# rf2p_arbiter

Figure 1. Where the registers sit (rf2p_arbiter).
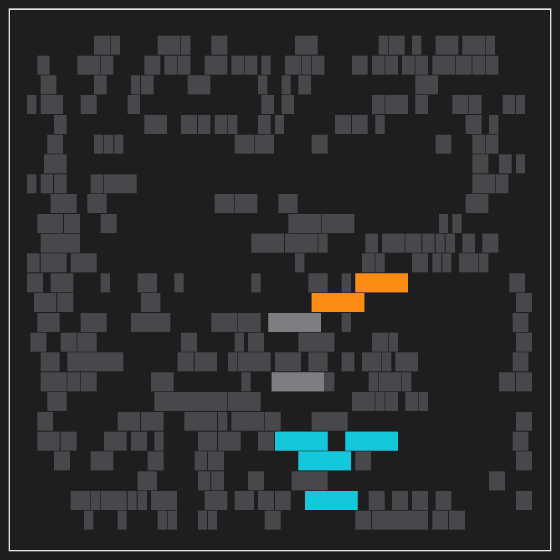
### src/rtl/rf2p_arbiter.sv
// rtl/rf2p_arbiter.sv - round-robin read/write port arbiter for one two-port register file; optional RF2P_ARB_FWD_EN enables collision forwarding
module rf2p_arbiter #(
  parameter int NREQ = 4,
  parameter int DWd  = 16,
  parameter int AWd  = 5
) (
  input  logic                 i_clk,
  input  logic                 i_rst,
  input  logic [NREQ-1:0]      i_rreq,
  input  logic [NREQ*AWd-1:0]  i_raddr,
  output logic [NREQ-1:0]      o_rgnt,
  output logic [NREQ-1:0]      o_rvalid,
  output logic [DWd-1:0]       o_rdata,
  input  logic [NREQ-1:0]      i_wreq,
  input  logic [NREQ*AWd-1:0]  i_waddr,
  input  logic [NREQ*DWd-1:0]  i_wdata,
  output logic [NREQ-1:0]      o_wgnt,
  output logic                 o_rf_read,
  output logic [AWd-1:0]       o_rf_raddr,
  input  logic [DWd-1:0]       i_rf_rdata,
  output logic                 o_rf_write,
  output logic [AWd-1:0]       o_rf_waddr,
  output logic [DWd-1:0]       o_rf_wdata
);

  localparam int PW = (NREQ > 1) ? $clog2(NREQ) : 1;

  logic [PW-1:0]   rptr;
  logic [PW-1:0]   wptr;
  logic [NREQ-1:0] rvalid_q;

  logic            rwin_valid;
  logic [PW-1:0]   rwin_idx;
  logic            wwin_valid;
  logic [PW-1:0]   wwin_idx;

  logic [AWd-1:0]  raddr_win;
  logic [AWd-1:0]  waddr_win;
  logic [DWd-1:0]  wdata_win;

  logic            collision;
  logic            rgrant_ok;
  logic            wgrant_ok;

`ifdef RF2P_ARB_FWD_EN
  logic            fwd_sel_q;
  logic [DWd-1:0]  fwd_data_q;
`endif

  // First asserted request at or after ptr, wrapping; returns {found, index}.
  // Every bit select uses a loop constant so the search unrolls into a flat
  // priority network without variable indexing.
  function automatic logic [PW:0] rr_pick(input logic [NREQ-1:0] req,
                                          input logic [PW-1:0]   ptr);
    logic          found;
    logic [PW-1:0] win;
    found = 1'b0;
    win   = '0;
    for (int i = 0; i < NREQ; i++) begin
      for (int j = 0; j < NREQ; j++) begin
        if (!found && req[j] && (((int'(ptr) + i) % NREQ) == j)) begin
          found = 1'b1;
          win   = PW'(j);
        end
      end
    end
    return {found, win};
  endfunction

  // Pointer advance: one past the winner, wrapping after the last requester.
  function automatic logic [PW-1:0] ptr_next(input logic [PW-1:0] idx);
    return (idx == PW'(NREQ - 1)) ? '0 : idx + PW'(1);
  endfunction

  // Independent round-robin search on the read and write request vectors.
  always_comb begin
    {rwin_valid, rwin_idx} = rr_pick(i_rreq, rptr);
    {wwin_valid, wwin_idx} = rr_pick(i_wreq, wptr);
  end

  // Select the winning requesters' address and data fields.
  always_comb begin
    raddr_win = '0;
    waddr_win = '0;
    wdata_win = '0;
    for (int j = 0; j < NREQ; j++) begin
      if (rwin_idx == PW'(j)) raddr_win = i_raddr[j*AWd +: AWd];
      if (wwin_idx == PW'(j)) begin
        waddr_win = i_waddr[j*AWd +: AWd];
        wdata_win = i_wdata[j*DWd +: DWd];
      end
    end
  end

  // Collision detection and final grant qualification; reset forces no grants.
  always_comb begin
    collision = rwin_valid && wwin_valid && (raddr_win == waddr_win);
    wgrant_ok = wwin_valid && !i_rst;
`ifdef RF2P_ARB_FWD_EN
    // Both sides proceed; the read picks up the new value from the forward register.
    rgrant_ok = rwin_valid && !i_rst;
`else
    // Hold the read off one cycle so it retries after the write has landed.
    rgrant_ok = rwin_valid && !collision && !i_rst;
`endif
  end

  // One-hot grants and RF command outputs; address/data are zero with no grant.
  always_comb begin
    o_rgnt = '0;
    o_wgnt = '0;
    for (int j = 0; j < NREQ; j++) begin
      o_rgnt[j] = rgrant_ok && (rwin_idx == PW'(j));
      o_wgnt[j] = wgrant_ok && (wwin_idx == PW'(j));
    end
    o_rf_read  = rgrant_ok;
    o_rf_raddr = rgrant_ok ? raddr_win : '0;
    o_rf_write = wgrant_ok;
    o_rf_waddr = wgrant_ok ? waddr_win : '0;
    o_rf_wdata = wgrant_ok ? wdata_win : '0;
  end

  // Round-robin pointers move only when their port actually grants.
  always_ff @(posedge i_clk) begin
    if (i_rst) begin
      rptr <= '0;
      wptr <= '0;
    end else begin
      if (rgrant_ok) rptr <= ptr_next(rwin_idx);
      if (wgrant_ok) wptr <= ptr_next(wwin_idx);
    end
  end

  // Register the read winner so its valid lines up with the RF read data.
  always_ff @(posedge i_clk) begin
    if (i_rst) rvalid_q <= '0;
    else       rvalid_q <= o_rgnt;
  end

`ifdef RF2P_ARB_FWD_EN
  // Capture colliding write data so the paired read returns the new value.
  always_ff @(posedge i_clk) begin
    if (i_rst) begin
      fwd_sel_q  <= 1'b0;
      fwd_data_q <= '0;
    end else begin
      fwd_sel_q <= collision && rgrant_ok && wgrant_ok;
      if (collision && rgrant_ok && wgrant_ok) fwd_data_q <= wdata_win;
    end
  end
`endif

  // Returned data is zero unless a valid is showing; a valid captured just
  // before reset asserts is suppressed while reset is high.
  always_comb begin
    o_rvalid = i_rst ? '0 : rvalid_q;
    o_rdata  = '0;
    if (|o_rvalid) begin
`ifdef RF2P_ARB_FWD_EN
      o_rdata = fwd_sel_q ? fwd_data_q : i_rf_rdata;
`else
      o_rdata = i_rf_rdata;
`endif
    end
  end

endmodule

### config.mk
export PLATFORM = sky130hd
export DESIGN_NAME = rf2p_arbiter
export DESIGN_NICKNAME = d
export VERILOG_FILES = /design/src/rtl/rf2p_arbiter.sv
export SDC_FILE = /design/constraint.sdc
export NUM_CORES = 1
export LEC_CHECK = 0
export CORE_MARGIN = 2
export CORE_UTILIZATION = 36
export CTS_CLUSTER_DIAMETER = 60
export DETAILED_ROUTE_END_ITERATION = 10
export DONT_BUFFER_PORTS = 1
export PLACE_DENSITY_LB_ADDON = 0.12
export SLEW_MARGIN = 30
export SYNTH_ARGS = -nofsm -noshare
export SYNTH_HDL_FRONTEND = slang
export SYNTH_SLANG_ARGS = --single-unit
### constraint.sdc
create_clock -name i_clk -period 5.3 [get_ports i_clk]
set_input_delay 1.06 -clock i_clk [delete_from_list [all_inputs] [get_ports i_clk]]
set_output_delay 1.06 -clock i_clk [all_outputs]
set_load 0.005 [all_outputs]
==> deck_impl_summary.md <==
Implementation Results

Worst setup path
  • RR Startpoint: wptr[0]
  • Crit start category: primary input
  • Worst path arrival time: 3780 ps
  • CP cell instances: inv_1, nor2_1, a21oi_1, o22ai_1, a21oi_1, ha_1, nor2b_1, a221o_1, o211a_1, nor4b_2, a41oi_4, and3_1
  • CP max stage delay: 490 ps
  • Largest driver fanout on the critical path: 14
  • Slowest CP cell: nor4b_2
  • Endpoint type of the worst setup path: output port

Final timing
  • Final setup viols: 0
  • Post-route setup slack: 459.1 ps

Synthesis
  • Post-synthesis sequential area ratio: 0.09027
  • Post-synth regs: 8
  • Basic Gates by Area: 0.3999
  • Adder Share, Synth: 0.05642

Final layout
  • Antenna Diode Count: 0
  • Most common logic cells in the final layout: nor2b_1 (38), nor2_1 (27), a21oi_1 (27)
  • Final-stage net count: 393
  • Core Util, Final: 0.3952

Detailed routing
  • First-pass DRT Iterations: 4
  • DR WL/cell: 17.31 um
  • Routed vias: 1971
  • Iteration-0 DRC Markers: 74

Min path
  • Hold Startpoint: wptr[0]
  • Hold depth: 2

Place
  • Placer Congestion: 0.7739

Power and ir drop
  • Internal: 0.3734 mW
  • Seq pwr share: 0.122
  • Clock Power: 0.0704 mW

Die
  • Die width: 74.20 um
  • Die y size: 74.20 um

Global route
  • Initial antenna violation count: 0

Clock tree
  • Clk buf depth: 2

Run status
  • Status: complete, no violations
Notes on Figure 1 above:
| colour | name in the netlist | sequential cells |
|---|---|---|
| orange | wptr | 2 |
| cyan | rvalid_q | 4 |
not coloured: 2

## routing by layer
metal	vias to the layer above	GRT usage	wire length (um)
met1	901	0.2407	2353
li1	952	-	-
met5	-	0	0
met4	0	0.03838	46
met3	6	0.01897	434
met2	112	0.3016	2703
## synthesized netlist by cell type, types with 3 or more instances
master,n,area (um^2)
and3_1,10,62.56
and2_1,6,37.54
o211a_1,4,40.04
o22a_1,6,52.55
clkbuf_1,13,48.80
a211oi_1,4,30.03
nor2_1,27,101.4
ha_1,8,100.1
dfxtp_1,8,160.2
o22ai_1,5,31.28
inv_1,18,67.56
nand2_1,12,45.04
nor3_1,17,85.08
a221o_1,4,40.04
a21oi_1,27,135.1
a221oi_1,15,131.4
nor2b_1,38,237.7
o221ai_1,3,26.28
## final cells by class
cell class | instances | area (um^2) | share of cell area
multi-input combinational | 219 | 1476 | 0.7909
inverter | 18 | 67.56 | 0.03619
sequential | 8 | 160.2 | 0.08579
timing repair buffer | 5 | 37.54 | 0.02011
tap | 67 | 83.83 | 0.04491
clock buffer | 3 | 41.29 | 0.02212
## worst min-delay path, stage by stage (launching register included)
cell	delay, ps
dfxtp_1	330
nor2_1	110
nor3_1	50

# tube_nmi_xfer_flat

Figure 2. M1 wires (tube_nmi_xfer_flat).
Supply wires on this layer in grey.
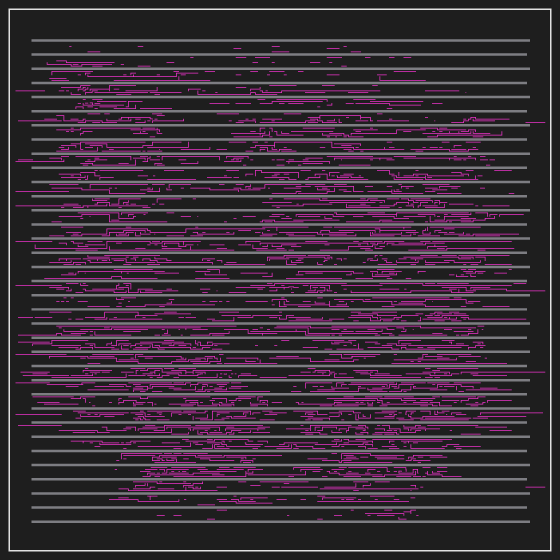
Figure 3. Logic cells by family (tube_nmi_xfer_flat).
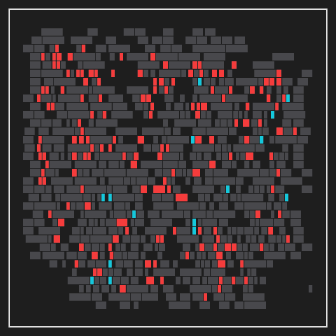
<file path="src/rtl/tube_pkg.sv">
// Shared Tube definitions: register addresses, transfer direction and
// the NMI transfer engine state encoding.
package tube_pkg;

    // Parasite-side register addresses on p_addr
    localparam logic [2:0] R1_STAT = 3'b000;
    localparam logic [2:0] R1_DATA = 3'b001;
    localparam logic [2:0] R2_STAT = 3'b010;
    localparam logic [2:0] R2_DATA = 3'b011;
    localparam logic [2:0] R3_STAT = 3'b100;
    localparam logic [2:0] R3_DATA = 3'b101;
    localparam logic [2:0] R4_STAT = 3'b110;
    localparam logic [2:0] R4_DATA = 3'b111;

    // Transfer direction as seen from the parasite
    localparam logic DIR_H2P = 1'b0;   // read R3, write memory
    localparam logic DIR_P2H = 1'b1;   // read memory, write R3

    typedef enum logic [2:0] {
        IDLE,
        MRD,
        WAIT_NMI,
        TACC,
        MWR,
        DONE
    } xfer_state_e;

endpackage

</file>
<file path="src/rtl/tube_nmi_xfer_if.sv">
// Bus bundle between the NMI transfer engine, the Tube ULA parasite port
// and parasite memory. master = engine, slave = ULA + memory side.
interface tube_nmi_xfer_if #(
    parameter int ADDR_W = 16
);
    // Tube ULA parasite port
    logic              t_nmi_b;
    logic [2:0]        t_addr;
    logic              t_cs_b;
    logic              t_rd_b;
    logic              t_wr_b;
    logic [7:0]        t_din;
    logic [7:0]        t_dout;
    logic              t_doe;
    // Parasite memory port
    logic [ADDR_W-1:0] m_addr;
    logic              m_req;
    logic              m_we;
    logic [7:0]        m_wdata;
    logic [7:0]        m_rdata;
    logic              m_ack;

    modport master (
        input  t_nmi_b, t_din, m_rdata, m_ack,
        output t_addr, t_cs_b, t_rd_b, t_wr_b, t_dout, t_doe,
               m_addr, m_req, m_we, m_wdata
    );

    modport slave (
        output t_nmi_b, t_din, m_rdata, m_ack,
        input  t_addr, t_cs_b, t_rd_b, t_wr_b, t_dout, t_doe,
               m_addr, m_req, m_we, m_wdata
    );
endinterface

</file>
<file path="src/rtl/tube_sync.sv">
// N-flop synchroniser for an asynchronous level; flops reset to 1 so an
// active-low input reads as deasserted straight out of reset.
module tube_sync #(
    parameter int N = 2
) (
    input  logic p_clk,
    input  logic p_rst,
    input  logic d_i,
    output logic q_o
);
    logic [N-1:0] sync_q;

    // Shift the raw input through N flops
    always_ff @(posedge p_clk) begin
        if (p_rst) begin
            sync_q <= '1;
        end else begin
            sync_q[0] <= d_i;
            for (int i = 1; i < N; i++) begin
                sync_q[i] <= sync_q[i-1];
            end
        end
    end

    assign q_o = sync_q[N-1];
endmodule

</file>
<file path="src/rtl/tube_nmi_xfer.sv">
// Parasite-side Tube register-3 NMI transfer engine. Each R3 NMI moves one
// byte between R3 data and parasite memory, H2P or P2H, with an address
// pointer and byte counter and a guard window against stale NMI levels.
module tube_nmi_xfer
    import tube_pkg::*;
#(
    parameter int ADDR_W        = 16,
    parameter int STROBE_CYCLES = 2,
    parameter int SYNC_STAGES   = 2,
    parameter int GUARD_CYCLES  = 3
) (
    input  logic              p_clk,
    input  logic              p_rst,
    input  logic              start,
    input  logic              dir,
    input  logic [ADDR_W-1:0] start_addr,
    input  logic [15:0]       length,
    input  logic              abort,
    output logic              busy,
    output logic              done,
    output logic              aborted,
    tube_nmi_xfer_if.master   bus
);
    localparam int PH_W = $clog2(STROBE_CYCLES + 1);
    localparam int GD_W = $clog2(GUARD_CYCLES + 1);

    xfer_state_e       state_q;
    logic              dir_q;
    logic [ADDR_W-1:0] ptr_q;
    logic [15:0]       cnt_q;
    logic [7:0]        buf_q;
    logic [PH_W-1:0]   ph_q;
    logic [GD_W-1:0]   guard_q;
    logic              busy_q, done_q, aborted_q;
    logic              t_cs_b_q, t_rd_b_q, t_wr_b_q, t_doe_q;
    logic [2:0]        t_addr_q;
    logic [7:0]        t_dout_q;
    logic              m_req_q, m_we_q;
    logic [ADDR_W-1:0] m_addr_q;
    logic [7:0]        m_wdata_q;

    logic              nmi_b_s;
    logic              nmi_s;
    logic [ADDR_W-1:0] ptr_d;
    logic [15:0]       cnt_d;
    logic              last_byte;

    tube_sync #(.N(SYNC_STAGES)) u_nmi_sync (
        .p_clk (p_clk),
        .p_rst (p_rst),
        .d_i   (bus.t_nmi_b),
        .q_o   (nmi_b_s)
    );

    assign nmi_s     = ~nmi_b_s;
    assign ptr_d     = ptr_q + 1'b1;         // wraps modulo 2^ADDR_W
    assign cnt_d     = cnt_q - 16'd1;
    assign last_byte = (cnt_q == 16'd1);     // tested before decrement

    // Transfer FSM with all outputs registered
    always_ff @(posedge p_clk) begin
        if (p_rst) begin
            state_q   <= IDLE;
            dir_q     <= DIR_H2P;
            ptr_q     <= '0;
            cnt_q     <= '0;
            buf_q     <= '0;
            ph_q      <= '0;
            guard_q   <= '0;
            busy_q    <= 1'b0;
            done_q    <= 1'b0;
            aborted_q <= 1'b0;
            t_cs_b_q  <= 1'b1;
            t_rd_b_q  <= 1'b1;
            t_wr_b_q  <= 1'b1;
            t_doe_q   <= 1'b0;
            t_addr_q  <= R1_STAT;
            t_dout_q  <= '0;
            m_req_q   <= 1'b0;
            m_we_q    <= 1'b0;
            m_addr_q  <= '0;
            m_wdata_q <= '0;
        end else begin
            // NOTE: defaults first, later non-blocking assignments in the
            // same block override them (e.g. the guard reload in TACC).
            done_q <= 1'b0;
            if (guard_q != '0) guard_q <= guard_q - 1'b1;

            case (state_q)
                IDLE: begin
                    if (start) begin
                        dir_q     <= dir;
                        ptr_q     <= start_addr;
                        cnt_q     <= length;
                        aborted_q <= 1'b0;
                        busy_q    <= 1'b1;
                        if (length == 16'd0)    state_q <= DONE;
                        else if (dir == DIR_H2P) state_q <= WAIT_NMI;
                        else                     state_q <= MRD;
                    end
                end

                MRD: begin
                    if (!m_req_q) begin
                        // Abort is only safe before the request goes out
                        if (abort) begin
                            aborted_q <= 1'b1;
                            state_q   <= DONE;
                        end else begin
                            m_req_q  <= 1'b1;
                            m_we_q   <= 1'b0;
                            m_addr_q <= ptr_q;
                        end
                    end else if (bus.m_ack) begin
                        buf_q   <= bus.m_rdata;
                        m_req_q <= 1'b0;
                        state_q <= WAIT_NMI;
                    end
                end

                WAIT_NMI: begin
                    if (abort) begin
                        aborted_q <= 1'b1;
                        state_q   <= DONE;
                    end else if (nmi_s && guard_q == '0) begin
                        state_q  <= TACC;
                        ph_q     <= '0;
                        t_cs_b_q <= 1'b0;
                        t_addr_q <= R3_DATA;
                        if (dir_q == DIR_H2P) begin
                            t_rd_b_q <= 1'b0;
                        end else begin
                            t_wr_b_q <= 1'b0;
                            t_doe_q  <= 1'b1;
                            t_dout_q <= buf_q;
                        end
                    end
                end

                TACC: begin
                    if (ph_q < PH_W'(STROBE_CYCLES - 1)) begin
                        ph_q <= ph_q + 1'b1;
                    end else if (ph_q == PH_W'(STROBE_CYCLES - 1)) begin
                        // Last strobe-low cycle: sample R3 and release strobe,
                        // chip select and data stay for one hold cycle
                        if (dir_q == DIR_H2P) buf_q <= bus.t_din;
                        t_rd_b_q <= 1'b1;
                        t_wr_b_q <= 1'b1;
                        ph_q     <= ph_q + 1'b1;
                    end else begin
                        t_cs_b_q <= 1'b1;
                        t_doe_q  <= 1'b0;
                        t_addr_q <= R1_STAT;
                        guard_q  <= GD_W'(GUARD_CYCLES);
                        if (dir_q == DIR_H2P) begin
                            state_q <= MWR;
                        end else begin
                            ptr_q   <= ptr_d;
                            cnt_q   <= cnt_d;
                            state_q <= last_byte ? DONE : MRD;
                        end
                    end
                end

                MWR: begin
                    if (!m_req_q) begin
                        m_req_q   <= 1'b1;
                        m_we_q    <= 1'b1;
                        m_addr_q  <= ptr_q;
                        m_wdata_q <= buf_q;
                    end else if (bus.m_ack) begin
                        m_req_q <= 1'b0;
                        m_we_q  <= 1'b0;
                        ptr_q   <= ptr_d;
                        cnt_q   <= cnt_d;
                        state_q <= last_byte ? DONE : WAIT_NMI;
                    end
                end

                DONE: begin
                    done_q  <= 1'b1;
                    busy_q  <= 1'b0;
                    state_q <= IDLE;
                end

                default: state_q <= IDLE;
            endcase
        end
    end

    assign busy        = busy_q;
    assign done        = done_q;
    assign aborted     = aborted_q;
    assign bus.t_addr  = t_addr_q;
    assign bus.t_cs_b  = t_cs_b_q;
    assign bus.t_rd_b  = t_rd_b_q;
    assign bus.t_wr_b  = t_wr_b_q;
    assign bus.t_dout  = t_dout_q;
    assign bus.t_doe   = t_doe_q;
    assign bus.m_addr  = m_addr_q;
    assign bus.m_req   = m_req_q;
    assign bus.m_we    = m_we_q;
    assign bus.m_wdata = m_wdata_q;
endmodule

</file>
<file path="src/flat_wrapper.sv">
// flat-port wrapper written by rule: the top's interface ports become plain ports
module tube_nmi_xfer_flat import tube_pkg::*;
#(
    parameter int ADDR_W        = 16,
    parameter int STROBE_CYCLES = 2,
    parameter int SYNC_STAGES   = 2,
    parameter int GUARD_CYCLES  = 3
)
  (p_clk, p_rst, start, dir, start_addr, length, abort, busy, done, aborted, bus_t_nmi_b, bus_t_din, bus_m_rdata, bus_m_ack, bus_t_addr, bus_t_cs_b, bus_t_rd_b, bus_t_wr_b, bus_t_dout, bus_t_doe, bus_m_addr, bus_m_req, bus_m_we, bus_m_wdata);
  tube_nmi_xfer_if #(.ADDR_W(ADDR_W)) bus_i ();
  input  logic p_clk;
  input  logic p_rst;
  input  logic start;
  input  logic dir;
  input  logic [ADDR_W-1:0] start_addr;
  input  logic [15:0] length;
  input  logic abort;
  output logic busy;
  output logic done;
  output logic aborted;
  input wire logic [$bits(bus_i.t_nmi_b)-1:0] bus_t_nmi_b;
  input wire logic [$bits(bus_i.t_din)-1:0] bus_t_din;
  input wire logic [$bits(bus_i.m_rdata)-1:0] bus_m_rdata;
  input wire logic [$bits(bus_i.m_ack)-1:0] bus_m_ack;
  output wire logic [$bits(bus_i.t_addr)-1:0] bus_t_addr;
  output wire logic [$bits(bus_i.t_cs_b)-1:0] bus_t_cs_b;
  output wire logic [$bits(bus_i.t_rd_b)-1:0] bus_t_rd_b;
  output wire logic [$bits(bus_i.t_wr_b)-1:0] bus_t_wr_b;
  output wire logic [$bits(bus_i.t_dout)-1:0] bus_t_dout;
  output wire logic [$bits(bus_i.t_doe)-1:0] bus_t_doe;
  output wire logic [$bits(bus_i.m_addr)-1:0] bus_m_addr;
  output wire logic [$bits(bus_i.m_req)-1:0] bus_m_req;
  output wire logic [$bits(bus_i.m_we)-1:0] bus_m_we;
  output wire logic [$bits(bus_i.m_wdata)-1:0] bus_m_wdata;
  assign bus_i.t_nmi_b = bus_t_nmi_b;
  assign bus_i.t_din = bus_t_din;
  assign bus_i.m_rdata = bus_m_rdata;
  assign bus_i.m_ack = bus_m_ack;
  assign bus_t_addr = bus_i.t_addr;
  assign bus_t_cs_b = bus_i.t_cs_b;
  assign bus_t_rd_b = bus_i.t_rd_b;
  assign bus_t_wr_b = bus_i.t_wr_b;
  assign bus_t_dout = bus_i.t_dout;
  assign bus_t_doe = bus_i.t_doe;
  assign bus_m_addr = bus_i.m_addr;
  assign bus_m_req = bus_i.m_req;
  assign bus_m_we = bus_i.m_we;
  assign bus_m_wdata = bus_i.m_wdata;
  tube_nmi_xfer #(.ADDR_W(ADDR_W), .STROBE_CYCLES(STROBE_CYCLES), .SYNC_STAGES(SYNC_STAGES), .GUARD_CYCLES(GUARD_CYCLES)) u_core (.p_clk(p_clk), .p_rst(p_rst), .start(start), .dir(dir), .start_addr(start_addr), .length(length), .abort(abort), .busy(busy), .done(done), .aborted(aborted), .bus(bus_i));
endmodule
</file>
<file path="config.mk">
export PLATFORM = sky130hd
export DESIGN_NAME = tube_nmi_xfer_flat
export DESIGN_NICKNAME = d
export VERILOG_FILES = /design/src/rtl/tube_pkg.sv /design/src/rtl/tube_nmi_xfer_if.sv /design/src/rtl/tube_sync.sv /design/src/rtl/tube_nmi_xfer.sv /design/src/flat_wrapper.sv
export SDC_FILE = /design/constraint.sdc
export NUM_CORES = 1
export LEC_CHECK = 0
export CAP_MARGIN = 20
export CORE_MARGIN = 4
export CORE_UTILIZATION = 52
export DETAILED_ROUTE_END_ITERATION = 12
export PLACE_DENSITY = 0.87
export SLEW_MARGIN = 20
export SYNTH_ARGS = -nofsm -noshare
export SYNTH_HDL_FRONTEND = slang
export SYNTH_SLANG_ARGS = --single-unit
</file>
<file path="constraint.sdc">
create_clock -name p_clk -period 2.21 [get_ports p_clk]
set_input_delay 0.442 -clock p_clk [delete_from_list [all_inputs] [get_ports p_clk]]
set_output_delay 0.442 -clock p_clk [all_outputs]
set_load 0.005 [all_outputs]
</file>
==> deck_impl_summary.md <==
Implementation Results

Die
  • FP Core Util: 0.5416
  • Die y size: 103.8 um
  • Core Rows: 34
  • Core area: 0.008806 mm^2

Final timing
  • Min Tclk post-route: 2096 ps

Detailed routing
  • DRC: 0
  • Drt via density: 6.124
  • DR WL/cell: 16.58 um
  • Routed vias: 5034

Power and ir drop
  • Switching power total: 3.084 mW
  • Max VDD drop: 0.0006026 V

Synthesis
  • Top cells by count: nand2_1 (98), dfxtp_1 (92), a21oi_1 (82), nor2_1 (49), o21ai_0 (37)
  • Synth Warn #: 0
  • Yosys xor share: 0
  • Cells after synthesis: 624
  • Yosys Instances: 624
  • Synth unique cells: 68
  • Adder Share, Synth: 0.01312

Run
  • Tool Warnings: 28

Global route
  • First-pass GRT wire length: 22.96 mm
  • Overflow after GRT: 0
  • Vias in the first global route: 4927

Clock tree
  • Late-Pin Clk Latency: 360 ps
  • CTS-repair resized insts: 0

Final layout
  • Most common logic cells in the final layout: nand2_1 (98), clkdlybuf4s50_1 (96), dfxtp_1 (92)
  • Fillers: 715
  • Final-stage net count: 769
  • Register area: 0.001842 mm^2

Worst setup path
  • Endpoint type of the worst setup path: flop
  • R2R cell count: 8
  • Largest driver fanout on the critical path: 9

Run status
  • Status: complete, no violations

Min path
  • Min-Delay Path Class: flop to flop

Place
  • HPWL after DPL: 9.728 mm
## Picture notes: Figure 2
longest straight run: 34.5 um
share of all routed wire: 42%
wire length on this layer: 5660 um
main direction: horizontal

## Picture notes: Figure 3
| colour | family | cells |
|---|---|---|
| red | nand cells | 157 |
| cyan | inv cells | 15 |

-- registers in the layout (all words and copies together) (netlist names), 2 cells and up --
name and cells:
u_core.bus.m_addr 16, u_core.cnt_q 16, u_core.ptr_q 16, u_core.buf_q 8, u_core.bus.m_wdata 8, u_core.bus.t_dout 8
u_core.state_q 3, u_core.guard_q 2, u_core.ph_q 2, u_core.u_nmi_sync.sync_q 2
-- worst max-delay path: stages (launching register included) --
cell      delay (ps)
dfxtp_1          400
inv_1             70
ha_1             240
o211a_1          220
o21ai_1          280
and2_2           330
buf_4            200
a21oi_1           90
a211oi_2         190
-- metal layers --
| layer | vias up | part of all wire | GRT usage |
|---|---|---|---|
| li1 | 2395 | - | - |
| met1 | 2363 | 0.42 | 0.3108 |
| met2 | 251 | 0.49 | 0.4248 |
| met3 | 25 | 0.081 | 0.05410 |
| met4 | 0 | 0.014 | 0.07312 |
| met5 | - | 0 | 0 |
-- layout make-up --
cell class	count	share of cell area
Sequential cell	92	0.3043
Multi-Input combinational cell	467	0.4321
Inverter	15	0.009303
Clock buffer	9	0.02047
Timing Repair Buffer	124	0.1972
Tap cell	108	0.02233
Clock inverter	7	0.01427

# muldiv_unit

Figure 4. Logic cells by family (muldiv_unit).
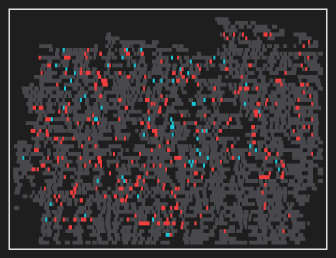
Figure 5. Where the registers sit (muldiv_unit).
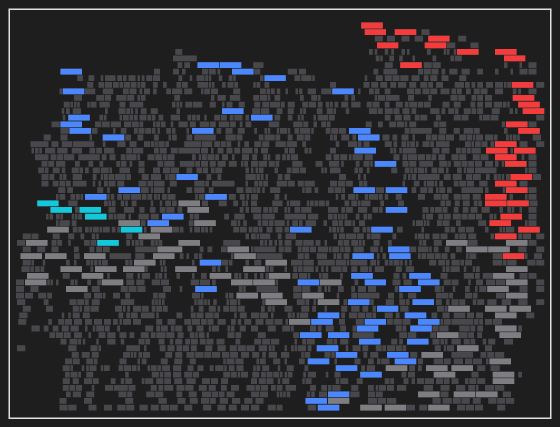
<file path="src/rtl/muldiv_pkg.sv">
// muldiv_pkg: shared state/op encodings and counter sizing for muldiv_unit
package muldiv_pkg;
  typedef enum logic [1:0] {IDLE, RUN, FIX} state_t;
  localparam logic OP_MUL = 1'b0;
  localparam logic OP_DIV = 1'b1;
  function automatic int cnt_w(input int w);
    return $clog2(w + 1);
  endfunction
endpackage

</file>
<file path="src/rtl/muldiv_negate.sv">
// muldiv_negate: two's-complement conditional negator
module muldiv_negate #(parameter int W = 32) (
  input  logic         en,
  input  logic [W-1:0] in,
  output logic [W-1:0] out
);
  assign out = en ? -in : in;
endmodule

</file>
<file path="src/rtl/muldiv_unit.sv">
// muldiv_unit: multi-cycle shift-add multiply / restoring divide producing HI/LO
// Define MULDIV_SIGNED_EN to honour is_signed; otherwise every operation is unsigned.
module muldiv_unit import muldiv_pkg::*; #(parameter int WIDTH = 32) (
  input  logic             clk,
  input  logic             reset,
  input  logic             start,
  input  logic             op,
  input  logic             is_signed,
  input  logic [WIDTH-1:0] a,
  input  logic [WIDTH-1:0] b,
  output logic             busy,
  output logic             done,
  output logic             div_zero,
  output logic [WIDTH-1:0] hi,
  output logic [WIDTH-1:0] lo
);
  localparam int CW = cnt_w(WIDTH);
  state_t state;
  logic [CW-1:0] cnt;
  logic op_q, zero_q, neg_q, neg_r, sa, sb, ge;
  logic [2*WIDTH-1:0] acc, res_in, res_fix;
  logic [WIDTH-1:0] dvs, a_mag, b_mag, rem_fix, diff;
  logic [WIDTH:0] sum, shl;
`ifdef MULDIV_SIGNED_EN
  assign sa = is_signed & a[WIDTH-1];
  assign sb = is_signed & b[WIDTH-1];
`else
  logic unused_sign;
  assign unused_sign = is_signed;
  assign sa = 1'b0;
  assign sb = 1'b0;
`endif
  muldiv_negate #(.W(WIDTH)) u_neg_a (.en(sa), .in(a), .out(a_mag));
  muldiv_negate #(.W(WIDTH)) u_neg_b (.en(sb), .in(b), .out(b_mag));
  // quotient is negated through the wide negator with a zero upper half
  assign res_in = (op_q == OP_DIV) ? {{WIDTH{1'b0}}, acc[WIDTH-1:0]} : acc;
  muldiv_negate #(.W(2*WIDTH)) u_neg_res (.en(neg_q), .in(res_in), .out(res_fix));
  muldiv_negate #(.W(WIDTH)) u_neg_rem (.en(neg_r), .in(acc[2*WIDTH-1:WIDTH]), .out(rem_fix));
  assign sum  = {1'b0, acc[2*WIDTH-1:WIDTH]} + {1'b0, dvs & {WIDTH{acc[0]}}};
  assign shl  = {acc[2*WIDTH-1:WIDTH], acc[WIDTH-1]};
  assign ge   = shl >= {1'b0, dvs};
  // when ge holds the true difference is below the divisor, so W bits suffice
  assign diff = shl[WIDTH-1:0] - dvs;
  always_ff @(posedge clk or negedge reset) begin
    if (!reset) begin
      state    <= IDLE;
      cnt      <= '0;
      op_q     <= 1'b0;
      zero_q   <= 1'b0;
      neg_q    <= 1'b0;
      neg_r    <= 1'b0;
      acc      <= '0;
      dvs      <= '0;
      busy     <= 1'b0;
      done     <= 1'b0;
      div_zero <= 1'b0;
      hi       <= '0;
      lo       <= '0;
    end else begin
      done     <= 1'b0;
      div_zero <= 1'b0;
      case (state)
        IDLE: if (start && !done) begin
          op_q   <= op;
          zero_q <= op == OP_DIV && b == '0;
          neg_q  <= sa ^ sb;
          neg_r  <= sa;
          cnt    <= '0;
          busy   <= 1'b1;
          acc    <= {{WIDTH{1'b0}}, (op == OP_DIV) ? a_mag : b_mag};
          dvs    <= (op == OP_DIV) ? b_mag : a_mag;
          state  <= (op == OP_DIV && b == '0) ? FIX : RUN;
        end
        RUN: begin
          acc <= (op_q == OP_MUL) ? {sum, acc[WIDTH-1:1]}
                                  : {ge ? diff : shl[WIDTH-1:0], acc[WIDTH-2:0], ge};
          cnt <= cnt + 1'b1;
          if (cnt == CW'(WIDTH - 1)) state <= FIX;
        end
        default: begin
          done     <= 1'b1;
          busy     <= 1'b0;
          div_zero <= zero_q;
          if (!zero_q) begin
            hi <= (op_q == OP_DIV) ? rem_fix : res_fix[2*WIDTH-1:WIDTH];
            lo <= res_fix[WIDTH-1:0];
          end
          state <= IDLE;
        end
      endcase
    end
  end
endmodule

</file>
<file path="config.mk">
export PLATFORM = sky130hd
export DESIGN_NAME = muldiv_unit
export DESIGN_NICKNAME = d
export VERILOG_FILES = /design/src/rtl/muldiv_pkg.sv /design/src/rtl/muldiv_negate.sv /design/src/rtl/muldiv_unit.sv
export SDC_FILE = /design/constraint.sdc
export NUM_CORES = 1
export LEC_CHECK = 0
export CORE_ASPECT_RATIO = 0.75
export CORE_MARGIN = 2
export CORE_UTILIZATION = 45
export CTS_CLUSTER_SIZE = 28
export DETAILED_ROUTE_END_ITERATION = 10
export PLACE_DENSITY = 0.67
export RECOVER_POWER = 100
export SYNTH_ARGS = -nofsm -noshare
export SYNTH_HDL_FRONTEND = slang
export SYNTH_HIERARCHICAL = 1
export SYNTH_SLANG_ARGS = --single-unit
</file>
<file path="constraint.sdc">
create_clock -name clk -period 3.5 [get_ports clk]
set_input_delay 0.7 -clock clk [delete_from_list [all_inputs] [get_ports clk]]
set_output_delay 0.7 -clock clk [all_outputs]
set_load 0.01 [all_outputs]
</file>
==> deck_impl_summary.md <==
Implementation Results

Final layout
  • Core Util, Final: 0.5359
  • Top cell excl fill/tap: nand2_1
  • Layout cell share with drive strength beyond 1: 0.1148

Clock tree
  • CTS tree: yes

Power and ir drop
  • Power Total: 17.00 mW
  • Leak: 7.947 nW

Worst setup path
  • Critical Path End: acc[56]
  • Worst path arrival time: 3680 ps
  • Largest driver fanout on the critical path: 19
  • CP cell instances: buf_4, and2_1, ha_1, a21oi_1, o21ai_1, a32o_1, or4_1, o221ai_4, o21ai_2, a31oi_4, xnor2_1, a221o_1
  • Worst R2R End: acc[56]

Detailed routing
  • DRC: 0

Run status
  • Failing checks: capacitance limit, slew limit
  • Status: finished, violations left

Synthesis
  • Post-synth regs: 173

Final timing
  • Min Tclk post-route: 3338 ps
  • Pins over their slew limit: 176

Run
  • Tool Warnings: 27
  • Max cap viols: 2
About Figure 4:
| colour | family | cells |
|---|---|---|
| cyan | inv cells | 66 |
| red | nand cells | 296 |

About Figure 5:
| colour | name in the netlist | sequential cells |
|---|---|---|
| blue | acc | 64 |
| red | hi | 32 |
| cyan | cnt | 6 |

[final cells by class]
type                       count  area, um^2  area share
multi-input combinational   1560       11210      0.5866
sequential                   173        4333      0.2267
timing repair buffer         243        2148      0.1124
tap                          465       581.8     0.03044
clock buffer                  18       439.2     0.02298
inverter                      66       247.7     0.01296
clock inverter                13       150.1    0.007856
[registers in the layout, indices dropped and copies added, names as in the netlist, 2 cells and up]
register,count
cnt,6
state,2
hi,32
lo,32
acc,64
dvs,32
[cells by family (layout without fill, tap and decap cells)]
group | count (synthesis) | after routing | share of synthesized area
buffers and inverters | 180 | 340 | 0.04646
other | 1 | 19 | 0.0002317
DFF | 173 | 173 | 0.2675
adders and majority gates | 71 | 71 | 0.05581
and+or+nand+nor | 576 | 576 | 0.1879
muxes | 181 | 181 | 0.1152
AOI/OAI and AO/OA | 509 | 509 | 0.2165
xor gates and xnor gates | 204 | 204 | 0.1104
[routing by layer]
layer / global-route usage / part of all wire / up-vias / routed length, um
met5: 0 / 0 / - / 0
met4: 0.06653 / 0.019 / 0 / 952
met3: 0.06684 / 0.093 / 61 / 4752
met2: 0.3952 / 0.41 / 569 / 20990
met1: 0.4061 / 0.48 / 7280 / 24450
li1: - / - / 7277 / -

# shift_reg_xfer

Figure 6. Where the registers sit (shift_reg_xfer).
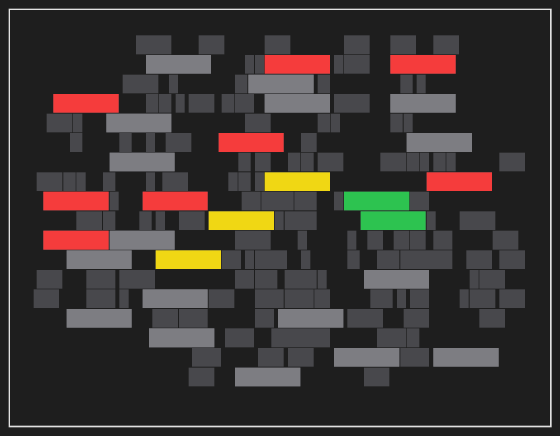
Figure 7. M1 wires (shift_reg_xfer).
Supply wires on this layer in grey.
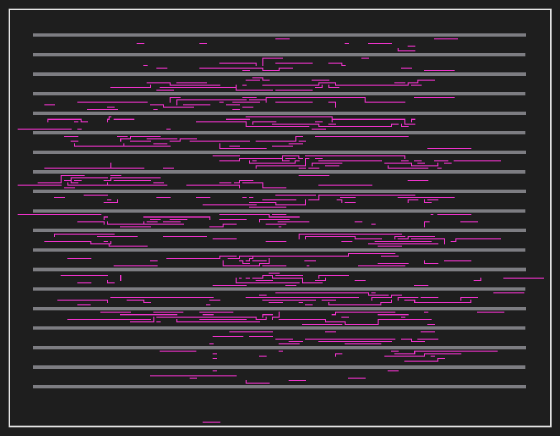
`src/rtl/shift_reg_pkg.sv`:
```
`default_nettype none
// ============================================================================
//  Module      : shift_reg_pkg
//  Description : Shared FSM encodings and beat/counter sizing helpers for the
//                shift_reg_xfer serializer/deserializer.
//  Revision    : 1.0 - initial release
// ============================================================================
package shift_reg_pkg;

    localparam logic [1:0] c_st_idle  = 2'd0;
    localparam logic [1:0] c_st_shift = 2'd1;
    localparam logic [1:0] c_st_latch = 2'd2;

    typedef enum logic [1:0] {
        ST_IDLE  = c_st_idle,
        ST_SHIFT = c_st_shift,
        ST_LATCH = c_st_latch
    } state_t;

    // Beats per frame: each lane carries WIDTH/LANES bits.
    function automatic int calc_beats(input int width, input int lanes);
        return width / lanes;
    endfunction

    // A single-beat frame still needs a one-bit counter.
    function automatic int calc_cnt_w(input int beats);
        return (beats > 1) ? $clog2(beats) : 1;
    endfunction

endpackage
`default_nettype wire

```
`src/rtl/shift_lane.sv`:
```
`default_nettype none
// ============================================================================
//  Module      : shift_lane
//  Description : One serial lane: loads a BEATS-bit slice, presents one bit
//                per beat on a registered output and captures the return bit
//                into the same slice position.
//  Revision    : 1.0 - initial release
// ============================================================================
module shift_lane
    import shift_reg_pkg::*;
#(
    parameter int BEATS     = 8,
    parameter int MSB_FIRST = 1,
    localparam int c_cw     = calc_cnt_w(BEATS)
) (
    input  logic             clk,
    input  logic             rst,
    input  logic             i_load,
    input  logic             i_shift,
    input  logic             i_last,
    input  logic [c_cw-1:0]  i_beat,
    input  logic [BEATS-1:0] i_par,
    input  logic             i_s_in,
    output logic             o_s_out,
    output logic [BEATS-1:0] o_cap_next
);

    localparam logic [c_cw-1:0] c_pos_first = (MSB_FIRST != 0) ? c_cw'(BEATS - 1) : '0;

    logic [BEATS-1:0] r_data;
    logic [BEATS-1:0] r_cap;
    logic [BEATS-1:0] w_cap_nxt;
    logic             r_s_out;
    logic [c_cw-1:0]  w_beat_nxt;
    logic [c_cw-1:0]  w_pos_cur;
    logic [c_cw-1:0]  w_pos_nxt;

    function automatic logic [c_cw-1:0] slice_pos(input logic [c_cw-1:0] beat);
        if (MSB_FIRST != 0)
            return c_cw'(BEATS - 1) - beat;
        return beat;
    endfunction

    // The next-beat index is clamped on the last beat so it never leaves the slice.
    always_comb begin
        w_beat_nxt           = i_last ? i_beat : i_beat + c_cw'(1);
        w_pos_cur            = slice_pos(i_beat);
        w_pos_nxt            = slice_pos(w_beat_nxt);
        w_cap_nxt            = r_cap;
        w_cap_nxt[w_pos_cur] = i_s_in;
    end

    always_ff @(posedge clk or posedge rst) begin
        if (rst) begin
            r_data  <= '0;
            r_cap   <= '0;
            r_s_out <= 1'b0;
        end else if (i_load) begin
            r_data  <= i_par;
            r_cap   <= '0;
            r_s_out <= i_par[c_pos_first];
        end else if (i_shift) begin
            r_cap   <= w_cap_nxt;
            r_s_out <= i_last ? 1'b0 : r_data[w_pos_nxt];
        end
    end

    assign o_s_out    = r_s_out;
    assign o_cap_next = w_cap_nxt;

endmodule
`default_nettype wire

```
`src/rtl/shift_reg_xfer.sv`:
```
`default_nettype none
// ============================================================================
//  Module      : shift_reg_xfer
//  Description : Parallel-to-serial transfer over LANES lanes with loopback
//                capture, a one-cycle latch strobe and a captured-word output.
//  Revision    : 1.0 - initial release
// ============================================================================
module shift_reg_xfer
    import shift_reg_pkg::*;
#(
    parameter int WIDTH     = 8,
    parameter int LANES     = 1,
    parameter int MSB_FIRST = 1
) (
    input  logic             serclk,
    input  logic             reset,
    input  logic             par_valid,
    output logic             par_ready,
    input  logic [WIDTH-1:0] par_data_in,
    input  logic [LANES-1:0] s_in,
    output logic [LANES-1:0] s_out,
    output logic             s_load,
    output logic [WIDTH-1:0] par_data_out,
    output logic             par_out_valid,
    output logic             busy
);

    localparam int c_beats                = calc_beats(WIDTH, LANES);
    localparam int c_cw                   = calc_cnt_w(c_beats);
    localparam logic [c_cw-1:0] c_last_bt = c_cw'(c_beats - 1);

    if (WIDTH % LANES != 0) begin : g_cfg_check
        $error("shift_reg_xfer: WIDTH must be a multiple of LANES");
    end

    state_t           r_state;
    state_t           w_state_nxt;
    logic [c_cw-1:0]  r_beat;
    logic [c_cw-1:0]  w_beat_nxt;
    logic [WIDTH-1:0] r_par_out;
    logic [WIDTH-1:0] w_cap_nxt;
    logic             w_accept;
    logic             w_shift;
    logic             w_last;

    assign w_shift  = (r_state == ST_SHIFT);
    assign w_last   = (r_beat == c_last_bt);
    assign w_accept = par_valid && par_ready;

    always_comb begin
        w_state_nxt   = r_state;
        w_beat_nxt    = r_beat;
        par_ready     = 1'b0;
        s_load        = 1'b0;
        par_out_valid = 1'b0;
        busy          = 1'b1;
        unique case (r_state)
            ST_IDLE: begin
                busy      = 1'b0;
                par_ready = !reset;
                if (par_valid && !reset) begin
                    w_state_nxt = ST_SHIFT;
                    w_beat_nxt  = '0;
                end
            end
            ST_SHIFT: begin
                // Counter stops at the last beat; the frame leaves SHIFT instead of wrapping.
                if (w_last) begin
                    w_state_nxt = ST_LATCH;
                    w_beat_nxt  = '0;
                end else begin
                    w_beat_nxt  = r_beat + c_cw'(1);
                end
            end
            ST_LATCH: begin
                s_load        = 1'b1;
                par_out_valid = 1'b1;
                w_state_nxt   = ST_IDLE;
            end
            default: begin
                w_state_nxt = ST_IDLE;
            end
        endcase
    end

    // The captured word includes the bit sampled on the edge that ends the last beat.
    always_ff @(posedge serclk or posedge reset) begin
        if (reset) begin
            r_state   <= ST_IDLE;
            r_beat    <= '0;
            r_par_out <= '0;
        end else begin
            r_state <= w_state_nxt;
            r_beat  <= w_beat_nxt;
            if (w_shift && w_last)
                r_par_out <= w_cap_nxt;
        end
    end

    assign par_data_out = r_par_out;

    for (genvar l = 0; l < LANES; l++) begin : g_lane
        shift_lane #(
            .BEATS     (c_beats),
            .MSB_FIRST (MSB_FIRST)
        ) u_lane (
            .clk        (serclk),
            .rst        (reset),
            .i_load     (w_accept),
            .i_shift    (w_shift),
            .i_last     (w_last),
            .i_beat     (r_beat),
            .i_par      (par_data_in[l*c_beats +: c_beats]),
            .i_s_in     (s_in[l]),
            .o_s_out    (s_out[l]),
            .o_cap_next (w_cap_nxt[l*c_beats +: c_beats])
        );
    end

endmodule
`default_nettype wire

```
`config.mk`:
```
export PLATFORM = sky130hd
export DESIGN_NAME = shift_reg_xfer
export DESIGN_NICKNAME = d
export VERILOG_FILES = /design/src/rtl/shift_reg_pkg.sv /design/src/rtl/shift_lane.sv /design/src/rtl/shift_reg_xfer.sv
export SDC_FILE = /design/constraint.sdc
export NUM_CORES = 1
export LEC_CHECK = 0
export CAP_MARGIN = 20
export CORE_ASPECT_RATIO = 0.75
export CORE_MARGIN = 3
export CORE_UTILIZATION = 40
export DETAILED_ROUTE_END_ITERATION = 7
export HOLD_SLACK_MARGIN = 0.03
export SLEW_MARGIN = 20
export SYNTH_ARGS = -nofsm -noshare
export SYNTH_HDL_FRONTEND = slang
export SYNTH_SLANG_ARGS = --single-unit
```
`constraint.sdc`:
```
create_clock -name serclk -period 6.11 [get_ports serclk]
set_clock_uncertainty 0.1 [all_clocks]
set_input_delay 0.611 -clock serclk [delete_from_list [all_inputs] [get_ports serclk]]
set_output_delay 0.611 -clock serclk [all_outputs]
set_load 0.05 [all_outputs]
```
==> deck_impl_summary.md <==
Implementation Results

Worst setup path
  • Crit path from: reset
  • Worst R2R Setup Slack: 3660 ps

Synthesis
  • Cells after synthesis: 130
  • Top FF cell, synth: dfrtp_1
  • Yosys Instances: 130
  • Max-area cell share: 0.5226
  • Mean Syn Cell Area: 11.05 um^2
  • Yosys stat area: 0.001436 mm^2
  • Syn Nets: 146
  • Basic Gates by Area: 0.1490
  • Post-synthesis sequential area ratio: 0.5226

Detailed routing
  • Drt via density: 5.056
  • DR WL/cell: 13.94 um

Run status
  • Status: complete, no violations

Global route
  • GRT Max-Usage Layer: met2
  • Overflow after GRT: 0
  • Vias in the first global route: 1058

Final layout
  • Layout cell share with drive strength beyond 1: 0.1548
  • Core Util, Final: 0.5295
  • Fillers: 310
  • Most common logic cells in the final layout: dfrtp_1 (30), clkdlybuf4s50_1 (24), nand2_1 (20)

Clock tree
  • Hold buffers post-CTS: 0

Final timing
  • Total negative slack: 0 ps

Power and ir drop
  • Sw frac: 0.4151
  • Total combinational power: 0.468 mW

Die
  • FP Core Util: 0.4280

Min path
  • Min-Delay Path Class: flop to flop
About Figure 6:
| colour | name in the netlist | sequential cells |
|---|---|---|
| green | r_state | 2 |
| red | par_data_out | 8 |
| yellow | r_beat | 3 |

About Figure 7:
nets with wire on the layer: 150
longest straight run: 15.6 um
wire length on this layer: 1370 um
main direction: horizontal

[Yosys cell counts, drive strengths merged (3+ instances only)]
cell / count
mux2: 9
buf: 5
nor2: 3
dfrtp: 30
ha: 4
mux2i: 9
nand2: 20
inv: 7
o21ai: 16
[stage by stage]
step | power [mW] | area [um^2] | instances | hold slack, ps | worst slack (ps)
5_1_grt | 1.054 | 1777 | 195 | 419.2 | 3347
6_report | 0.9791 | 1777 | 195 | 375.7 | 3409
3_3_place_gp | 0.8085 | 1685 | 187 | 361.6 | 3441
4_1_cts | 0.9903 | 1777 | 195 | 384.4 | 3397
3_5_place_dp | 0.8223 | 1685 | 187 | 370.3 | 3403
2_1_floorplan | 0.6939 | 1436 | 130 | 349.2 | 3855
[state kept, by name, summed over array words and instances (netlist names)]
register / flops
par_data_out: 8
g_lane.u_lane.o_s_out: 1
r_beat: 3
r_state: 2
g_lane.u_lane.r_data: 8
g_lane.u_lane.r_cap: 8
[cell type report]
cell class / count / share of cell area
Inverter: 7 / 0.01479
Tap cell: 40 / 0.02817
Clock buffer: 7 / 0.04859
Multi-Input combinational cell: 86 / 0.3479
Timing Repair Buffer: 24 / 0.1352
Clock inverter: 1 / 0.002817
Sequential cell: 30 / 0.4225

# avaliador_polinomio

<file path="config.mk">
export PLATFORM = sky130hd
export DESIGN_NAME = avaliador_polinomio
export DESIGN_NICKNAME = d
export VERILOG_FILES = /design/src/rtl/avaliador_polinomio_pkg.sv /design/src/rtl/avaliador_polinomio_ula_n.sv /design/src/rtl/avaliador_polinomio.sv
export SDC_FILE = /design/constraint.sdc
export NUM_CORES = 1
export LEC_CHECK = 0
export CAP_MARGIN = 20
export CORE_MARGIN = 2
export CORE_UTILIZATION = 30
export DETAILED_ROUTE_END_ITERATION = 7
export GPL_ROUTABILITY_DRIVEN = 0
export REMOVE_ABC_BUFFERS = 1
export SLEW_MARGIN = 40
export SYNTH_ARGS = -nofsm -noshare
export SYNTH_HDL_FRONTEND = slang
export SYNTH_SLANG_ARGS = --single-unit
</file>
<file path="constraint.sdc">
create_clock -name clk -period 13.08 [get_ports clk]
set_clock_uncertainty 0.05 [all_clocks]
set_input_delay 2.616 -clock clk [delete_from_list [all_inputs] [get_ports clk]]
set_output_delay 2.616 -clock clk [all_outputs]
set_load 0.03 [all_outputs]
</file>
<file path="src/rtl/avaliador_polinomio_pkg.sv">
// rtl/avaliador_polinomio_pkg.sv - shared types for the Horner polynomial evaluator
package avaliador_polinomio_pkg;

  // Control FSM states
  typedef enum logic [1:0] {
    IDLE = 2'd0,
    MUL  = 2'd1,
    ADD  = 2'd2,
    DONE = 2'd3
  } state_t;

  // ULA operation select
  typedef enum logic {
    OP_ADD = 1'b0,
    OP_MUL = 1'b1
  } ula_op_t;

  // Coefficient index width: enough to hold DEGREE-1, never narrower than one bit
  function automatic int idx_width(input int degree);
    return (degree > 1) ? $clog2(degree) : 1;
  endfunction

endpackage

</file>
<file path="src/rtl/avaliador_polinomio_ula_n.sv">
// rtl/avaliador_polinomio_ula_n.sv - combinational unsigned add/multiply unit with overflow
module ula_n
  import avaliador_polinomio_pkg::*;
#(
  parameter int WIDTH = 16
) (
  input  logic [WIDTH-1:0] a,
  input  logic [WIDTH-1:0] b,
  input  ula_op_t          op,
  output logic [WIDTH-1:0] result,
  output logic             overflow
);

  logic [2*WIDTH-1:0] w_prod;
  logic [WIDTH:0]     w_sum;

  assign w_prod = {{WIDTH{1'b0}}, a} * {{WIDTH{1'b0}}, b};
  assign w_sum  = {1'b0, a} + {1'b0, b};

  // Select the operation; overflow is a nonzero upper product half or the adder carry
  always_comb begin
    result   = '0;
    overflow = 1'b0;
    if (op == OP_MUL) begin
      result   = w_prod[WIDTH-1:0];
      overflow = |w_prod[2*WIDTH-1:WIDTH];
    end else begin
      result   = w_sum[WIDTH-1:0];
      overflow = w_sum[WIDTH];
    end
  end

endmodule

</file>
<file path="src/rtl/avaliador_polinomio.sv">
// rtl/avaliador_polinomio.sv - polynomial evaluator by Horner's rule with start/busy/done handshake
module avaliador_polinomio
  import avaliador_polinomio_pkg::*;
#(
  parameter int WIDTH  = 16,
  parameter int DEGREE = 3
) (
  input  logic                      clk,
  input  logic                      rst,
  input  logic                      start,
  input  logic [WIDTH-1:0]          x,
  input  logic [(DEGREE+1)*WIDTH-1:0] coefs,
  output logic                      busy,
  output logic                      done,
  output logic [WIDTH-1:0]          resultado,
  output logic                      ovf
);

  localparam int IDX_W = idx_width(DEGREE);
  localparam logic [IDX_W-1:0] IDX_FIRST = IDX_W'(DEGREE - 1);

  state_t r_state;
  state_t w_next;

  // c_D goes straight into the accumulator, so only c_0..c_{D-1} are kept
  logic [DEGREE*WIDTH-1:0] r_coefs;
  logic [WIDTH-1:0]        r_x;
  logic [WIDTH-1:0]        r_acc;
  logic [IDX_W-1:0]        r_idx;
  logic                    r_ovf_int;
  logic [WIDTH-1:0]        r_resultado;
  logic                    r_ovf;

  logic [WIDTH-1:0]        w_coef;
  ula_op_t                 w_op;
  logic [WIDTH-1:0]        w_ula_b;
  logic [WIDTH-1:0]        w_ula_y;
  logic                    w_ula_ovf;

  // Coefficient mux: pick c_idx from the captured coefficient set
  always_comb begin
    w_coef = '0;
    for (int i = 0; i < DEGREE; i++) begin
      if (r_idx == IDX_W'(i)) begin
        w_coef = r_coefs[i*WIDTH +: WIDTH];
      end
    end
  end

  assign w_op    = (r_state == MUL) ? OP_MUL : OP_ADD;
  assign w_ula_b = (r_state == MUL) ? r_x : w_coef;

  ula_n #(
    .WIDTH (WIDTH)
  ) u_ula (
    .a        (r_acc),
    .b        (w_ula_b),
    .op       (w_op),
    .result   (w_ula_y),
    .overflow (w_ula_ovf)
  );

  // State register
  always_ff @(posedge clk) begin
    if (rst) begin
      r_state <= IDLE;
    end else begin
      r_state <= w_next;
    end
  end

  // Next-state and handshake outputs
  always_comb begin
    w_next = r_state;
    busy   = 1'b0;
    done   = 1'b0;
    case (r_state)
      IDLE: begin
        if (start) begin
          w_next = MUL;
        end
      end
      MUL: begin
        busy   = 1'b1;
        w_next = ADD;
      end
      ADD: begin
        busy   = 1'b1;
        w_next = (r_idx == '0) ? DONE : MUL;
      end
      DONE: begin
        done   = 1'b1;
        w_next = IDLE;
      end
      default: w_next = IDLE;
    endcase
  end

  // Datapath: operand capture, Horner accumulation, index countdown and result latch
  always_ff @(posedge clk) begin
    if (rst) begin
      r_x         <= '0;
      r_coefs     <= '0;
      r_acc       <= '0;
      r_idx       <= '0;
      r_ovf_int   <= 1'b0;
      r_resultado <= '0;
      r_ovf       <= 1'b0;
    end else begin
      case (r_state)
        IDLE: begin
          if (start) begin
            r_x       <= x;
            r_coefs   <= coefs[DEGREE*WIDTH-1:0];
            r_acc     <= coefs[DEGREE*WIDTH +: WIDTH];
            r_idx     <= IDX_FIRST;
            r_ovf_int <= 1'b0;
          end
        end
        MUL: begin
          r_acc     <= w_ula_y;
          r_ovf_int <= r_ovf_int | w_ula_ovf;
        end
        ADD: begin
          r_acc     <= w_ula_y;
          r_ovf_int <= r_ovf_int | w_ula_ovf;
          if (r_idx == '0) begin
            r_resultado <= w_ula_y;
            r_ovf       <= r_ovf_int | w_ula_ovf;
          end else begin
            r_idx <= r_idx - 1'b1;
          end
        end
        default: ;
      endcase
    end
  end

  assign resultado = r_resultado;
  assign ovf       = r_ovf;

endmodule
</file>
Figure 8. Power grid (avaliador_polinomio).
Pins as bars on the die edge.
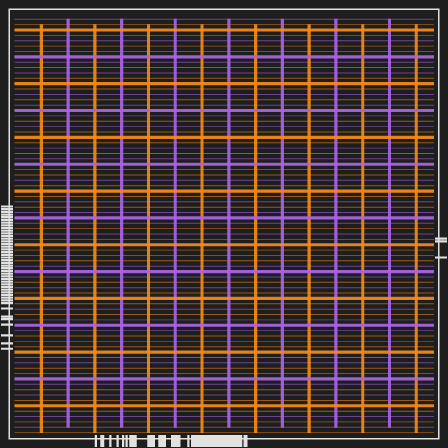
| colour | net |
|---|---|
| orange | VSS |
| purple | VDD |
met1 rails: 78
rows: 77

==> deck_impl_summary.md <==
Implementation Results

Place
  • Dpl cell area: 0.01522 mm^2
  • Placed instance count: 2311
  • Pre-CTS setup slack: 4361 ps

Global route
  • Pin count of the biggest net entering global routing: 79
  • Met2 GRT Util: 0.3047
  • Overflow after GRT: 0

Detailed routing
  • Met3 routed WL: 1.827 mm
  • DR WL/cell: 16.72 um
  • First-pass DRT Iterations: 5
  • Iteration-0 DRC Markers: 681

Final layout
  • Flop share of the area: 0.1320
  • Comb gate area: 0.01049 mm^2
  • Non-CTS buffers: 120
  • Register area: 0.002049 mm^2
  • Final-stage net count: 2135
  • P&R area growth vs syn: 14.20%
  • Logic inverters: 211
  • Combinational share of cell area: 0.6756

Worst setup path
  • Worst path top cell family by delay: adder cells
  • Worst R2R End: ovf
  • CP required: 13250 ps

Synthesis
  • Syn Std Cell Area: 0.01359 mm^2
  • Top cells by count: nand2_1 (342), inv_1 (211), fa_1 (195), a21oi_1 (147), ha_1 (127)
  • Post-synthesis sequential area ratio: 0.1502
  • Yosys Instances: 1684
  • Post-synth EDFFs: 0
  • Synth Warn #: 0

Clock tree
  • CTS-repair resized insts: 0
  • Hold buffers post-CTS: 0
  • H-Tree Depth: 3

Die
  • Die y size: 216.9 um

Run
  • Max cap viols: 0

Final timing
  • Fmax: 114.4 MHz
  • Pins over their slew limit: 0
  • Min Tclk post-route: 8739 ps
  • Relative slew slack: 0.3876
  • Final setup viols: 0

Run status
  • Status: complete, no violations
Figure 9. Where the registers sit (avaliador_polinomio).
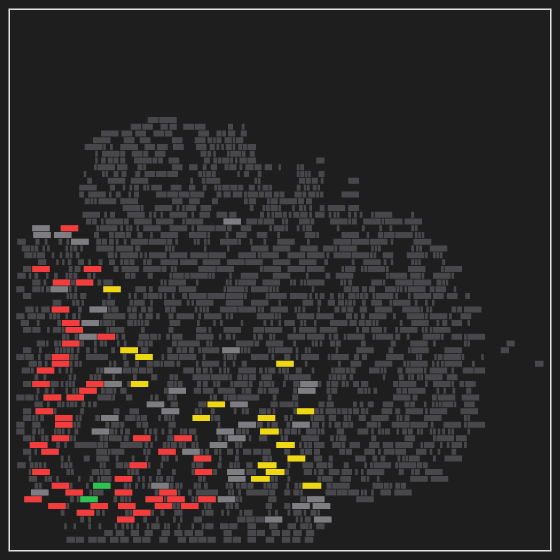
| colour | name in the netlist | sequential cells |
|---|---|---|
| red | r_coefs | 48 |
| green | r_state | 2 |
| yellow | r_acc | 16 |
not coloured: 36

cells in the final DEF (no fill, tap or decap), drive strengths merged, types with 2 or more instances in the layout:
master	count
dfxtp	102
o211ai	10
nor2b	4
o21ai	59
a21boi	3
nand3	12
nor3b	5
a211o	2
a21oi	150
mux2i	9
xor2	13
o21bai	3
a21o	11
ha	127
nor2	105
nand2b	4
clkdlybuf4s50	100
o31a	2
or3	2
a31oi	10
o21a	6
o41ai	2
buf	20
clkbuf	9
a211oi	25
clkinv	4
inv	214
nand4	5
and2	114
a31o	2
fa	195
nor4	2
o211a	3
nor3	12
xnor2	19
o22ai	2
and3	7
a311oi	3
nand2	342
worst register-to-register path: cells and delay by family, from the launching register on:
family	cells	cell delay, ps
flip-flops	1	360
adder cells (fa/ha/maj)	9	4070
AND/OR/NAND/NOR	7	1000
buffers and inverters	5	380
AND-OR/OR-AND	8	2610
XOR/XNOR	1	140
where the power goes:
group / switching, mW / total (mW) / internal, mW
sequential: 0.0895 / 0.439 / 0.350
clock: 0.140 / 0.276 / 0.136
combinational: 0.543 / 0.867 / 0.323
total: 0.773 / 1.58 / 0.809

# alsu_cmd_driver

Figure 10. Where the registers sit (alsu_cmd_driver).
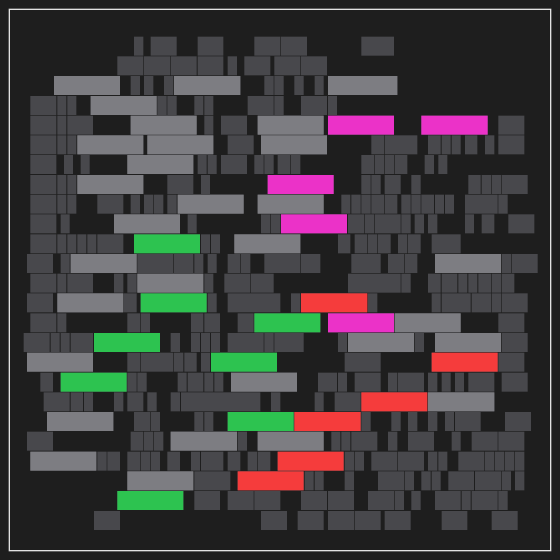
==> src/rtl/alsu_cmd_driver.sv <==
// alsu_cmd_driver: initiator-side sequencer for the ALSU.
// Accepts one packed command at a time, applies it to the ALSU ports for
// LATENCY+hold+1 cycles, then returns the sampled ALSU result with a
// sequence tag over a valid/ready response channel.
module alsu_cmd_driver #(
    parameter int LATENCY = 2,
    parameter int TAG_W   = 8,
    parameter int LED_W   = 16
) (
    input  logic             clk,
    input  logic             rst,
    // command channel
    input  logic             cmd_valid,
    output logic             cmd_ready,
    input  logic [20:0]      cmd_data,
    // response channel
    output logic             rsp_valid,
    input  logic             rsp_ready,
    output logic [5:0]       rsp_out,
    output logic             rsp_invalid,
    output logic [TAG_W-1:0] rsp_tag,
    // ALSU stimulus
    output logic             alsu_rst,
    output logic [2:0]       alsu_opcode,
    output logic [2:0]       alsu_A,
    output logic [2:0]       alsu_B,
    output logic             alsu_cin,
    output logic             alsu_serial_in,
    output logic             alsu_direction,
    output logic             alsu_red_op_A,
    output logic             alsu_red_op_B,
    output logic             alsu_bypass_A,
    output logic             alsu_bypass_B,
    // ALSU result
    input  logic [5:0]       alsu_out,
    input  logic [LED_W-1:0] alsu_leds
);

    // Wide enough for the largest wait load, LATENCY + 15.
    localparam int CNT_W = 5;

    typedef enum logic [1:0] {
        IDLE = 2'd0,
        WAIT = 2'd1,
        RESP = 2'd2
    } state_t;

    typedef struct packed {
        logic [3:0] hold;
        logic       clr;
        logic [2:0] opcode;
        logic [2:0] a;
        logic [2:0] b;
        logic       cin;
        logic       serial_in;
        logic       direction;
        logic       red_op_a;
        logic       red_op_b;
        logic       bypass_a;
        logic       bypass_b;
    } cmd_t;

    state_t           state;
    cmd_t             cmd;
    logic [CNT_W-1:0] wait_cnt;
    logic [TAG_W-1:0] tag_cnt;

    assign cmd = cmd_t'(cmd_data);

    // Sequencer: accept a command, hold it on the ALSU, capture and return the result.
    always_ff @(posedge clk or negedge rst) begin
        if (!rst) begin
            state          <= IDLE;
            wait_cnt       <= '0;
            tag_cnt        <= '0;
            cmd_ready      <= 1'b0;
            rsp_valid      <= 1'b0;
            rsp_out        <= '0;
            rsp_invalid    <= 1'b0;
            rsp_tag        <= '0;
            alsu_rst       <= 1'b1;
            alsu_opcode    <= '0;
            alsu_A         <= '0;
            alsu_B         <= '0;
            alsu_cin       <= 1'b0;
            alsu_serial_in <= 1'b0;
            alsu_direction <= 1'b0;
            alsu_red_op_A  <= 1'b0;
            alsu_red_op_B  <= 1'b0;
            alsu_bypass_A  <= 1'b0;
            alsu_bypass_B  <= 1'b0;
        end else begin
            // NOTE: default non-blocking assignment first, overridden later in the
            // same block; the last assignment wins, so alsu_rst is a one-cycle pulse
            // whenever only the accept branch raises it.
            alsu_rst <= 1'b0;
            case (state)
                IDLE: begin
                    if (cmd_valid && cmd_ready) begin
                        alsu_rst       <= cmd.clr;
                        alsu_opcode    <= cmd.opcode;
                        alsu_A         <= cmd.a;
                        alsu_B         <= cmd.b;
                        alsu_cin       <= cmd.cin;
                        alsu_serial_in <= cmd.serial_in;
                        alsu_direction <= cmd.direction;
                        alsu_red_op_A  <= cmd.red_op_a;
                        alsu_red_op_B  <= cmd.red_op_b;
                        alsu_bypass_A  <= cmd.bypass_a;
                        alsu_bypass_B  <= cmd.bypass_b;
                        rsp_tag        <= tag_cnt;
                        tag_cnt        <= tag_cnt + TAG_W'(1);
                        wait_cnt       <= CNT_W'(LATENCY) + CNT_W'(cmd.hold);
                        cmd_ready      <= 1'b0;
                        state          <= WAIT;
                    end else begin
                        cmd_ready <= 1'b1;
                    end
                end
                WAIT: begin
                    if (wait_cnt == '0) begin
                        rsp_out     <= alsu_out;
                        rsp_invalid <= |alsu_leds;
                        rsp_valid   <= 1'b1;
                        state       <= RESP;
                    end else begin
                        wait_cnt <= wait_cnt - CNT_W'(1);
                    end
                end
                RESP: begin
                    if (rsp_ready) begin
                        rsp_valid <= 1'b0;
                        cmd_ready <= 1'b1;
                        state     <= IDLE;
                    end
                end
                default: begin
                    cmd_ready <= 1'b0;
                    rsp_valid <= 1'b0;
                    state     <= IDLE;
                end
            endcase
        end
    end

endmodule

==> config.mk <==
export PLATFORM = sky130hd
export DESIGN_NAME = alsu_cmd_driver
export DESIGN_NICKNAME = d
export VERILOG_FILES = /design/src/rtl/alsu_cmd_driver.sv
export SDC_FILE = /design/constraint.sdc
export NUM_CORES = 1
export LEC_CHECK = 0
export ABC_AREA = 1
export CORE_MARGIN = 1.5
export CORE_UTILIZATION = 44
export DETAILED_ROUTE_END_ITERATION = 12
export PLACE_DENSITY = 0.79
export SLEW_MARGIN = 10
export SYNTH_ARGS = -nofsm -noshare
export SYNTH_HDL_FRONTEND = slang
export SYNTH_SLANG_ARGS = --single-unit
==> constraint.sdc <==
create_clock -name clk -period 1.8 [get_ports clk]
set_input_delay 0.36 -clock clk [delete_from_list [all_inputs] [get_ports clk]]
set_output_delay 0.36 -clock clk [all_outputs]
set_load 0.02 [all_outputs]
==> deck_impl_summary.md <==
Implementation Results

Detailed routing
  • DRC: 0

Power and ir drop
  • Max VDD drop: 0.001153 V
  • Clk network pwr share: 0.145
  • Switching power total: 2.067 mW
  • Total combinational power: 2.52 mW

Synthesis
  • Top-count cell post-synth: nand2_1
  • Mean Syn Cell Area: 8.321 um^2
  • Synth Warn #: 0

Clock tree
  • CTS tree: yes
  • CTS-repair resized insts: 0

Final layout
  • Final Cell Area: 0.003228 mm^2
  • Flop share of the area: 0.3802
  • NonClk Buf Share: 0.2636
  • Final-layout clock-cell area share: 0.03217
  • #MultiIn Comb: 189

Worst setup path
  • Worst path top cell family by delay: buffers and inverters
  • Buf+Inv Stages, Crit Path: 1
  • Crit start category: flop

Run status
  • Status: complete, no violations
## Picture notes: Figure 10
| colour | name in the netlist | sequential cells |
|---|---|---|
| red | rsp_out | 6 |
| magenta | wait_cnt | 5 |
| green | tag_cnt | 8 |
not coloured: 30

## sequential cells by signal, summed over array words and instances (netlist names)
signal / flops
cmd_ready: 1
rsp_tag: 8
alsu_B: 3
rsp_out: 6
alsu_serial_in: 1
alsu_bypass_A: 1
alsu_direction: 1
tag_cnt: 8
rsp_invalid: 1
alsu_opcode: 3
alsu_A: 3
alsu_rst: 1
alsu_bypass_B: 1
alsu_red_op_B: 1
wait_cnt: 5
rsp_valid: 1
state: 2
alsu_red_op_A: 1
alsu_cin: 1
## layer usage
layer | up-vias | part of all wire | GRT usage
met1 | 864 | 0.44 | 0.2482
met4 | 0 | 0.019 | 0.05859
met3 | 9 | 0.056 | 0.05420
met5 | - | 0 | 0
met2 | 49 | 0.49 | 0.3274
li1 | 1000 | - | -
## kinds of logic (layout without fill, tap and decap cells)
logic type / after synthesis / count (layout) / share of synthesized area
compound gates: 18 / 18 / 0.04024
xor+xnor: 3 / 3 / 0.01174
fa+ha+maj: 3 / 3 / 0.01677
buf+inv: 31 / 117 / 0.06484
flops: 49 / 49 / 0.5484
simple gates: 165 / 165 / 0.3180

# mov_pipe

===== src/rtl/mov_pipe.sv =====
// mov_pipe: pipelined register-move unit (MOV / MVN / CMOV / MOVZ).
// The move result is computed when an operation enters stage 0 and then
// rides through DEPTH elastic stages with valid/ready handshaking.
// Optional feature: define MOV_PIPE_CNT_EN to add a saturating 16-bit
// output-transfer counter on port xfer_cnt.
module mov_pipe #(
    parameter int N     = 32,
    parameter int DEPTH = 2
) (
    input  logic         clk,
    input  logic         rst,
    input  logic         in_valid,
    output logic         in_ready,
    input  logic [N-1:0] in_data,
    input  logic [N-1:0] in_dest,
    input  logic [1:0]   mode,
    input  logic         cond,
    output logic         out_valid,
    input  logic         out_ready,
    output logic [N-1:0] out_data,
    output logic         busy
`ifdef MOV_PIPE_CNT_EN
    ,
    output logic [15:0]  xfer_cnt
`endif
);

    typedef enum logic [1:0] {
        MODE_MOV  = 2'b00,
        MODE_MVN  = 2'b01,
        MODE_CMOV = 2'b10,
        MODE_MOVZ = 2'b11
    } mode_t;

    logic [DEPTH-1:0] stage_valid;
    logic [N-1:0]     stage_data [DEPTH];
    logic [DEPTH-1:0] stage_load;
    logic [N-1:0]     result;
    logic             in_xfer;

    // A stage may load when it is empty or its contents leave this cycle;
    // that holds exactly when out_ready is high or some stage at or beyond it is empty.
    always_comb begin : ready_chain
        logic chain;
        chain      = out_ready;
        stage_load = '0;
        for (int k = DEPTH - 1; k >= 0; k--) begin
            chain         = chain || !stage_valid[k];
            stage_load[k] = chain;
        end
    end

    // Reset blocks acceptance outright so nothing slips in while flushing.
    assign in_ready = !rst && stage_load[0];
    assign in_xfer  = in_valid && in_ready;

    // Move result from the operands presented at the input.
    always_comb begin
        result = '0;
        case (mode_t'(mode))
            MODE_MOV:  result = in_data;
            MODE_MVN:  result = ~in_data;
            MODE_CMOV: result = cond ? in_data : in_dest;
            MODE_MOVZ: result = '0;
            default:   result = '0;
        endcase
    end

    // Stage 0 captures a new operation only on an input transfer.
    always_ff @(posedge clk) begin
        if (rst) begin
            stage_valid[0] <= 1'b0;
            stage_data[0]  <= '0;
        end else if (stage_load[0]) begin
            stage_valid[0] <= in_xfer;
            if (in_xfer) begin
                stage_data[0] <= result;
            end
        end
    end

    // Later stages pull from the previous stage; data is only overwritten by a
    // valid operation so an idle output keeps showing its last result.
    for (genvar k = 1; k < DEPTH; k++) begin : g_stage
        always_ff @(posedge clk) begin
            if (rst) begin
                stage_valid[k] <= 1'b0;
                stage_data[k]  <= '0;
            end else if (stage_load[k]) begin
                stage_valid[k] <= stage_valid[k-1];
                if (stage_valid[k-1]) begin
                    stage_data[k] <= stage_data[k-1];
                end
            end
        end
    end

    assign out_valid = stage_valid[DEPTH-1];
    assign out_data  = stage_data[DEPTH-1];
    assign busy      = |stage_valid;

`ifdef MOV_PIPE_CNT_EN
    // Count output transfers, sticking at all-ones instead of wrapping.
    always_ff @(posedge clk) begin
        if (rst) begin
            xfer_cnt <= 16'h0000;
        end else if (out_valid && out_ready && (xfer_cnt != 16'hFFFF)) begin
            xfer_cnt <= xfer_cnt + 16'h0001;
        end
    end
`endif

endmodule


===== config.mk =====
export PLATFORM = sky130hd
export DESIGN_NAME = mov_pipe
export DESIGN_NICKNAME = d
export VERILOG_FILES = /design/src/rtl/mov_pipe.sv
export SDC_FILE = /design/constraint.sdc
export NUM_CORES = 1
export LEC_CHECK = 0
export CORE_MARGIN = 5
export CORE_UTILIZATION = 41
export CTS_CLUSTER_DIAMETER = 150
export CTS_CLUSTER_SIZE = 14
export DETAILED_ROUTE_END_ITERATION = 8
export PLACE_DENSITY = 0.75
export SYNTH_ARGS = -nofsm -noshare
export SYNTH_HDL_FRONTEND = slang
export SYNTH_SLANG_ARGS = --single-unit

===== constraint.sdc =====
create_clock -name clk -period 3.45 [get_ports clk]
set_input_delay 0.345 -clock clk [delete_from_list [all_inputs] [get_ports clk]]
set_output_delay 0.345 -clock clk [all_outputs]
set_load 0.02 [all_outputs]

==> deck_impl_summary.md <==
Implementation Results

Run status
  • Status: complete, no violations

Global route
  • Vias in the first global route: 2519
  • Met1 GRT Util: 0.1951

Final layout
  • CLK BUF: 12
  • NonClk Buf Share: 0.2351
  • Core Util, Final: 0.5667

Worst setup path
  • Crit start category: primary input
  • Worst R2R Setup Slack: 1550 ps
  • Worst R2R End: stage_data[0][4]

Synthesis
  • Mean Syn Cell Area: 12.62 um^2
  • Yosys xor share: 0.08254
  • Synth logic family: simple AND/OR/NAND/NOR gates

Run
  • Tool Warnings: 26

Power and ir drop
  • Leak: 1.656 nW

Min path
  • Hold depth: 1

Place
  • Placer Congestion: 0.7760

Final timing
  • Total negative slack: 0 ps

Die
  • Die area: 0.01020 mm^2
-- power breakdown --
part / leakage [nW] / internal, mW / total (mW) / switching, mW
sequential: 0.701 / 0.938 / 0.953 / 0.0145
combinational: 0.865 / 0.167 / 0.330 / 0.163
clock: 0.0894 / 0.329 / 0.602 / 0.273
-- sequential cells by signal (all words and copies together) (netlist names) --
| signal | cells |
|---|---|
| out_valid | 1 |
| stage_data | 64 |
| stage_valid | 1 |
-- cell usage in the layout (no fill, tap or decap), types with 2 or more instances in the layout --
cell type,instances
xor2_1,30
buf_4,5
dfxtp_1,2
clkinv_1,2
inv_1,2
a21oi_1,34
and2b_1,2
clkbuf_8,9
clkbuf_1,3
and2_1,32
nand2_1,3
a32oi_1,30
clkdlybuf4s50_1,104
nand3b_1,3
nor2_1,4
edfxtp_1,64
xnor2_1,2
o21ba_2,2
nand2b_1,30
-- routing by layer --
metal | share of wire | vias to the layer above
met5 | 0 | -
met4 | 0.027 | 0
met3 | 0.052 | 17
met2 | 0.51 | 87
met1 | 0.41 | 1184
li1 | - | 1180
-- worst max-delay path, cell delays in order --
cell	delay [ps]
clkdlybuf4s50_1	470
and2b_1	270
a21oi_1	170
clkdlybuf4s50_1	620
Figure 11. Power grid (mov_pipe).
Pins as bars on the die edge.
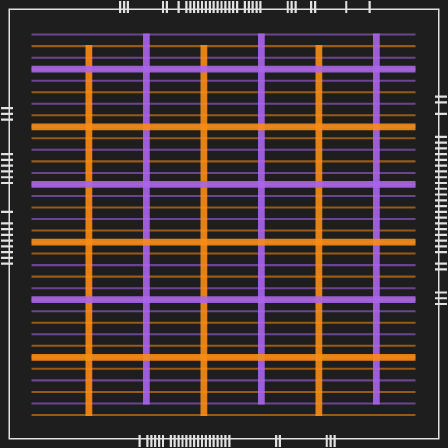
| colour | net |
|---|---|
| purple | VDD |
| orange | VSS |
signal pins: 106
met5 straps: 6
met1 rails: 34
met4 straps: 6
rows: 33

Figure 12. M1 wires (mov_pipe).
Supply wires on this layer in grey.
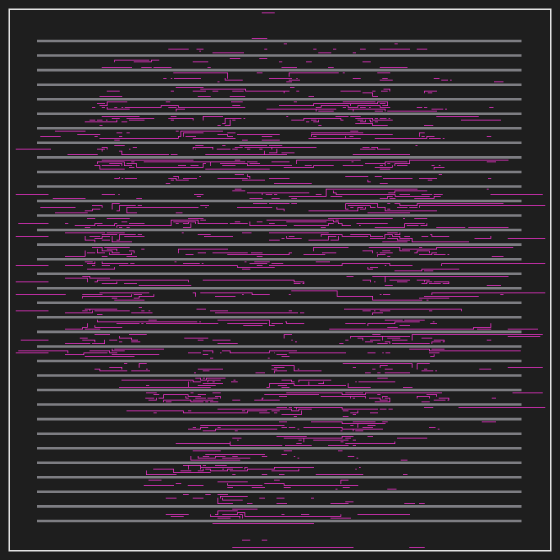
wire length on this layer: 3280 um
nets with wire on the layer: 398
main direction: horizontal
share of all routed wire: 41%


# mem_read_arbiter_flat

Figure 13. Where the registers sit (mem_read_arbiter_flat).
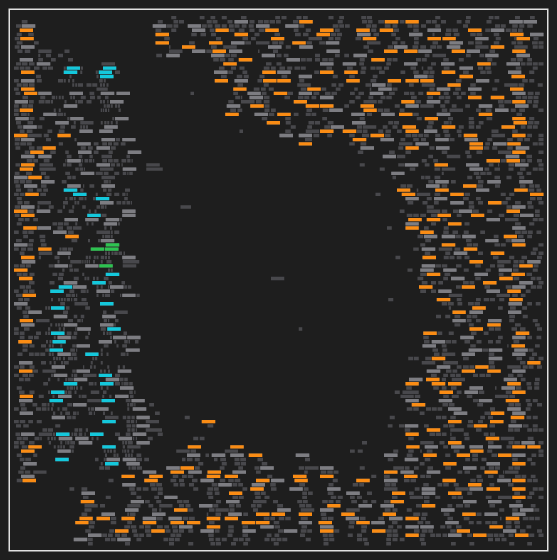
===== config.mk =====
export PLATFORM = sky130hd
export DESIGN_NAME = mem_read_arbiter_flat
export DESIGN_NICKNAME = d
export VERILOG_FILES = /design/src/rtl/mem_read_arbiter_pkg.sv /design/src/rtl/mem_read_arbiter_if.sv /design/src/rtl/mem_read_arbiter_req_slot.sv /design/src/rtl/mem_read_arbiter.sv /design/src/flat_wrapper.sv
export SDC_FILE = /design/constraint.sdc
export NUM_CORES = 1
export LEC_CHECK = 0
export CORE_AREA = 2 2 345 347
export CTS_CLUSTER_SIZE = 30
export DETAILED_ROUTE_END_ITERATION = 10
export DIE_AREA = 0 0 347 349
export HOLD_SLACK_MARGIN = 0.02
export PLACE_DENSITY = 0.47
export SLEW_MARGIN = 20
export SYNTH_ARGS = -nofsm -noshare
export SYNTH_HDL_FRONTEND = slang
export SYNTH_SLANG_ARGS = --single-unit

===== constraint.sdc =====
create_clock -name cpu_clk -period 61.8 [get_ports cpu_clk]
set_input_delay 9.27 -clock cpu_clk [delete_from_list [all_inputs] [get_ports cpu_clk]]
set_output_delay 9.27 -clock cpu_clk [all_outputs]
set_load 0.005 [all_outputs]

===== src/rtl/mem_read_arbiter_pkg.sv =====
// mem_arb_pkg: shared types for the memory read arbiter.
// FSM state encodings, requester IDs and the idle read-enable value.
package mem_arb_pkg;

  typedef enum logic [1:0] {
    IDLE  = 2'b00,
    ISSUE = 2'b01,
    WAIT  = 2'b10
  } state_t;

  localparam logic       REQ_IC   = 1'b0;
  localparam logic       REQ_DC   = 1'b1;
  localparam logic [3:0] REN_NONE = 4'h0;

endpackage


===== src/rtl/mem_read_arbiter_if.sv =====
// mem_read_arbiter_if: line read bus (rrdy/ren/raddr/rvalid/rdata).
// master issues ren/raddr; slave returns rrdy/rvalid/rdata.
interface mem_read_arbiter_if #(
  parameter int ADDR_W = 32,
  parameter int DATA_W = 256
);
  logic              rrdy;
  logic [3:0]        ren;
  logic [ADDR_W-1:0] raddr;
  logic              rvalid;
  logic [DATA_W-1:0] rdata;

  modport master (
    input  rrdy,
    output ren,
    output raddr,
    input  rvalid,
    input  rdata
  );

  modport slave (
    output rrdy,
    input  ren,
    input  raddr,
    output rvalid,
    output rdata
  );
endinterface


===== src/rtl/mem_read_arbiter_req_slot.sv =====
// mem_arb_req_slot: one pending {ren, raddr} request with full flag.
// Ports: cpu_clk/cpu_rst, ren_i/addr_i capture, clr_i, full_o/ren_o/addr_o.
module mem_arb_req_slot
  import mem_arb_pkg::*;
#(
  parameter int ADDR_W = 32
) (
  input  logic              cpu_clk,
  input  logic              cpu_rst,
  input  logic [3:0]        ren_i,
  input  logic [ADDR_W-1:0] addr_i,
  input  logic              clr_i,
  output logic              full_o,
  output logic [3:0]        ren_o,
  output logic [ADDR_W-1:0] addr_o
);

  logic              full_q;
  logic [3:0]        ren_q;
  logic [ADDR_W-1:0] addr_q;

  always_ff @(posedge cpu_clk or posedge cpu_rst) begin
    if (cpu_rst) begin
      full_q <= 1'b0;
      ren_q  <= REN_NONE;
      addr_q <= '0;
    end else if (clr_i) begin
      full_q <= 1'b0;
      ren_q  <= REN_NONE;
      addr_q <= '0;
    end else if (!full_q && ren_i != REN_NONE) begin
      full_q <= 1'b1;
      ren_q  <= ren_i;
      addr_q <= addr_i;
    end
  end

  assign full_o = full_q;
  assign ren_o  = ren_q;
  assign addr_o = addr_q;

  // A request arriving while the slot is occupied is dropped.
  a_no_overrun: assert property (
    @(posedge cpu_clk) disable iff (cpu_rst)
    !(full_q && ren_i != REN_NONE)
  );

endmodule


===== src/rtl/mem_read_arbiter.sv =====
// mem_read_arbiter: shares one line-read bus between ICache and DCache.
// Ports: cpu_clk, cpu_rst, ic/dc (slave), mem (master). Macro MEM_ARB_RR_EN.
module mem_read_arbiter
  import mem_arb_pkg::*;
#(
  parameter int ADDR_W = 32,
  parameter int DATA_W = 256
) (
  input logic                cpu_clk,
  input logic                cpu_rst,
  mem_read_arbiter_if.slave  ic,
  mem_read_arbiter_if.slave  dc,
  mem_read_arbiter_if.master mem
);

  logic              ic_full, dc_full;
  logic [3:0]        ic_sren, dc_sren;
  logic [ADDR_W-1:0] ic_saddr, dc_saddr;
  logic              ic_clr, dc_clr;

  state_t            state_q;
  logic              gnt_q;
  logic [3:0]        mem_ren_q;
  logic [ADDR_W-1:0] mem_raddr_q;
  logic              ic_rvalid_q, dc_rvalid_q;
  logic [DATA_W-1:0] ic_rdata_q, dc_rdata_q;
  logic              sel;
  logic              done;

  mem_arb_req_slot #(.ADDR_W(ADDR_W)) u_ic_slot (
    .cpu_clk (cpu_clk),
    .cpu_rst (cpu_rst),
    .ren_i   (ic.ren),
    .addr_i  (ic.raddr),
    .clr_i   (ic_clr),
    .full_o  (ic_full),
    .ren_o   (ic_sren),
    .addr_o  (ic_saddr)
  );

  mem_arb_req_slot #(.ADDR_W(ADDR_W)) u_dc_slot (
    .cpu_clk (cpu_clk),
    .cpu_rst (cpu_rst),
    .ren_i   (dc.ren),
    .addr_i  (dc.raddr),
    .clr_i   (dc_clr),
    .full_o  (dc_full),
    .ren_o   (dc_sren),
    .addr_o  (dc_saddr)
  );

  assign done   = (state_q == WAIT) && mem.rvalid;
  assign ic_clr = done && (gnt_q == REQ_IC);
  assign dc_clr = done && (gnt_q == REQ_DC);

`ifdef MEM_ARB_RR_EN
  logic ptr_q;

  always_comb begin
    sel = REQ_IC;
    unique case (1'b1)
      ic_full && dc_full: sel = ~ptr_q;
      dc_full:            sel = REQ_DC;
      default:            sel = REQ_IC;
    endcase
  end

  always_ff @(posedge cpu_clk or posedge cpu_rst) begin
    if (cpu_rst)
      ptr_q <= REQ_IC;
    else if (state_q == IDLE && (ic_full || dc_full) && mem.rrdy)
      ptr_q <= sel;
  end
`else
  assign sel = dc_full ? REQ_DC : REQ_IC;
`endif

  always_ff @(posedge cpu_clk or posedge cpu_rst) begin
    if (cpu_rst) begin
      state_q     <= IDLE;
      gnt_q       <= REQ_IC;
      mem_ren_q   <= REN_NONE;
      mem_raddr_q <= '0;
      ic_rvalid_q <= 1'b0;
      dc_rvalid_q <= 1'b0;
      ic_rdata_q  <= '0;
      dc_rdata_q  <= '0;
    end else begin
      ic_rvalid_q <= 1'b0;
      dc_rvalid_q <= 1'b0;
      unique case (state_q)
        IDLE: begin
          if ((ic_full || dc_full) && mem.rrdy) begin
            gnt_q       <= sel;
            mem_ren_q   <= (sel == REQ_DC) ? dc_sren : ic_sren;
            mem_raddr_q <= (sel == REQ_DC) ? dc_saddr : ic_saddr;
            state_q     <= ISSUE;
          end
        end
        ISSUE: begin
          mem_ren_q <= REN_NONE;
          state_q   <= WAIT;
        end
        WAIT: begin
          if (mem.rvalid) begin
            if (gnt_q == REQ_DC) begin
              dc_rdata_q  <= mem.rdata;
              dc_rvalid_q <= 1'b1;
            end else begin
              ic_rdata_q  <= mem.rdata;
              ic_rvalid_q <= 1'b1;
            end
            mem_raddr_q <= '0;
            state_q     <= IDLE;
          end
        end
        default: state_q <= IDLE;
      endcase
    end
  end

  assign ic.rrdy   = ~ic_full;
  assign dc.rrdy   = ~dc_full;
  assign ic.rvalid = ic_rvalid_q;
  assign dc.rvalid = dc_rvalid_q;
  assign ic.rdata  = ic_rdata_q;
  assign dc.rdata  = dc_rdata_q;
  assign mem.ren   = mem_ren_q;
  assign mem.raddr = mem_raddr_q;

endmodule


===== src/flat_wrapper.sv =====
// flat-port wrapper written by rule: the top's interface ports become plain ports
module mem_read_arbiter_flat import mem_arb_pkg::*;
#(
  parameter int ADDR_W = 32,
  parameter int DATA_W = 256
)
  (cpu_clk, cpu_rst, ic_rrdy, ic_ren, ic_raddr, ic_rvalid, ic_rdata, dc_rrdy, dc_ren, dc_raddr, dc_rvalid, dc_rdata, mem_rrdy, mem_ren, mem_raddr, mem_rvalid, mem_rdata);
  mem_read_arbiter_if #(.ADDR_W(ADDR_W), .DATA_W(DATA_W)) ic_i ();
  mem_read_arbiter_if #(.ADDR_W(ADDR_W), .DATA_W(DATA_W)) dc_i ();
  mem_read_arbiter_if #(.ADDR_W(ADDR_W), .DATA_W(DATA_W)) mem_i ();
  input logic cpu_clk;
  input logic cpu_rst;
  output wire logic [$bits(ic_i.rrdy)-1:0] ic_rrdy;
  input wire logic [$bits(ic_i.ren)-1:0] ic_ren;
  input wire logic [$bits(ic_i.raddr)-1:0] ic_raddr;
  output wire logic [$bits(ic_i.rvalid)-1:0] ic_rvalid;
  output wire logic [$bits(ic_i.rdata)-1:0] ic_rdata;
  output wire logic [$bits(dc_i.rrdy)-1:0] dc_rrdy;
  input wire logic [$bits(dc_i.ren)-1:0] dc_ren;
  input wire logic [$bits(dc_i.raddr)-1:0] dc_raddr;
  output wire logic [$bits(dc_i.rvalid)-1:0] dc_rvalid;
  output wire logic [$bits(dc_i.rdata)-1:0] dc_rdata;
  input wire logic [$bits(mem_i.rrdy)-1:0] mem_rrdy;
  output wire logic [$bits(mem_i.ren)-1:0] mem_ren;
  output wire logic [$bits(mem_i.raddr)-1:0] mem_raddr;
  input wire logic [$bits(mem_i.rvalid)-1:0] mem_rvalid;
  input wire logic [$bits(mem_i.rdata)-1:0] mem_rdata;
  assign ic_rrdy = ic_i.rrdy;
  assign ic_i.ren = ic_ren;
  assign ic_i.raddr = ic_raddr;
  assign ic_rvalid = ic_i.rvalid;
  assign ic_rdata = ic_i.rdata;
  assign dc_rrdy = dc_i.rrdy;
  assign dc_i.ren = dc_ren;
  assign dc_i.raddr = dc_raddr;
  assign dc_rvalid = dc_i.rvalid;
  assign dc_rdata = dc_i.rdata;
  assign mem_i.rrdy = mem_rrdy;
  assign mem_ren = mem_i.ren;
  assign mem_raddr = mem_i.raddr;
  assign mem_i.rvalid = mem_rvalid;
  assign mem_i.rdata = mem_rdata;
  mem_read_arbiter #(.ADDR_W(ADDR_W), .DATA_W(DATA_W)) u_core (.cpu_clk(cpu_clk), .cpu_rst(cpu_rst), .ic(ic_i), .dc(dc_i), .mem(mem_i));
endmodule

==> deck_impl_summary.md <==
Implementation Results

Run status
  • Status: complete, no violations

Power and ir drop
  • Total combinational power: 0.701 mW
  • Comb power frac: 0.380
  • PD cells: 49.49 mW/mm^2
  • Clock Power: 0.440 mW

Final timing
  • Final hold slack: 481.1 ps
  • Relative slew slack: 0.3331
  • Final setup viols: 0
  • Fmax: 78.67 MHz
  • Hold Fails Final Rpt: 0

Final layout
  • Layout cell share with drive strength beyond 1: 0.1708
  • Top cell class by occupied area: registers
  • Register area: 0.01569 mm^2
  • Final Cell Area: 0.03726 mm^2

Synthesis
  • Post-synth EDFFs: 0
  • Top cells by count: dfrtp_1 (627), mux2_2 (286), mux2_1 (227), a21oi_1 (74)
  • Yosys stat area: 0.02440 mm^2
  • Synth Area in Compound Gates: 0.05160
  • Syn Nets: 1961
  • Top FF cell, synth: dfrtp_1

Detailed routing
  • DR WL/cell: 23.03 um
  • DRC: 0

Worst setup path
  • R2R cell count: 8
  • WP depth: 8

Die
  • Die width: 347 um

Clock tree
  • Late-Pin Clk Latency: 650 ps

Place
  • Port bufs: 883
Notes on Figure 13 above:
| colour | name in the netlist | sequential cells | where |
|---|---|---|---|
| green | u_core.u_ic_slot.ren_o | 4 | middle left |
| cyan | u_core.u_ic_slot.addr_o | 32 | a column on the left |
| orange | u_core.ic.rdata | 256 | widely spread |
not coloured: 335

layer usage:
metal | vias to the layer above | routed length (um) | part of all wire | global-route usage
met4 | 18 | 3397 | 0.036 | 0.06335
met1 | 8904 | 35500 | 0.37 | 0.1651
met3 | 173 | 8289 | 0.087 | 0.06153
met2 | 668 | 47430 | 0.50 | 0.2607
met5 | - | 125 | 0.0013 | 0
li1 | 7625 | - | - | -
layout by cell type (no fill, tap or decap), types with 2 or more instances in the layout:
master / instances
bufinv_16: 2
a21oi_1: 74
buf_12: 2
mux2i_1: 37
clkbuf_1: 18
o2bb2ai_1: 4
o21ai_1: 10
nor4_4: 2
nand2_1: 41
diode_2: 19
or4_1: 2
clkinv_2: 11
clkbuf_8: 13
buf_4: 27
clkinvlp_4: 3
inv_6: 2
inv_1: 4
o211ai_1: 64
nand3_1: 64
o21ai_0: 62
clkinv_8: 3
clkinv_16: 3
mux2_1: 227
clkbuf_16: 77
mux2_2: 286
clkdlybuf4s50_1: 883
dfrtp_1: 626

# load_store_unit

Figure 14. Power grid (load_store_unit).
Pins as bars on the die edge.
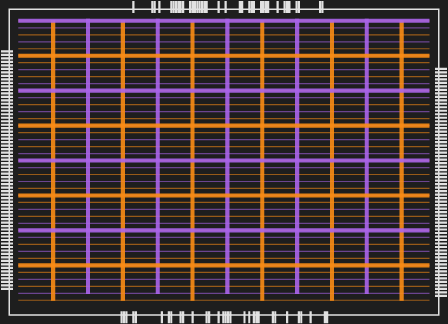
File: src/rtl/lsu_pkg.sv
// Shared encodings for the load/store unit: RV32I load/store funct3 codes and FSM states.
package lsu_pkg;

    localparam logic [2:0] F3_B  = 3'b000;
    localparam logic [2:0] F3_H  = 3'b001;
    localparam logic [2:0] F3_W  = 3'b010;
    localparam logic [2:0] F3_BU = 3'b100;
    localparam logic [2:0] F3_HU = 3'b101;

    typedef enum logic [2:0] {
        IDLE,
        READ,
        WRITE,
        RESP,
        ERR
    } lsu_state_t;

endpackage

File: src/rtl/lsu_data_align.sv
// Combinational lane logic: merges sub-word store data into the read word and
// extracts/extends load data from a memory word.
module lsu_data_align
    import lsu_pkg::*;
(
    input  logic [31:0] i_rd_q,
    input  logic [31:0] i_wdata_q,
    input  logic [31:0] i_ld_src,
    input  logic [2:0]  i_funct3,
    input  logic [1:0]  i_addr_lo,
    input  logic        i_we,
    output logic [31:0] o_mem_wd,
    output logic [31:0] o_ld_data
);

    logic [7:0]  w_byte;
    logic [15:0] w_half;

    always_comb begin
        w_byte = i_ld_src[{i_addr_lo, 3'b000} +: 8];
        w_half = i_addr_lo[1] ? i_ld_src[31:16] : i_ld_src[15:0];

        o_ld_data = 32'h0;
        if (!i_we) begin
            unique case (i_funct3)
                F3_B:    o_ld_data = {{24{w_byte[7]}}, w_byte};
                F3_H:    o_ld_data = {{16{w_half[15]}}, w_half};
                F3_W:    o_ld_data = i_ld_src;
                F3_BU:   o_ld_data = {24'h0, w_byte};
                F3_HU:   o_ld_data = {16'h0, w_half};
                default: o_ld_data = 32'h0;
            endcase
        end

        o_mem_wd = i_wdata_q;
        unique case (i_funct3)
            F3_B: begin
                o_mem_wd = i_rd_q;
                o_mem_wd[{i_addr_lo, 3'b000} +: 8] = i_wdata_q[7:0];
            end
            F3_H: begin
                o_mem_wd = i_rd_q;
                if (i_addr_lo[1]) o_mem_wd[31:16] = i_wdata_q[15:0];
                else              o_mem_wd[15:0]  = i_wdata_q[15:0];
            end
            default: o_mem_wd = i_wdata_q;
        endcase
    end

endmodule

File: src/rtl/load_store_unit.sv
// Multi-cycle RV32I load/store unit driving a word-indexed, combinational-read data memory.
// Sub-word stores read-modify-write; bad requests answer with resp_err and never write.
module load_store_unit
    import lsu_pkg::*;
#(
    parameter int DATA_MEMORY_DEPTH = 256
) (
    input  logic        clk,
    input  logic        rst_n,
    input  logic        req_valid,
    output logic        req_ready,
    input  logic        req_we,
    input  logic [2:0]  req_funct3,
    input  logic [31:0] req_addr,
    input  logic [31:0] req_wdata,
    output logic        resp_valid,
    output logic [31:0] resp_rdata,
    output logic        resp_err,
    output logic        mem_we,
    output logic [31:0] mem_a,
    output logic [31:0] mem_wd,
    input  logic [31:0] mem_rd
);

    lsu_state_t  r_state, w_next;
    logic        r_we, r_err;
    logic [2:0]  r_f3;
    logic [31:0] r_addr, r_wdata, r_rd, r_rdata;
    logic        w_accept, w_illegal, w_misalign, w_oor, w_req_err;
    logic [31:0] w_ld_data, w_mem_wd;

    assign req_ready = (r_state == IDLE);
    assign w_accept  = req_valid & req_ready;

    always_comb begin
        w_illegal = 1'b0;
        unique case (req_funct3)
            F3_B, F3_H, F3_W: w_illegal = 1'b0;
            F3_BU, F3_HU:     w_illegal = req_we;
            default:          w_illegal = 1'b1;
        endcase
        w_misalign = (((req_funct3 == F3_H) || (req_funct3 == F3_HU)) && req_addr[0])
                   || ((req_funct3 == F3_W) && (req_addr[1:0] != 2'b00));
        w_oor      = ({2'b00, req_addr[31:2]} >= 32'(DATA_MEMORY_DEPTH));
        w_req_err  = w_illegal | w_misalign | w_oor;
    end

    always_comb begin
        w_next = r_state;
        unique case (r_state)
            IDLE: begin
                if (w_accept) begin
                    if (w_req_err)                            w_next = ERR;
                    else if (req_we && (req_funct3 == F3_W)) w_next = WRITE;
                    else                                      w_next = READ;
                end
            end
            READ:    w_next = r_we ? WRITE : RESP;
            WRITE:   w_next = RESP;
            RESP:    w_next = IDLE;
            ERR:     w_next = IDLE;
            default: w_next = IDLE;
        endcase
    end

    always_ff @(posedge clk) begin
        if (!rst_n) r_state <= IDLE;
        else        r_state <= w_next;
    end

    // Response data is registered as the FSM enters RESP/ERR so it holds afterwards.
    always_ff @(posedge clk) begin
        if (!rst_n) begin
            r_we    <= 1'b0;
            r_f3    <= 3'b000;
            r_addr  <= 32'h0;
            r_wdata <= 32'h0;
            r_rd    <= 32'h0;
            r_rdata <= 32'h0;
            r_err   <= 1'b0;
        end else begin
            if (w_accept) begin
                r_we    <= req_we;
                r_f3    <= req_funct3;
                r_addr  <= req_addr;
                r_wdata <= req_wdata;
            end
            if (r_state == READ) r_rd <= mem_rd;
            if (w_next == RESP) begin
                r_err   <= 1'b0;
                r_rdata <= (r_state == READ) ? w_ld_data : 32'h0;
            end
            if (w_next == ERR) begin
                r_err   <= 1'b1;
                r_rdata <= 32'h0;
            end
        end
    end

    lsu_data_align u_align (
        .i_rd_q    (r_rd),
        .i_wdata_q (r_wdata),
        .i_ld_src  (mem_rd),
        .i_funct3  (r_f3),
        .i_addr_lo (r_addr[1:0]),
        .i_we      (r_we),
        .o_mem_wd  (w_mem_wd),
        .o_ld_data (w_ld_data)
    );

    assign mem_we     = (r_state == WRITE) & rst_n;
    assign mem_a      = {2'b00, r_addr[31:2]};
    assign mem_wd     = w_mem_wd;
    assign resp_valid = (r_state == RESP) || (r_state == ERR);
    assign resp_rdata = r_rdata;
    assign resp_err   = r_err;

endmodule

File: config.mk
export PLATFORM = sky130hd
export DESIGN_NAME = load_store_unit
export DESIGN_NICKNAME = d
export VERILOG_FILES = /design/src/rtl/lsu_pkg.sv /design/src/rtl/lsu_data_align.sv /design/src/rtl/load_store_unit.sv
export SDC_FILE = /design/constraint.sdc
export NUM_CORES = 1
export LEC_CHECK = 0
export ABC_AREA = 0
export CAP_MARGIN = 5
export CORE_ASPECT_RATIO = 0.7
export CORE_MARGIN = 3
export CORE_UTILIZATION = 35
export DETAILED_ROUTE_END_ITERATION = 10
export GPL_ROUTABILITY_DRIVEN = 0
export PLACE_DENSITY = 0.72
export SETUP_SLACK_MARGIN = 0.3
export SLEW_MARGIN = 15
export SYNTH_ARGS = -nofsm -noshare
export SYNTH_HDL_FRONTEND = slang
export SYNTH_SLANG_ARGS = --single-unit
File: constraint.sdc
create_clock -name clk -period 3.1 [get_ports clk]
set_input_delay 0.93 -clock clk [delete_from_list [all_inputs] [get_ports clk]]
set_output_delay 0.93 -clock clk [all_outputs]
set_load 0.02 [all_outputs]
==> deck_impl_summary.md <==
Implementation Results

Synthesis
  • Yosys xor share: 0.001385
  • Post-synthesis sequential area ratio: 0.4306
  • Max-area cell share: 0.4306
  • Adder Share, Synth: 0.009895
  • Cell type with the largest total area: dfxtp_1
  • Top cells by count: nand2_1 (240), dfxtp_1 (136), a21oi_1 (121), clkbuf_1 (37), buf_4 (32)

Final timing
  • Fmax: 326.8 MHz
  • Fin crit share: 0.9870
  • Hold Fails Final Rpt: 0
  • Worst Tran Pin Value: 1112 ps
  • Max Clock Skew: 12.64 ps
  • Pins over their slew limit: 0
  • RSZ-0062 raised after global routing: yes

Die
  • Die width: 166.6 um
  • Die area: 0.01974 mm^2

Detailed routing
  • DR WL/cell: 18.17 um
  • Wire length on met2: 9.420 mm
  • Final WL: 22.17 mm
  • Met3 routed WL: 2.313 mm

Place
  • Pre-CTS setup slack: -202.8 ps
  • HPWL after DPL: 16.08 mm

Power and ir drop
  • Pwr top: clock
  • PD cells: 506.2 mW/mm^2
  • Clk network pwr share: 0.442
  • Seq pwr share: 0.407
  • Sw frac: 0.2859

Clock tree
  • CTS Sinks: 136
  • CTS tree: yes
  • Late-Pin Clk Latency: 430 ps
  • Reg clk slew, reported paths: 60 ps
  • CTS-repair resized insts: 144
  • Post-CTS Repair Setup Buffers: 1

Worst setup path
  • Worst R2R Setup Slack: 770 ps
  • Worst R2R End: resp_rdata[12]
  • Crit path from: r_addr[1]
  • Endpoint type of the worst setup path: output port

Global route
  • Vias in the first global route: 6068
  • First-pass GRT wire length: 34.16 mm

Run
  • Tool Warnings: 34

Final layout
  • Most common logic cells in the final layout: nand2_1 (238), clkdlybuf4s50_1 (165), dfxtp_1 (132)
  • Top cell excl fill/tap: nand2_1

Run status
  • Status: complete, no violations
## Picture notes: Figure 14
| colour | net |
|---|---|
| orange | VSS |
| purple | VDD |
rows: 40
met4 straps: 11
met1 rails: 41
met5 straps: 8

[cell type report]
| type | instances | area (um^2) | share of cell area |
|---|---|---|---|
| inverters | 20 | 80.08 | 0.008890 |
| clock buffers | 17 | 425.4 | 0.04723 |
| clock inverters | 15 | 160.2 | 0.01778 |
| flip-flops and latches | 136 | 2728 | 0.3028 |
| well taps | 231 | 289.0 | 0.03209 |
| repair buffers | 238 | 2227 | 0.2473 |
| multi-input cells | 563 | 3098 | 0.3439 |
[critical path, cell delays in order, from the launching register on]
cell	delay, ps
dfxtp_2	360
clkinv_4	70
ha_4	240
nor2b_4	130
a31oi_1	150
nor2_2	70
buf_6	140
a222oi_1	330
inv_1	70
buf_2	160
[stage by stage]
stage	area, um^2	std cells	hold slack (ps)	total power, mW	utilization
2_1_floorplan	6349	808	435.7	2.230	-
3_3_place_gp	8416	1187	440.5	2.561	0.4832
3_5_place_dp	8416	1187	446.6	2.567	0.4832
4_1_cts	8950	1220	455.6	4.579	0.5139
5_1_grt	9007	1220	466.3	4.732	0.5172
6_report	9007	1220	452.1	4.559	0.5172
[layer usage]
layer,track usage,vias to the layer above
met1,0.2995,3059
met2,0.3242,321
met3,0.08559,34
met4,0.06131,2
li1,-,3093
met5,0,-

# regfile_bypass_flat

Figure 15. Where the registers sit (regfile_bypass_flat).
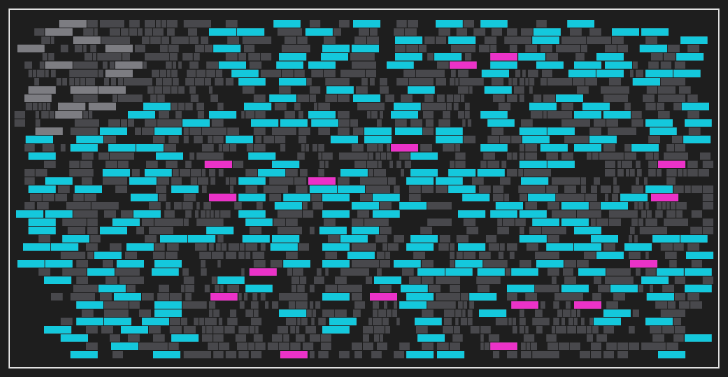
Figure 16. Power grid (regfile_bypass_flat).
Pins as bars on the die edge.
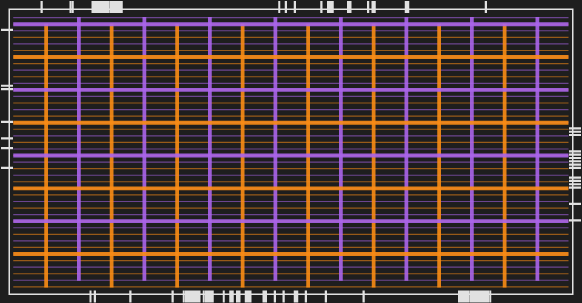
==> src/rtl/regfile_bypass_if.sv <==
// Bundle of the decode-side (reads, reservations) and writeback-side (writes)
// signals of the bypassing register file.
interface regfile_bypass_if #(
    parameter int DATA_W = 16,
    parameter int ADDR_W = 4
);
    logic [ADDR_W-1:0] regAddress1;
    logic [ADDR_W-1:0] regAddress2;
    logic [DATA_W-1:0] readData1;
    logic [DATA_W-1:0] readData2;
    logic              regWrite;
    logic [ADDR_W-1:0] writeAddress;
    logic [DATA_W-1:0] writeData;
    logic              writeSpecialEn;
    logic [DATA_W-1:0] writeSpecial;
    logic [DATA_W-1:0] readSpecial;
    logic              reserveEn;
    logic [ADDR_W-1:0] reserveAddress;
    logic              busy1;
    logic              busy2;

    modport master (
        output regAddress1, regAddress2, regWrite, writeAddress, writeData,
               writeSpecialEn, writeSpecial, reserveEn, reserveAddress,
        input  readData1, readData2, readSpecial, busy1, busy2
    );

    modport slave (
        input  regAddress1, regAddress2, regWrite, writeAddress, writeData,
               writeSpecialEn, writeSpecial, reserveEn, reserveAddress,
        output readData1, readData2, readSpecial, busy1, busy2
    );
endinterface

==> src/rtl/regfile_bypass.sv <==
// Register file with two async read ports, a general and a special write port,
// optional write-to-read forwarding, optional zero register and a pending-write scoreboard.
module regfile_bypass #(
    parameter int DATA_W      = 16,
    parameter int ADDR_W      = 4,
    parameter int SPECIAL_IDX = 15,
    parameter bit BYPASS      = 1'b1,
    parameter bit ZERO_R0     = 1'b0
) (
    input logic             clk,
    input logic             rst,
    regfile_bypass_if.slave bus
);
    localparam int DEPTH = 2 ** ADDR_W;
    localparam logic [ADDR_W-1:0] SPECIAL_A = ADDR_W'(SPECIAL_IDX);

    logic [DATA_W-1:0] mem [DEPTH];
    logic [DEPTH-1:0]  busy;

    logic gen_we;
    logic spec_we;
    logic reserve_ok;
    logic [DATA_W-1:0] stored1;
    logic [DATA_W-1:0] stored2;
    logic [DATA_W-1:0] stored_s;

    // The general port owns SPECIAL_IDX when both ports target it in one cycle.
    assign gen_we     = bus.regWrite && !(ZERO_R0 && bus.writeAddress == '0);
    assign spec_we    = bus.writeSpecialEn && !(ZERO_R0 && SPECIAL_A == '0)
                        && !(bus.regWrite && bus.writeAddress == SPECIAL_A);
    assign reserve_ok = bus.reserveEn && !(ZERO_R0 && bus.reserveAddress == '0);

    always_ff @(posedge clk or posedge rst) begin
        if (rst) begin
            for (int i = 0; i < DEPTH; i++) begin
                mem[i] <= '0;
            end
            busy <= '0;
        end else begin
            if (spec_we) begin
                mem[SPECIAL_A] <= bus.writeSpecial;
            end
            if (gen_we) begin
                mem[bus.writeAddress]  <= bus.writeData;
                busy[bus.writeAddress] <= 1'b0;
            end
            // Placed after the release so a same-cycle new reservation wins.
            if (reserve_ok) begin
                busy[bus.reserveAddress] <= 1'b1;
            end
        end
    end

    assign stored1  = mem[bus.regAddress1];
    assign stored2  = mem[bus.regAddress2];
    assign stored_s = mem[SPECIAL_A];

    function automatic logic [DATA_W-1:0] pick(
        input logic [ADDR_W-1:0] addr,
        input logic [DATA_W-1:0] stored,
        input logic              reset_on,
        input logic              rw,
        input logic [ADDR_W-1:0] wa,
        input logic [DATA_W-1:0] wd,
        input logic              wse,
        input logic [DATA_W-1:0] ws
    );
        logic [DATA_W-1:0] value;
        value = stored;
        if (reset_on || (ZERO_R0 && addr == '0)) begin
            value = '0;
        end else if (BYPASS && rw && wa == addr) begin
            value = wd;
        end else if (BYPASS && wse && addr == SPECIAL_A) begin
            value = ws;
        end
        return value;
    endfunction

    always_comb begin
        bus.readData1   = pick(bus.regAddress1, stored1, rst, bus.regWrite, bus.writeAddress,
                               bus.writeData, bus.writeSpecialEn, bus.writeSpecial);
        bus.readData2   = pick(bus.regAddress2, stored2, rst, bus.regWrite, bus.writeAddress,
                               bus.writeData, bus.writeSpecialEn, bus.writeSpecial);
        bus.readSpecial = pick(SPECIAL_A, stored_s, rst, bus.regWrite, bus.writeAddress,
                               bus.writeData, bus.writeSpecialEn, bus.writeSpecial);
    end

    // Busy bits are never forwarded: a release becomes visible only after the edge.
    assign bus.busy1 = busy[bus.regAddress1];
    assign bus.busy2 = busy[bus.regAddress2];
endmodule

==> src/flat_wrapper.sv <==
// flat-port wrapper written by rule: the top's interface ports become plain ports
module regfile_bypass_flat 
#(
    parameter int DATA_W      = 16,
    parameter int ADDR_W      = 4,
    parameter int SPECIAL_IDX = 15,
    parameter bit BYPASS      = 1'b1,
    parameter bit ZERO_R0     = 1'b0
)
  (clk, rst, bus_regAddress1, bus_regAddress2, bus_regWrite, bus_writeAddress, bus_writeData, bus_writeSpecialEn, bus_writeSpecial, bus_reserveEn, bus_reserveAddress, bus_readData1, bus_readData2, bus_readSpecial, bus_busy1, bus_busy2);
  regfile_bypass_if #(.DATA_W(DATA_W), .ADDR_W(ADDR_W)) bus_i ();
  input logic clk;
  input logic rst;
  input wire logic [$bits(bus_i.regAddress1)-1:0] bus_regAddress1;
  input wire logic [$bits(bus_i.regAddress2)-1:0] bus_regAddress2;
  input wire logic [$bits(bus_i.regWrite)-1:0] bus_regWrite;
  input wire logic [$bits(bus_i.writeAddress)-1:0] bus_writeAddress;
  input wire logic [$bits(bus_i.writeData)-1:0] bus_writeData;
  input wire logic [$bits(bus_i.writeSpecialEn)-1:0] bus_writeSpecialEn;
  input wire logic [$bits(bus_i.writeSpecial)-1:0] bus_writeSpecial;
  input wire logic [$bits(bus_i.reserveEn)-1:0] bus_reserveEn;
  input wire logic [$bits(bus_i.reserveAddress)-1:0] bus_reserveAddress;
  output wire logic [$bits(bus_i.readData1)-1:0] bus_readData1;
  output wire logic [$bits(bus_i.readData2)-1:0] bus_readData2;
  output wire logic [$bits(bus_i.readSpecial)-1:0] bus_readSpecial;
  output wire logic [$bits(bus_i.busy1)-1:0] bus_busy1;
  output wire logic [$bits(bus_i.busy2)-1:0] bus_busy2;
  assign bus_i.regAddress1 = bus_regAddress1;
  assign bus_i.regAddress2 = bus_regAddress2;
  assign bus_i.regWrite = bus_regWrite;
  assign bus_i.writeAddress = bus_writeAddress;
  assign bus_i.writeData = bus_writeData;
  assign bus_i.writeSpecialEn = bus_writeSpecialEn;
  assign bus_i.writeSpecial = bus_writeSpecial;
  assign bus_i.reserveEn = bus_reserveEn;
  assign bus_i.reserveAddress = bus_reserveAddress;
  assign bus_readData1 = bus_i.readData1;
  assign bus_readData2 = bus_i.readData2;
  assign bus_readSpecial = bus_i.readSpecial;
  assign bus_busy1 = bus_i.busy1;
  assign bus_busy2 = bus_i.busy2;
  regfile_bypass #(.DATA_W(DATA_W), .ADDR_W(ADDR_W), .SPECIAL_IDX(SPECIAL_IDX), .BYPASS(BYPASS), .ZERO_R0(ZERO_R0)) u_core (.clk(clk), .rst(rst), .bus(bus_i));
endmodule
==> config.mk <==
export PLATFORM = sky130hd
export DESIGN_NAME = regfile_bypass_flat
export DESIGN_NICKNAME = d
export VERILOG_FILES = /design/src/rtl/regfile_bypass_if.sv /design/src/rtl/regfile_bypass.sv /design/src/flat_wrapper.sv
export SDC_FILE = /design/constraint.sdc
export NUM_CORES = 1
export LEC_CHECK = 0
export ABC_AREA = 0
export ABC_CLOCK_PERIOD_IN_PS = 15600
export CORE_ASPECT_RATIO = 0.5
export CORE_UTILIZATION = 59
export CTS_CLUSTER_DIAMETER = 60
export CTS_CLUSTER_SIZE = 30
export DETAILED_ROUTE_END_ITERATION = 7
export PLACE_DENSITY_LB_ADDON = 0.05
export SYNTH_ARGS = -nofsm -noshare
export SYNTH_HDL_FRONTEND = slang
export SYNTH_SLANG_ARGS = --single-unit
export TNS_END_PERCENT = 50
==> constraint.sdc <==
create_clock -name clk -period 15.6 [get_ports clk]
set_input_delay 1.56 -clock clk [delete_from_list [all_inputs] [get_ports clk]]
set_output_delay 1.56 -clock clk [all_outputs]
set_load 0.05 [all_outputs]
==> deck_impl_summary.md <==
Implementation Results

Place
  • Placer Congestion: 0.8875

Die
  • FP Core Util: 0.6128
  • Die area: 0.02734 mm^2

Power and ir drop
  • Seq pwr share: 0.486
  • Internal: 1.364 mW

Final layout
  • Antenna Diode Count: 0
  • P&R area growth vs syn: 9.696%

Global route
  • Met1 GRT Util: 0.5050

Detailed routing
  • DRC: 0
  • Post-route ant nets: 0

Synthesis
  • Yosys Instances: 1255

Run status
  • Status: complete, no violations

Worst setup path
  • Crit path from: bus_regAddress2[3]
  • R2R cell count: 3

Clock tree
  • Late-Pin Clk Latency: 510 ps
About Figure 15:
| colour | name in the netlist | sequential cells | where |
|---|---|---|---|
| cyan | u_core.mem | 240 | widely spread |
| magenta | u_core.stored_s | 16 | widely spread |
not coloured: 16

About Figure 16:
| colour | net |
|---|---|
| orange | VSS |
| purple | VDD |
rows: 41
met1 rails: 42
signal pins: 103
met4 straps: 16
met5 straps: 8

cells in the final DEF (no fill, tap or decap), types with 29 or more instances in the layout:
| cell type | Yosys | final |
|---|---|---|
| clkdlybuf4s50_1 | 0 | 95 |
| o22ai_1 | 29 | 29 |
| mux2_2 | 242 | 242 |
| mux4_2 | 68 | 68 |
| dfrtp_1 | 272 | 272 |
| a21oi_1 | 48 | 46 |
| o21ai_0 | 93 | 93 |
| buf_4 | 13 | 33 |
| nor2_1 | 70 | 66 |
| mux2i_1 | 103 | 103 |
| nand2_1 | 30 | 30 |
area by class of cell:
type	instances	share of cell area
repair buffers	132	0.07068
flip-flops and latches	272	0.3948
clock inverters	8	0.006023
inverters	5	0.001524
well taps	344	0.02496
multi-input cells	861	0.4803
clock buffers	15	0.02177
cell families (layout without fill, tap and decap cells):
family	after synthesis	count (layout)	synth area share
AND-OR/OR-AND	239	239	0.09378
XOR/XNOR	8	8	0.004458
multiplexers	433	433	0.3698
AND/OR/NAND/NOR	181	181	0.05676
flip-flops	272	272	0.4331
buffers and inverters	122	160	0.04211
worst register-to-register path, stage by stage (launching register included):
cell and delay [ps]:
dfrtp_1 370, nor2b_1 190, a21oi_1 50, o21ai_0 280

# riscv_lsu

### config.mk
export PLATFORM = sky130hd
export DESIGN_NAME = riscv_lsu
export DESIGN_NICKNAME = d
export VERILOG_FILES = /design/src/rtl/riscv_lsu.sv
export SDC_FILE = /design/constraint.sdc
export NUM_CORES = 1
export LEC_CHECK = 0
export CAP_MARGIN = 20
export CORE_ASPECT_RATIO = 0.6
export CORE_MARGIN = 4
export CORE_UTILIZATION = 25
export CTS_CLUSTER_DIAMETER = 100
export DETAILED_ROUTE_END_ITERATION = 12
export HOLD_SLACK_MARGIN = 0.15
export PLACE_DENSITY = 0.53
export RECOVER_POWER = 100
export SLEW_MARGIN = 20
export SYNTH_ARGS = -nofsm -noshare
export SYNTH_HDL_FRONTEND = slang
export SYNTH_SLANG_ARGS = --single-unit
### constraint.sdc
create_clock -name clk -period 5.3 [get_ports clk]
set_input_delay 1.06 -clock clk [delete_from_list [all_inputs] [get_ports clk]]
set_output_delay 1.06 -clock clk [all_outputs]
set_load 0.02 [all_outputs]
### src/rtl/riscv_lsu.sv
// riscv_lsu: load/store unit sitting right after the execute ALU.
//
// Accepts one memory operation at a time, runs it on a req/gnt/rvalid
// data bus and returns a single-cycle completion pulse. Loads return the
// lane-aligned, sign/zero-extended result.
//
// Ports:
//   clk, rst_n        core clock (rising edge), async active-low reset
//   req_valid/ready   request handshake from execute
//   req_we            1 = store, 0 = load
//   req_funct3        000 B, 001 H, 010 W, 100 BU, 101 HU
//   req_addr          effective byte address
//   req_wdata         store data (rs2)
//   mem_req/we/addr   bus request, write enable, word-aligned address
//   mem_be/wdata      byte enables, lane-replicated store data
//   mem_gnt           bus accepted the request (looked at only in REQ)
//   mem_rvalid/rdata  read data return (looked at only in WAIT)
//   rsp_valid         one-cycle completion pulse
//   rsp_rdata         load result, held until the next completion
//   rsp_misaligned    qualifies rsp_valid: access faulted, no bus traffic
//
// Handshake: a request transfers on a rising edge where req_valid and
// req_ready are both 1. req_ready is 1 only while idle and never depends
// combinationally on req_valid. The bus side uses mem_req held with
// stable address/data until mem_gnt, then one mem_rvalid per load.
module riscv_lsu #(
    parameter int WORD_LENGTH = 32
) (
    input  logic                   clk,
    input  logic                   rst_n,
    input  logic                   req_valid,
    output logic                   req_ready,
    input  logic                   req_we,
    input  logic [2:0]             req_funct3,
    input  logic [WORD_LENGTH-1:0] req_addr,
    input  logic [WORD_LENGTH-1:0] req_wdata,
    output logic                   mem_req,
    output logic                   mem_we,
    output logic [WORD_LENGTH-1:0] mem_addr,
    output logic [3:0]             mem_be,
    output logic [WORD_LENGTH-1:0] mem_wdata,
    input  logic                   mem_gnt,
    input  logic                   mem_rvalid,
    input  logic [WORD_LENGTH-1:0] mem_rdata,
    output logic                   rsp_valid,
    output logic [WORD_LENGTH-1:0] rsp_rdata,
    output logic                   rsp_misaligned
);

    localparam logic [2:0] F3_B  = 3'b000;
    localparam logic [2:0] F3_H  = 3'b001;
    localparam logic [2:0] F3_W  = 3'b010;
    localparam logic [2:0] F3_BU = 3'b100;
    localparam logic [2:0] F3_HU = 3'b101;

    typedef enum logic [1:0] {
        IDLE = 2'd0,
        REQ  = 2'd1,
        WAIT = 2'd2,
        RESP = 2'd3
    } state_e;

    state_e                 state_q;
    logic                   we_q;
    logic [2:0]             funct3_q;
    logic [WORD_LENGTH-1:0] addr_q;
    logic [3:0]             be_q;
    logic [WORD_LENGTH-1:0] wdata_q;
    logic                   fault_q;
    logic [WORD_LENGTH-1:0] rdata_q;

    // Request decode: byte enables, replicated store data, fault check.
    logic [3:0]             be_d;
    logic [WORD_LENGTH-1:0] wdata_d;
    logic                   fault_d;

    always_comb begin
        be_d    = 4'b0000;
        wdata_d = req_wdata;
        fault_d = 1'b0;
        case (req_funct3)
            F3_B, F3_BU: begin
                be_d    = 4'b0001 << req_addr[1:0];
                wdata_d = {4{req_wdata[7:0]}};
            end
            F3_H, F3_HU: begin
                be_d    = req_addr[1] ? 4'b1100 : 4'b0011;
                wdata_d = {2{req_wdata[15:0]}};
                fault_d = req_addr[0];
            end
            F3_W: begin
                be_d    = 4'b1111;
                fault_d = |req_addr[1:0];
            end
            default: fault_d = 1'b1;
        endcase
        // Unsigned variants only make sense for loads.
        if (req_we && req_funct3[2]) begin
            fault_d = 1'b1;
        end
    end

    // Load extract: bring the addressed lane down to bit 0, then extend.
    logic [WORD_LENGTH-1:0] shifted;
    logic [WORD_LENGTH-1:0] load_data;

    assign shifted = mem_rdata >> {addr_q[1:0], 3'b000};

    always_comb begin
        case (funct3_q)
            F3_B:    load_data = {{(WORD_LENGTH-8){shifted[7]}}, shifted[7:0]};
            F3_BU:   load_data = {{(WORD_LENGTH-8){1'b0}}, shifted[7:0]};
            F3_H:    load_data = {{(WORD_LENGTH-16){shifted[15]}}, shifted[15:0]};
            F3_HU:   load_data = {{(WORD_LENGTH-16){1'b0}}, shifted[15:0]};
            default: load_data = mem_rdata;
        endcase
    end

    always_ff @(posedge clk or negedge rst_n) begin
        if (!rst_n) begin
            state_q  <= IDLE;
            we_q     <= 1'b0;
            funct3_q <= 3'b000;
            addr_q   <= '0;
            be_q     <= 4'b0000;
            wdata_q  <= '0;
            fault_q  <= 1'b0;
            rdata_q  <= '0;
        end else begin
            case (state_q)
                IDLE: begin
                    if (req_valid) begin
                        we_q     <= req_we;
                        funct3_q <= req_funct3;
                        addr_q   <= req_addr;
                        be_q     <= be_d;
                        wdata_q  <= wdata_d;
                        fault_q  <= fault_d;
                        if (fault_d) begin
                            rdata_q <= '0;
                            state_q <= RESP;
                        end else begin
                            state_q <= REQ;
                        end
                    end
                end
                REQ: begin
                    if (mem_gnt) begin
                        if (we_q) begin
                            rdata_q <= '0;
                            state_q <= RESP;
                        end else begin
                            state_q <= WAIT;
                        end
                    end
                end
                WAIT: begin
                    if (mem_rvalid) begin
                        rdata_q <= load_data;
                        state_q <= RESP;
                    end
                end
                RESP: begin
                    state_q <= IDLE;
                end
            endcase
        end
    end

    logic in_req;
    assign in_req = (state_q == REQ);

    // Bus outputs are driven only while requesting, zero otherwise.
    assign req_ready      = (state_q == IDLE);
    assign mem_req        = in_req;
    assign mem_we         = in_req & we_q;
    assign mem_addr       = in_req ? {addr_q[WORD_LENGTH-1:2], 2'b00} : '0;
    assign mem_be         = in_req ? be_q : 4'b0000;
    assign mem_wdata      = in_req ? wdata_q : '0;
    assign rsp_valid      = (state_q == RESP);
    assign rsp_misaligned = (state_q == RESP) & fault_q;
    assign rsp_rdata      = rdata_q;

endmodule

Figure 17. M1 wires (riscv_lsu).
Supply wires on this layer in grey.
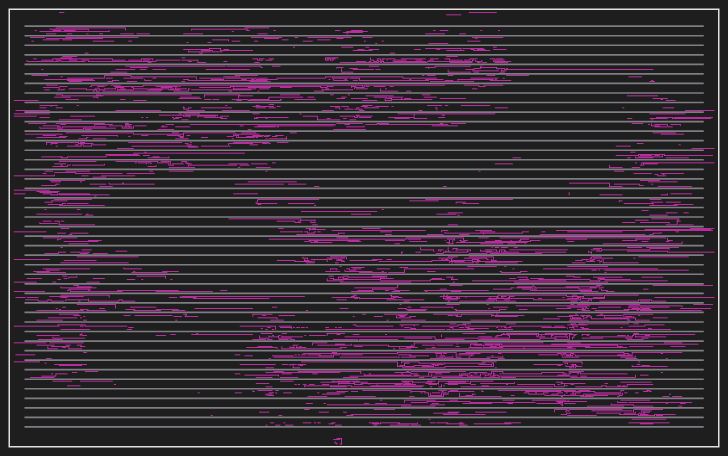
share of all routed wire: 47%
main direction: horizontal
wire length on this layer: 8680 um
nets with wire on the layer: 710
longest straight run: 62.6 um

Figure 18. Where the registers sit (riscv_lsu).
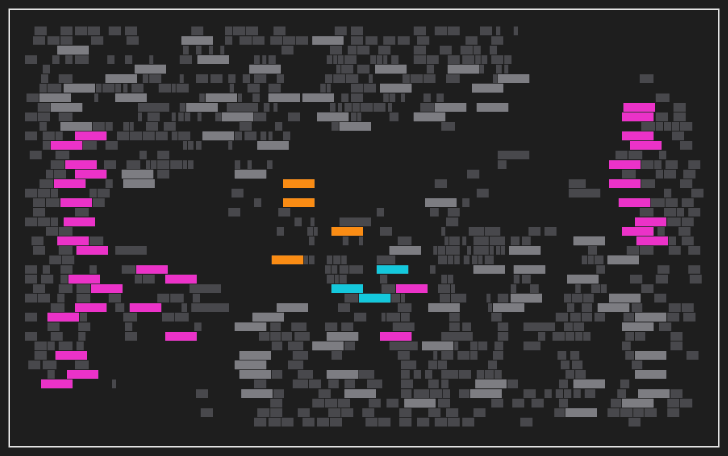
| colour | name in the netlist | sequential cells |
|---|---|---|
| orange | be_q | 4 |
| cyan | funct3_q | 3 |
| magenta | addr_q | 32 |

==> deck_impl_summary.md <==
Implementation Results

Power and ir drop
  • Total combinational power: 2.31 mW
  • PD cells: 542.9 mW/mm^2
  • Clk network pwr share: 0.163
  • Comb power frac: 0.515
  • Leak: 3.593 nW

Min path
  • Hold Startpoint: fault_q

Synthesis
  • Mean Syn Cell Area: 10.84 um^2
  • Yosys xor share: 0
  • Top-count cell post-synth: dfrtp_1
  • Cells after synthesis: 520
  • Post-synthesis sequential area ratio: 0.4751
  • Top cells, area: dfrtp_1 (48%), mux2_2 (8.8%), and2_1 (8.3%)
  • Mux cell area share: 0.1523

Final timing
  • Relative slew slack: -1.177
  • Pins over their slew limit: 164
  • Total negative slack: 0 ps

Worst setup path
  • R2R cell count: 5
  • Crit path from: req_valid
  • Critical Path End: wdata_q[2]
  • Endpoint type of the worst setup path: flop
  • Worst R2R Setup Slack: 1450 ps

Final layout
  • Register area: 0.002678 mm^2
  • Combinational share of cell area: 0.3313
  • Layout cell share with drive strength beyond 1: 0.1160
  • Final-layout clock-cell area share: 0.03826
  • Core Util, Final: 0.3725
  • NonClk Buf Share: 0.2551
  • Seq_cells: 107
  • CLK BUF: 13

Run status
  • Failing checks: capacitance limit, slew limit
  • Status: finished, violations left

Detailed routing
  • DRC: 0
  • Post-route ant nets: 0

Clock tree
  • CTS Sinks: 107
  • Clk buf depth: 2

Global route
  • First-pass GRT wire length: 28.79 mm
  • Pin count of the biggest net entering global routing: 70

Run
  • Max cap viols: 3

Place
  • Placed instance count: 999

Die
  • Boundary pin count: 210
  • Core area: 0.02212 mm^2
==> per-layer routing <==
layer  vias up  global-route usage  share of wire
li1       2231                   -              -
met1      2322              0.1984           0.47
met2       157              0.2145           0.43
met3        11             0.06740          0.094
met4         0             0.02851         0.0086
met5         -                   0              0
==> cell families (layout without fill, tap and decap cells) <==
group	after synthesis	after routing
flops	107	107
simple gates	140	140
fa+ha+maj	5	5
other cells	1	2
compound gates	137	137
buf+inv	51	237
mux	79	79
==> registers in the layout, summed over array words and instances, names as in the netlist <==
signal	count
wdata_q	32
fault_q	1
be_q	4
funct3_q	3
rsp_rdata	32
addr_q	32
state_q	2
we_q	1
==> metrics by stage <==
stage / cell area [um^2] / hold slack, ps / setup slack (ps)
2_1_floorplan: 5639 / 441.9 / 2684
6_report: 8240 / 475.5 / 1003
5_1_grt: 8240 / 509.0 / 669.1
3_5_place_dp: 7954 / 462.6 / 1540
4_1_cts: 8269 / 480.3 / 1509
3_3_place_gp: 7954 / 455.4 / 1701
==> critical path, stage by stage <==
cell and delay, ps:
dlygate4sd3_1 570, nand2_1 1630, clkbuf_2 830, mux2_2 410


==> notes/layouts.md <==
Pictures saved along the way, in no particular order.

The clock network.
Plate I
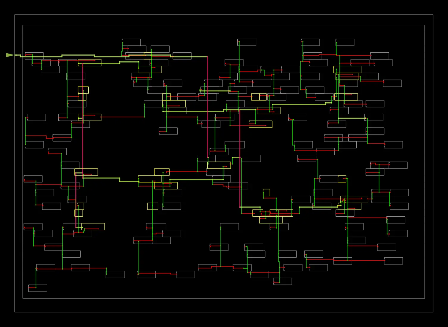
Plate II
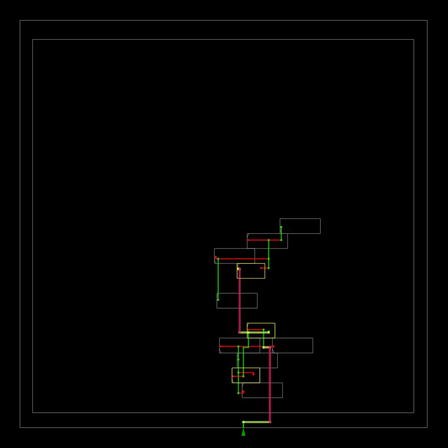
Plate III
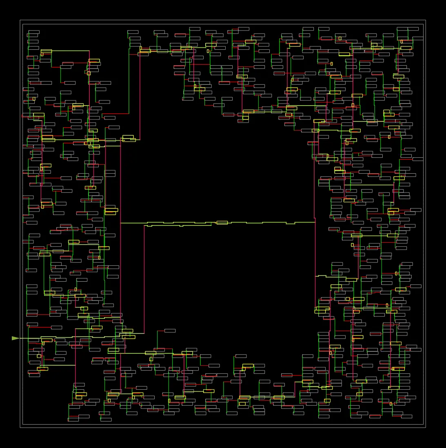
Plate IV
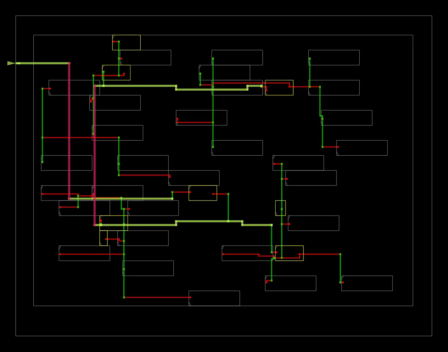
Plate V
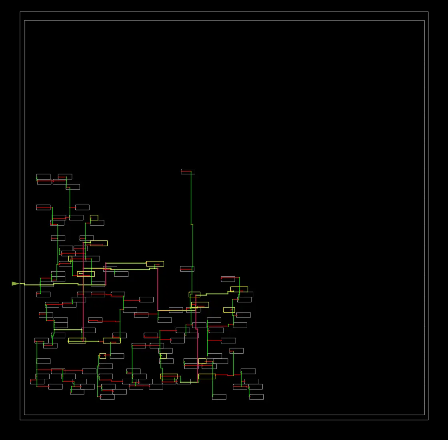
Plate VI
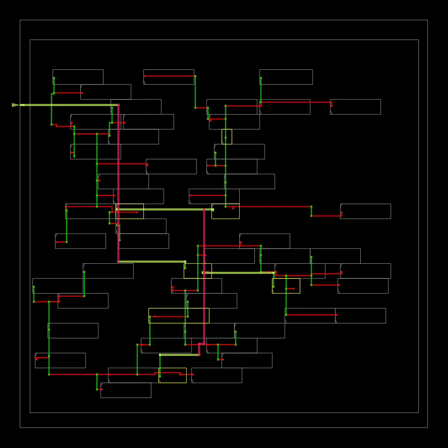
- fewest sequential cells: Plate II
- most sequential cells: Plate III
For avaliador_polinomio, see Plate V.
For mem_read_arbiter_flat, see Plate III.
For rf2p_arbiter, see Plate II.
For alsu_cmd_driver, see Plate VI.
For shift_reg_xfer, see Plate IV.
For load_store_unit, see Plate I.


==> notes/layouts.md <==
Pictures saved along the way, in no particular order.

Logic cells by family.
(a)
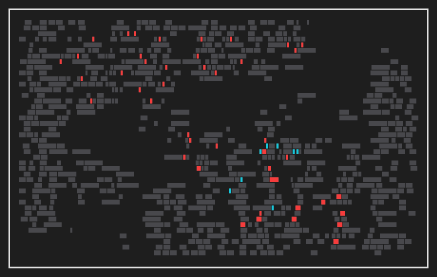
(b)
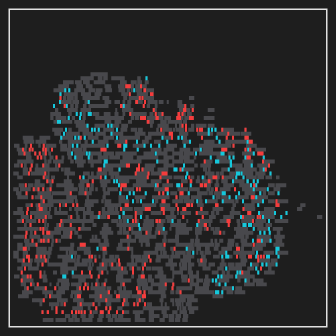
(c)
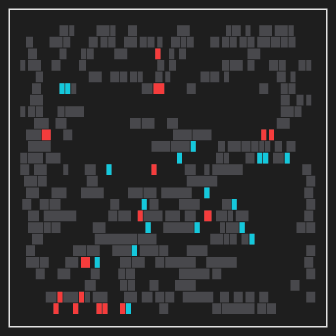
(d)
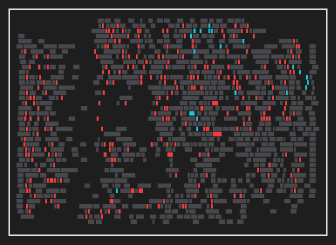
(e)
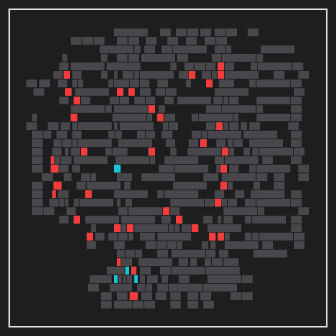
(f)
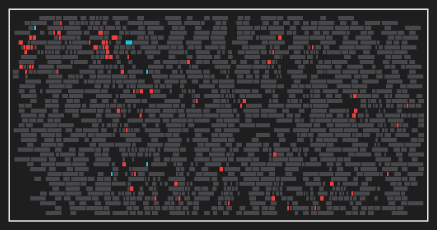
| from | picture |
|---|---|
| avaliador_polinomio | (b) |
| riscv_lsu | (a) |
| mov_pipe | (e) |
| load_store_unit | (d) |
| regfile_bypass_flat | (f) |
| rf2p_arbiter | (c) |
- fewest cells: (c)
- most cells: (b)

Power and IR drop assume default switching activity.
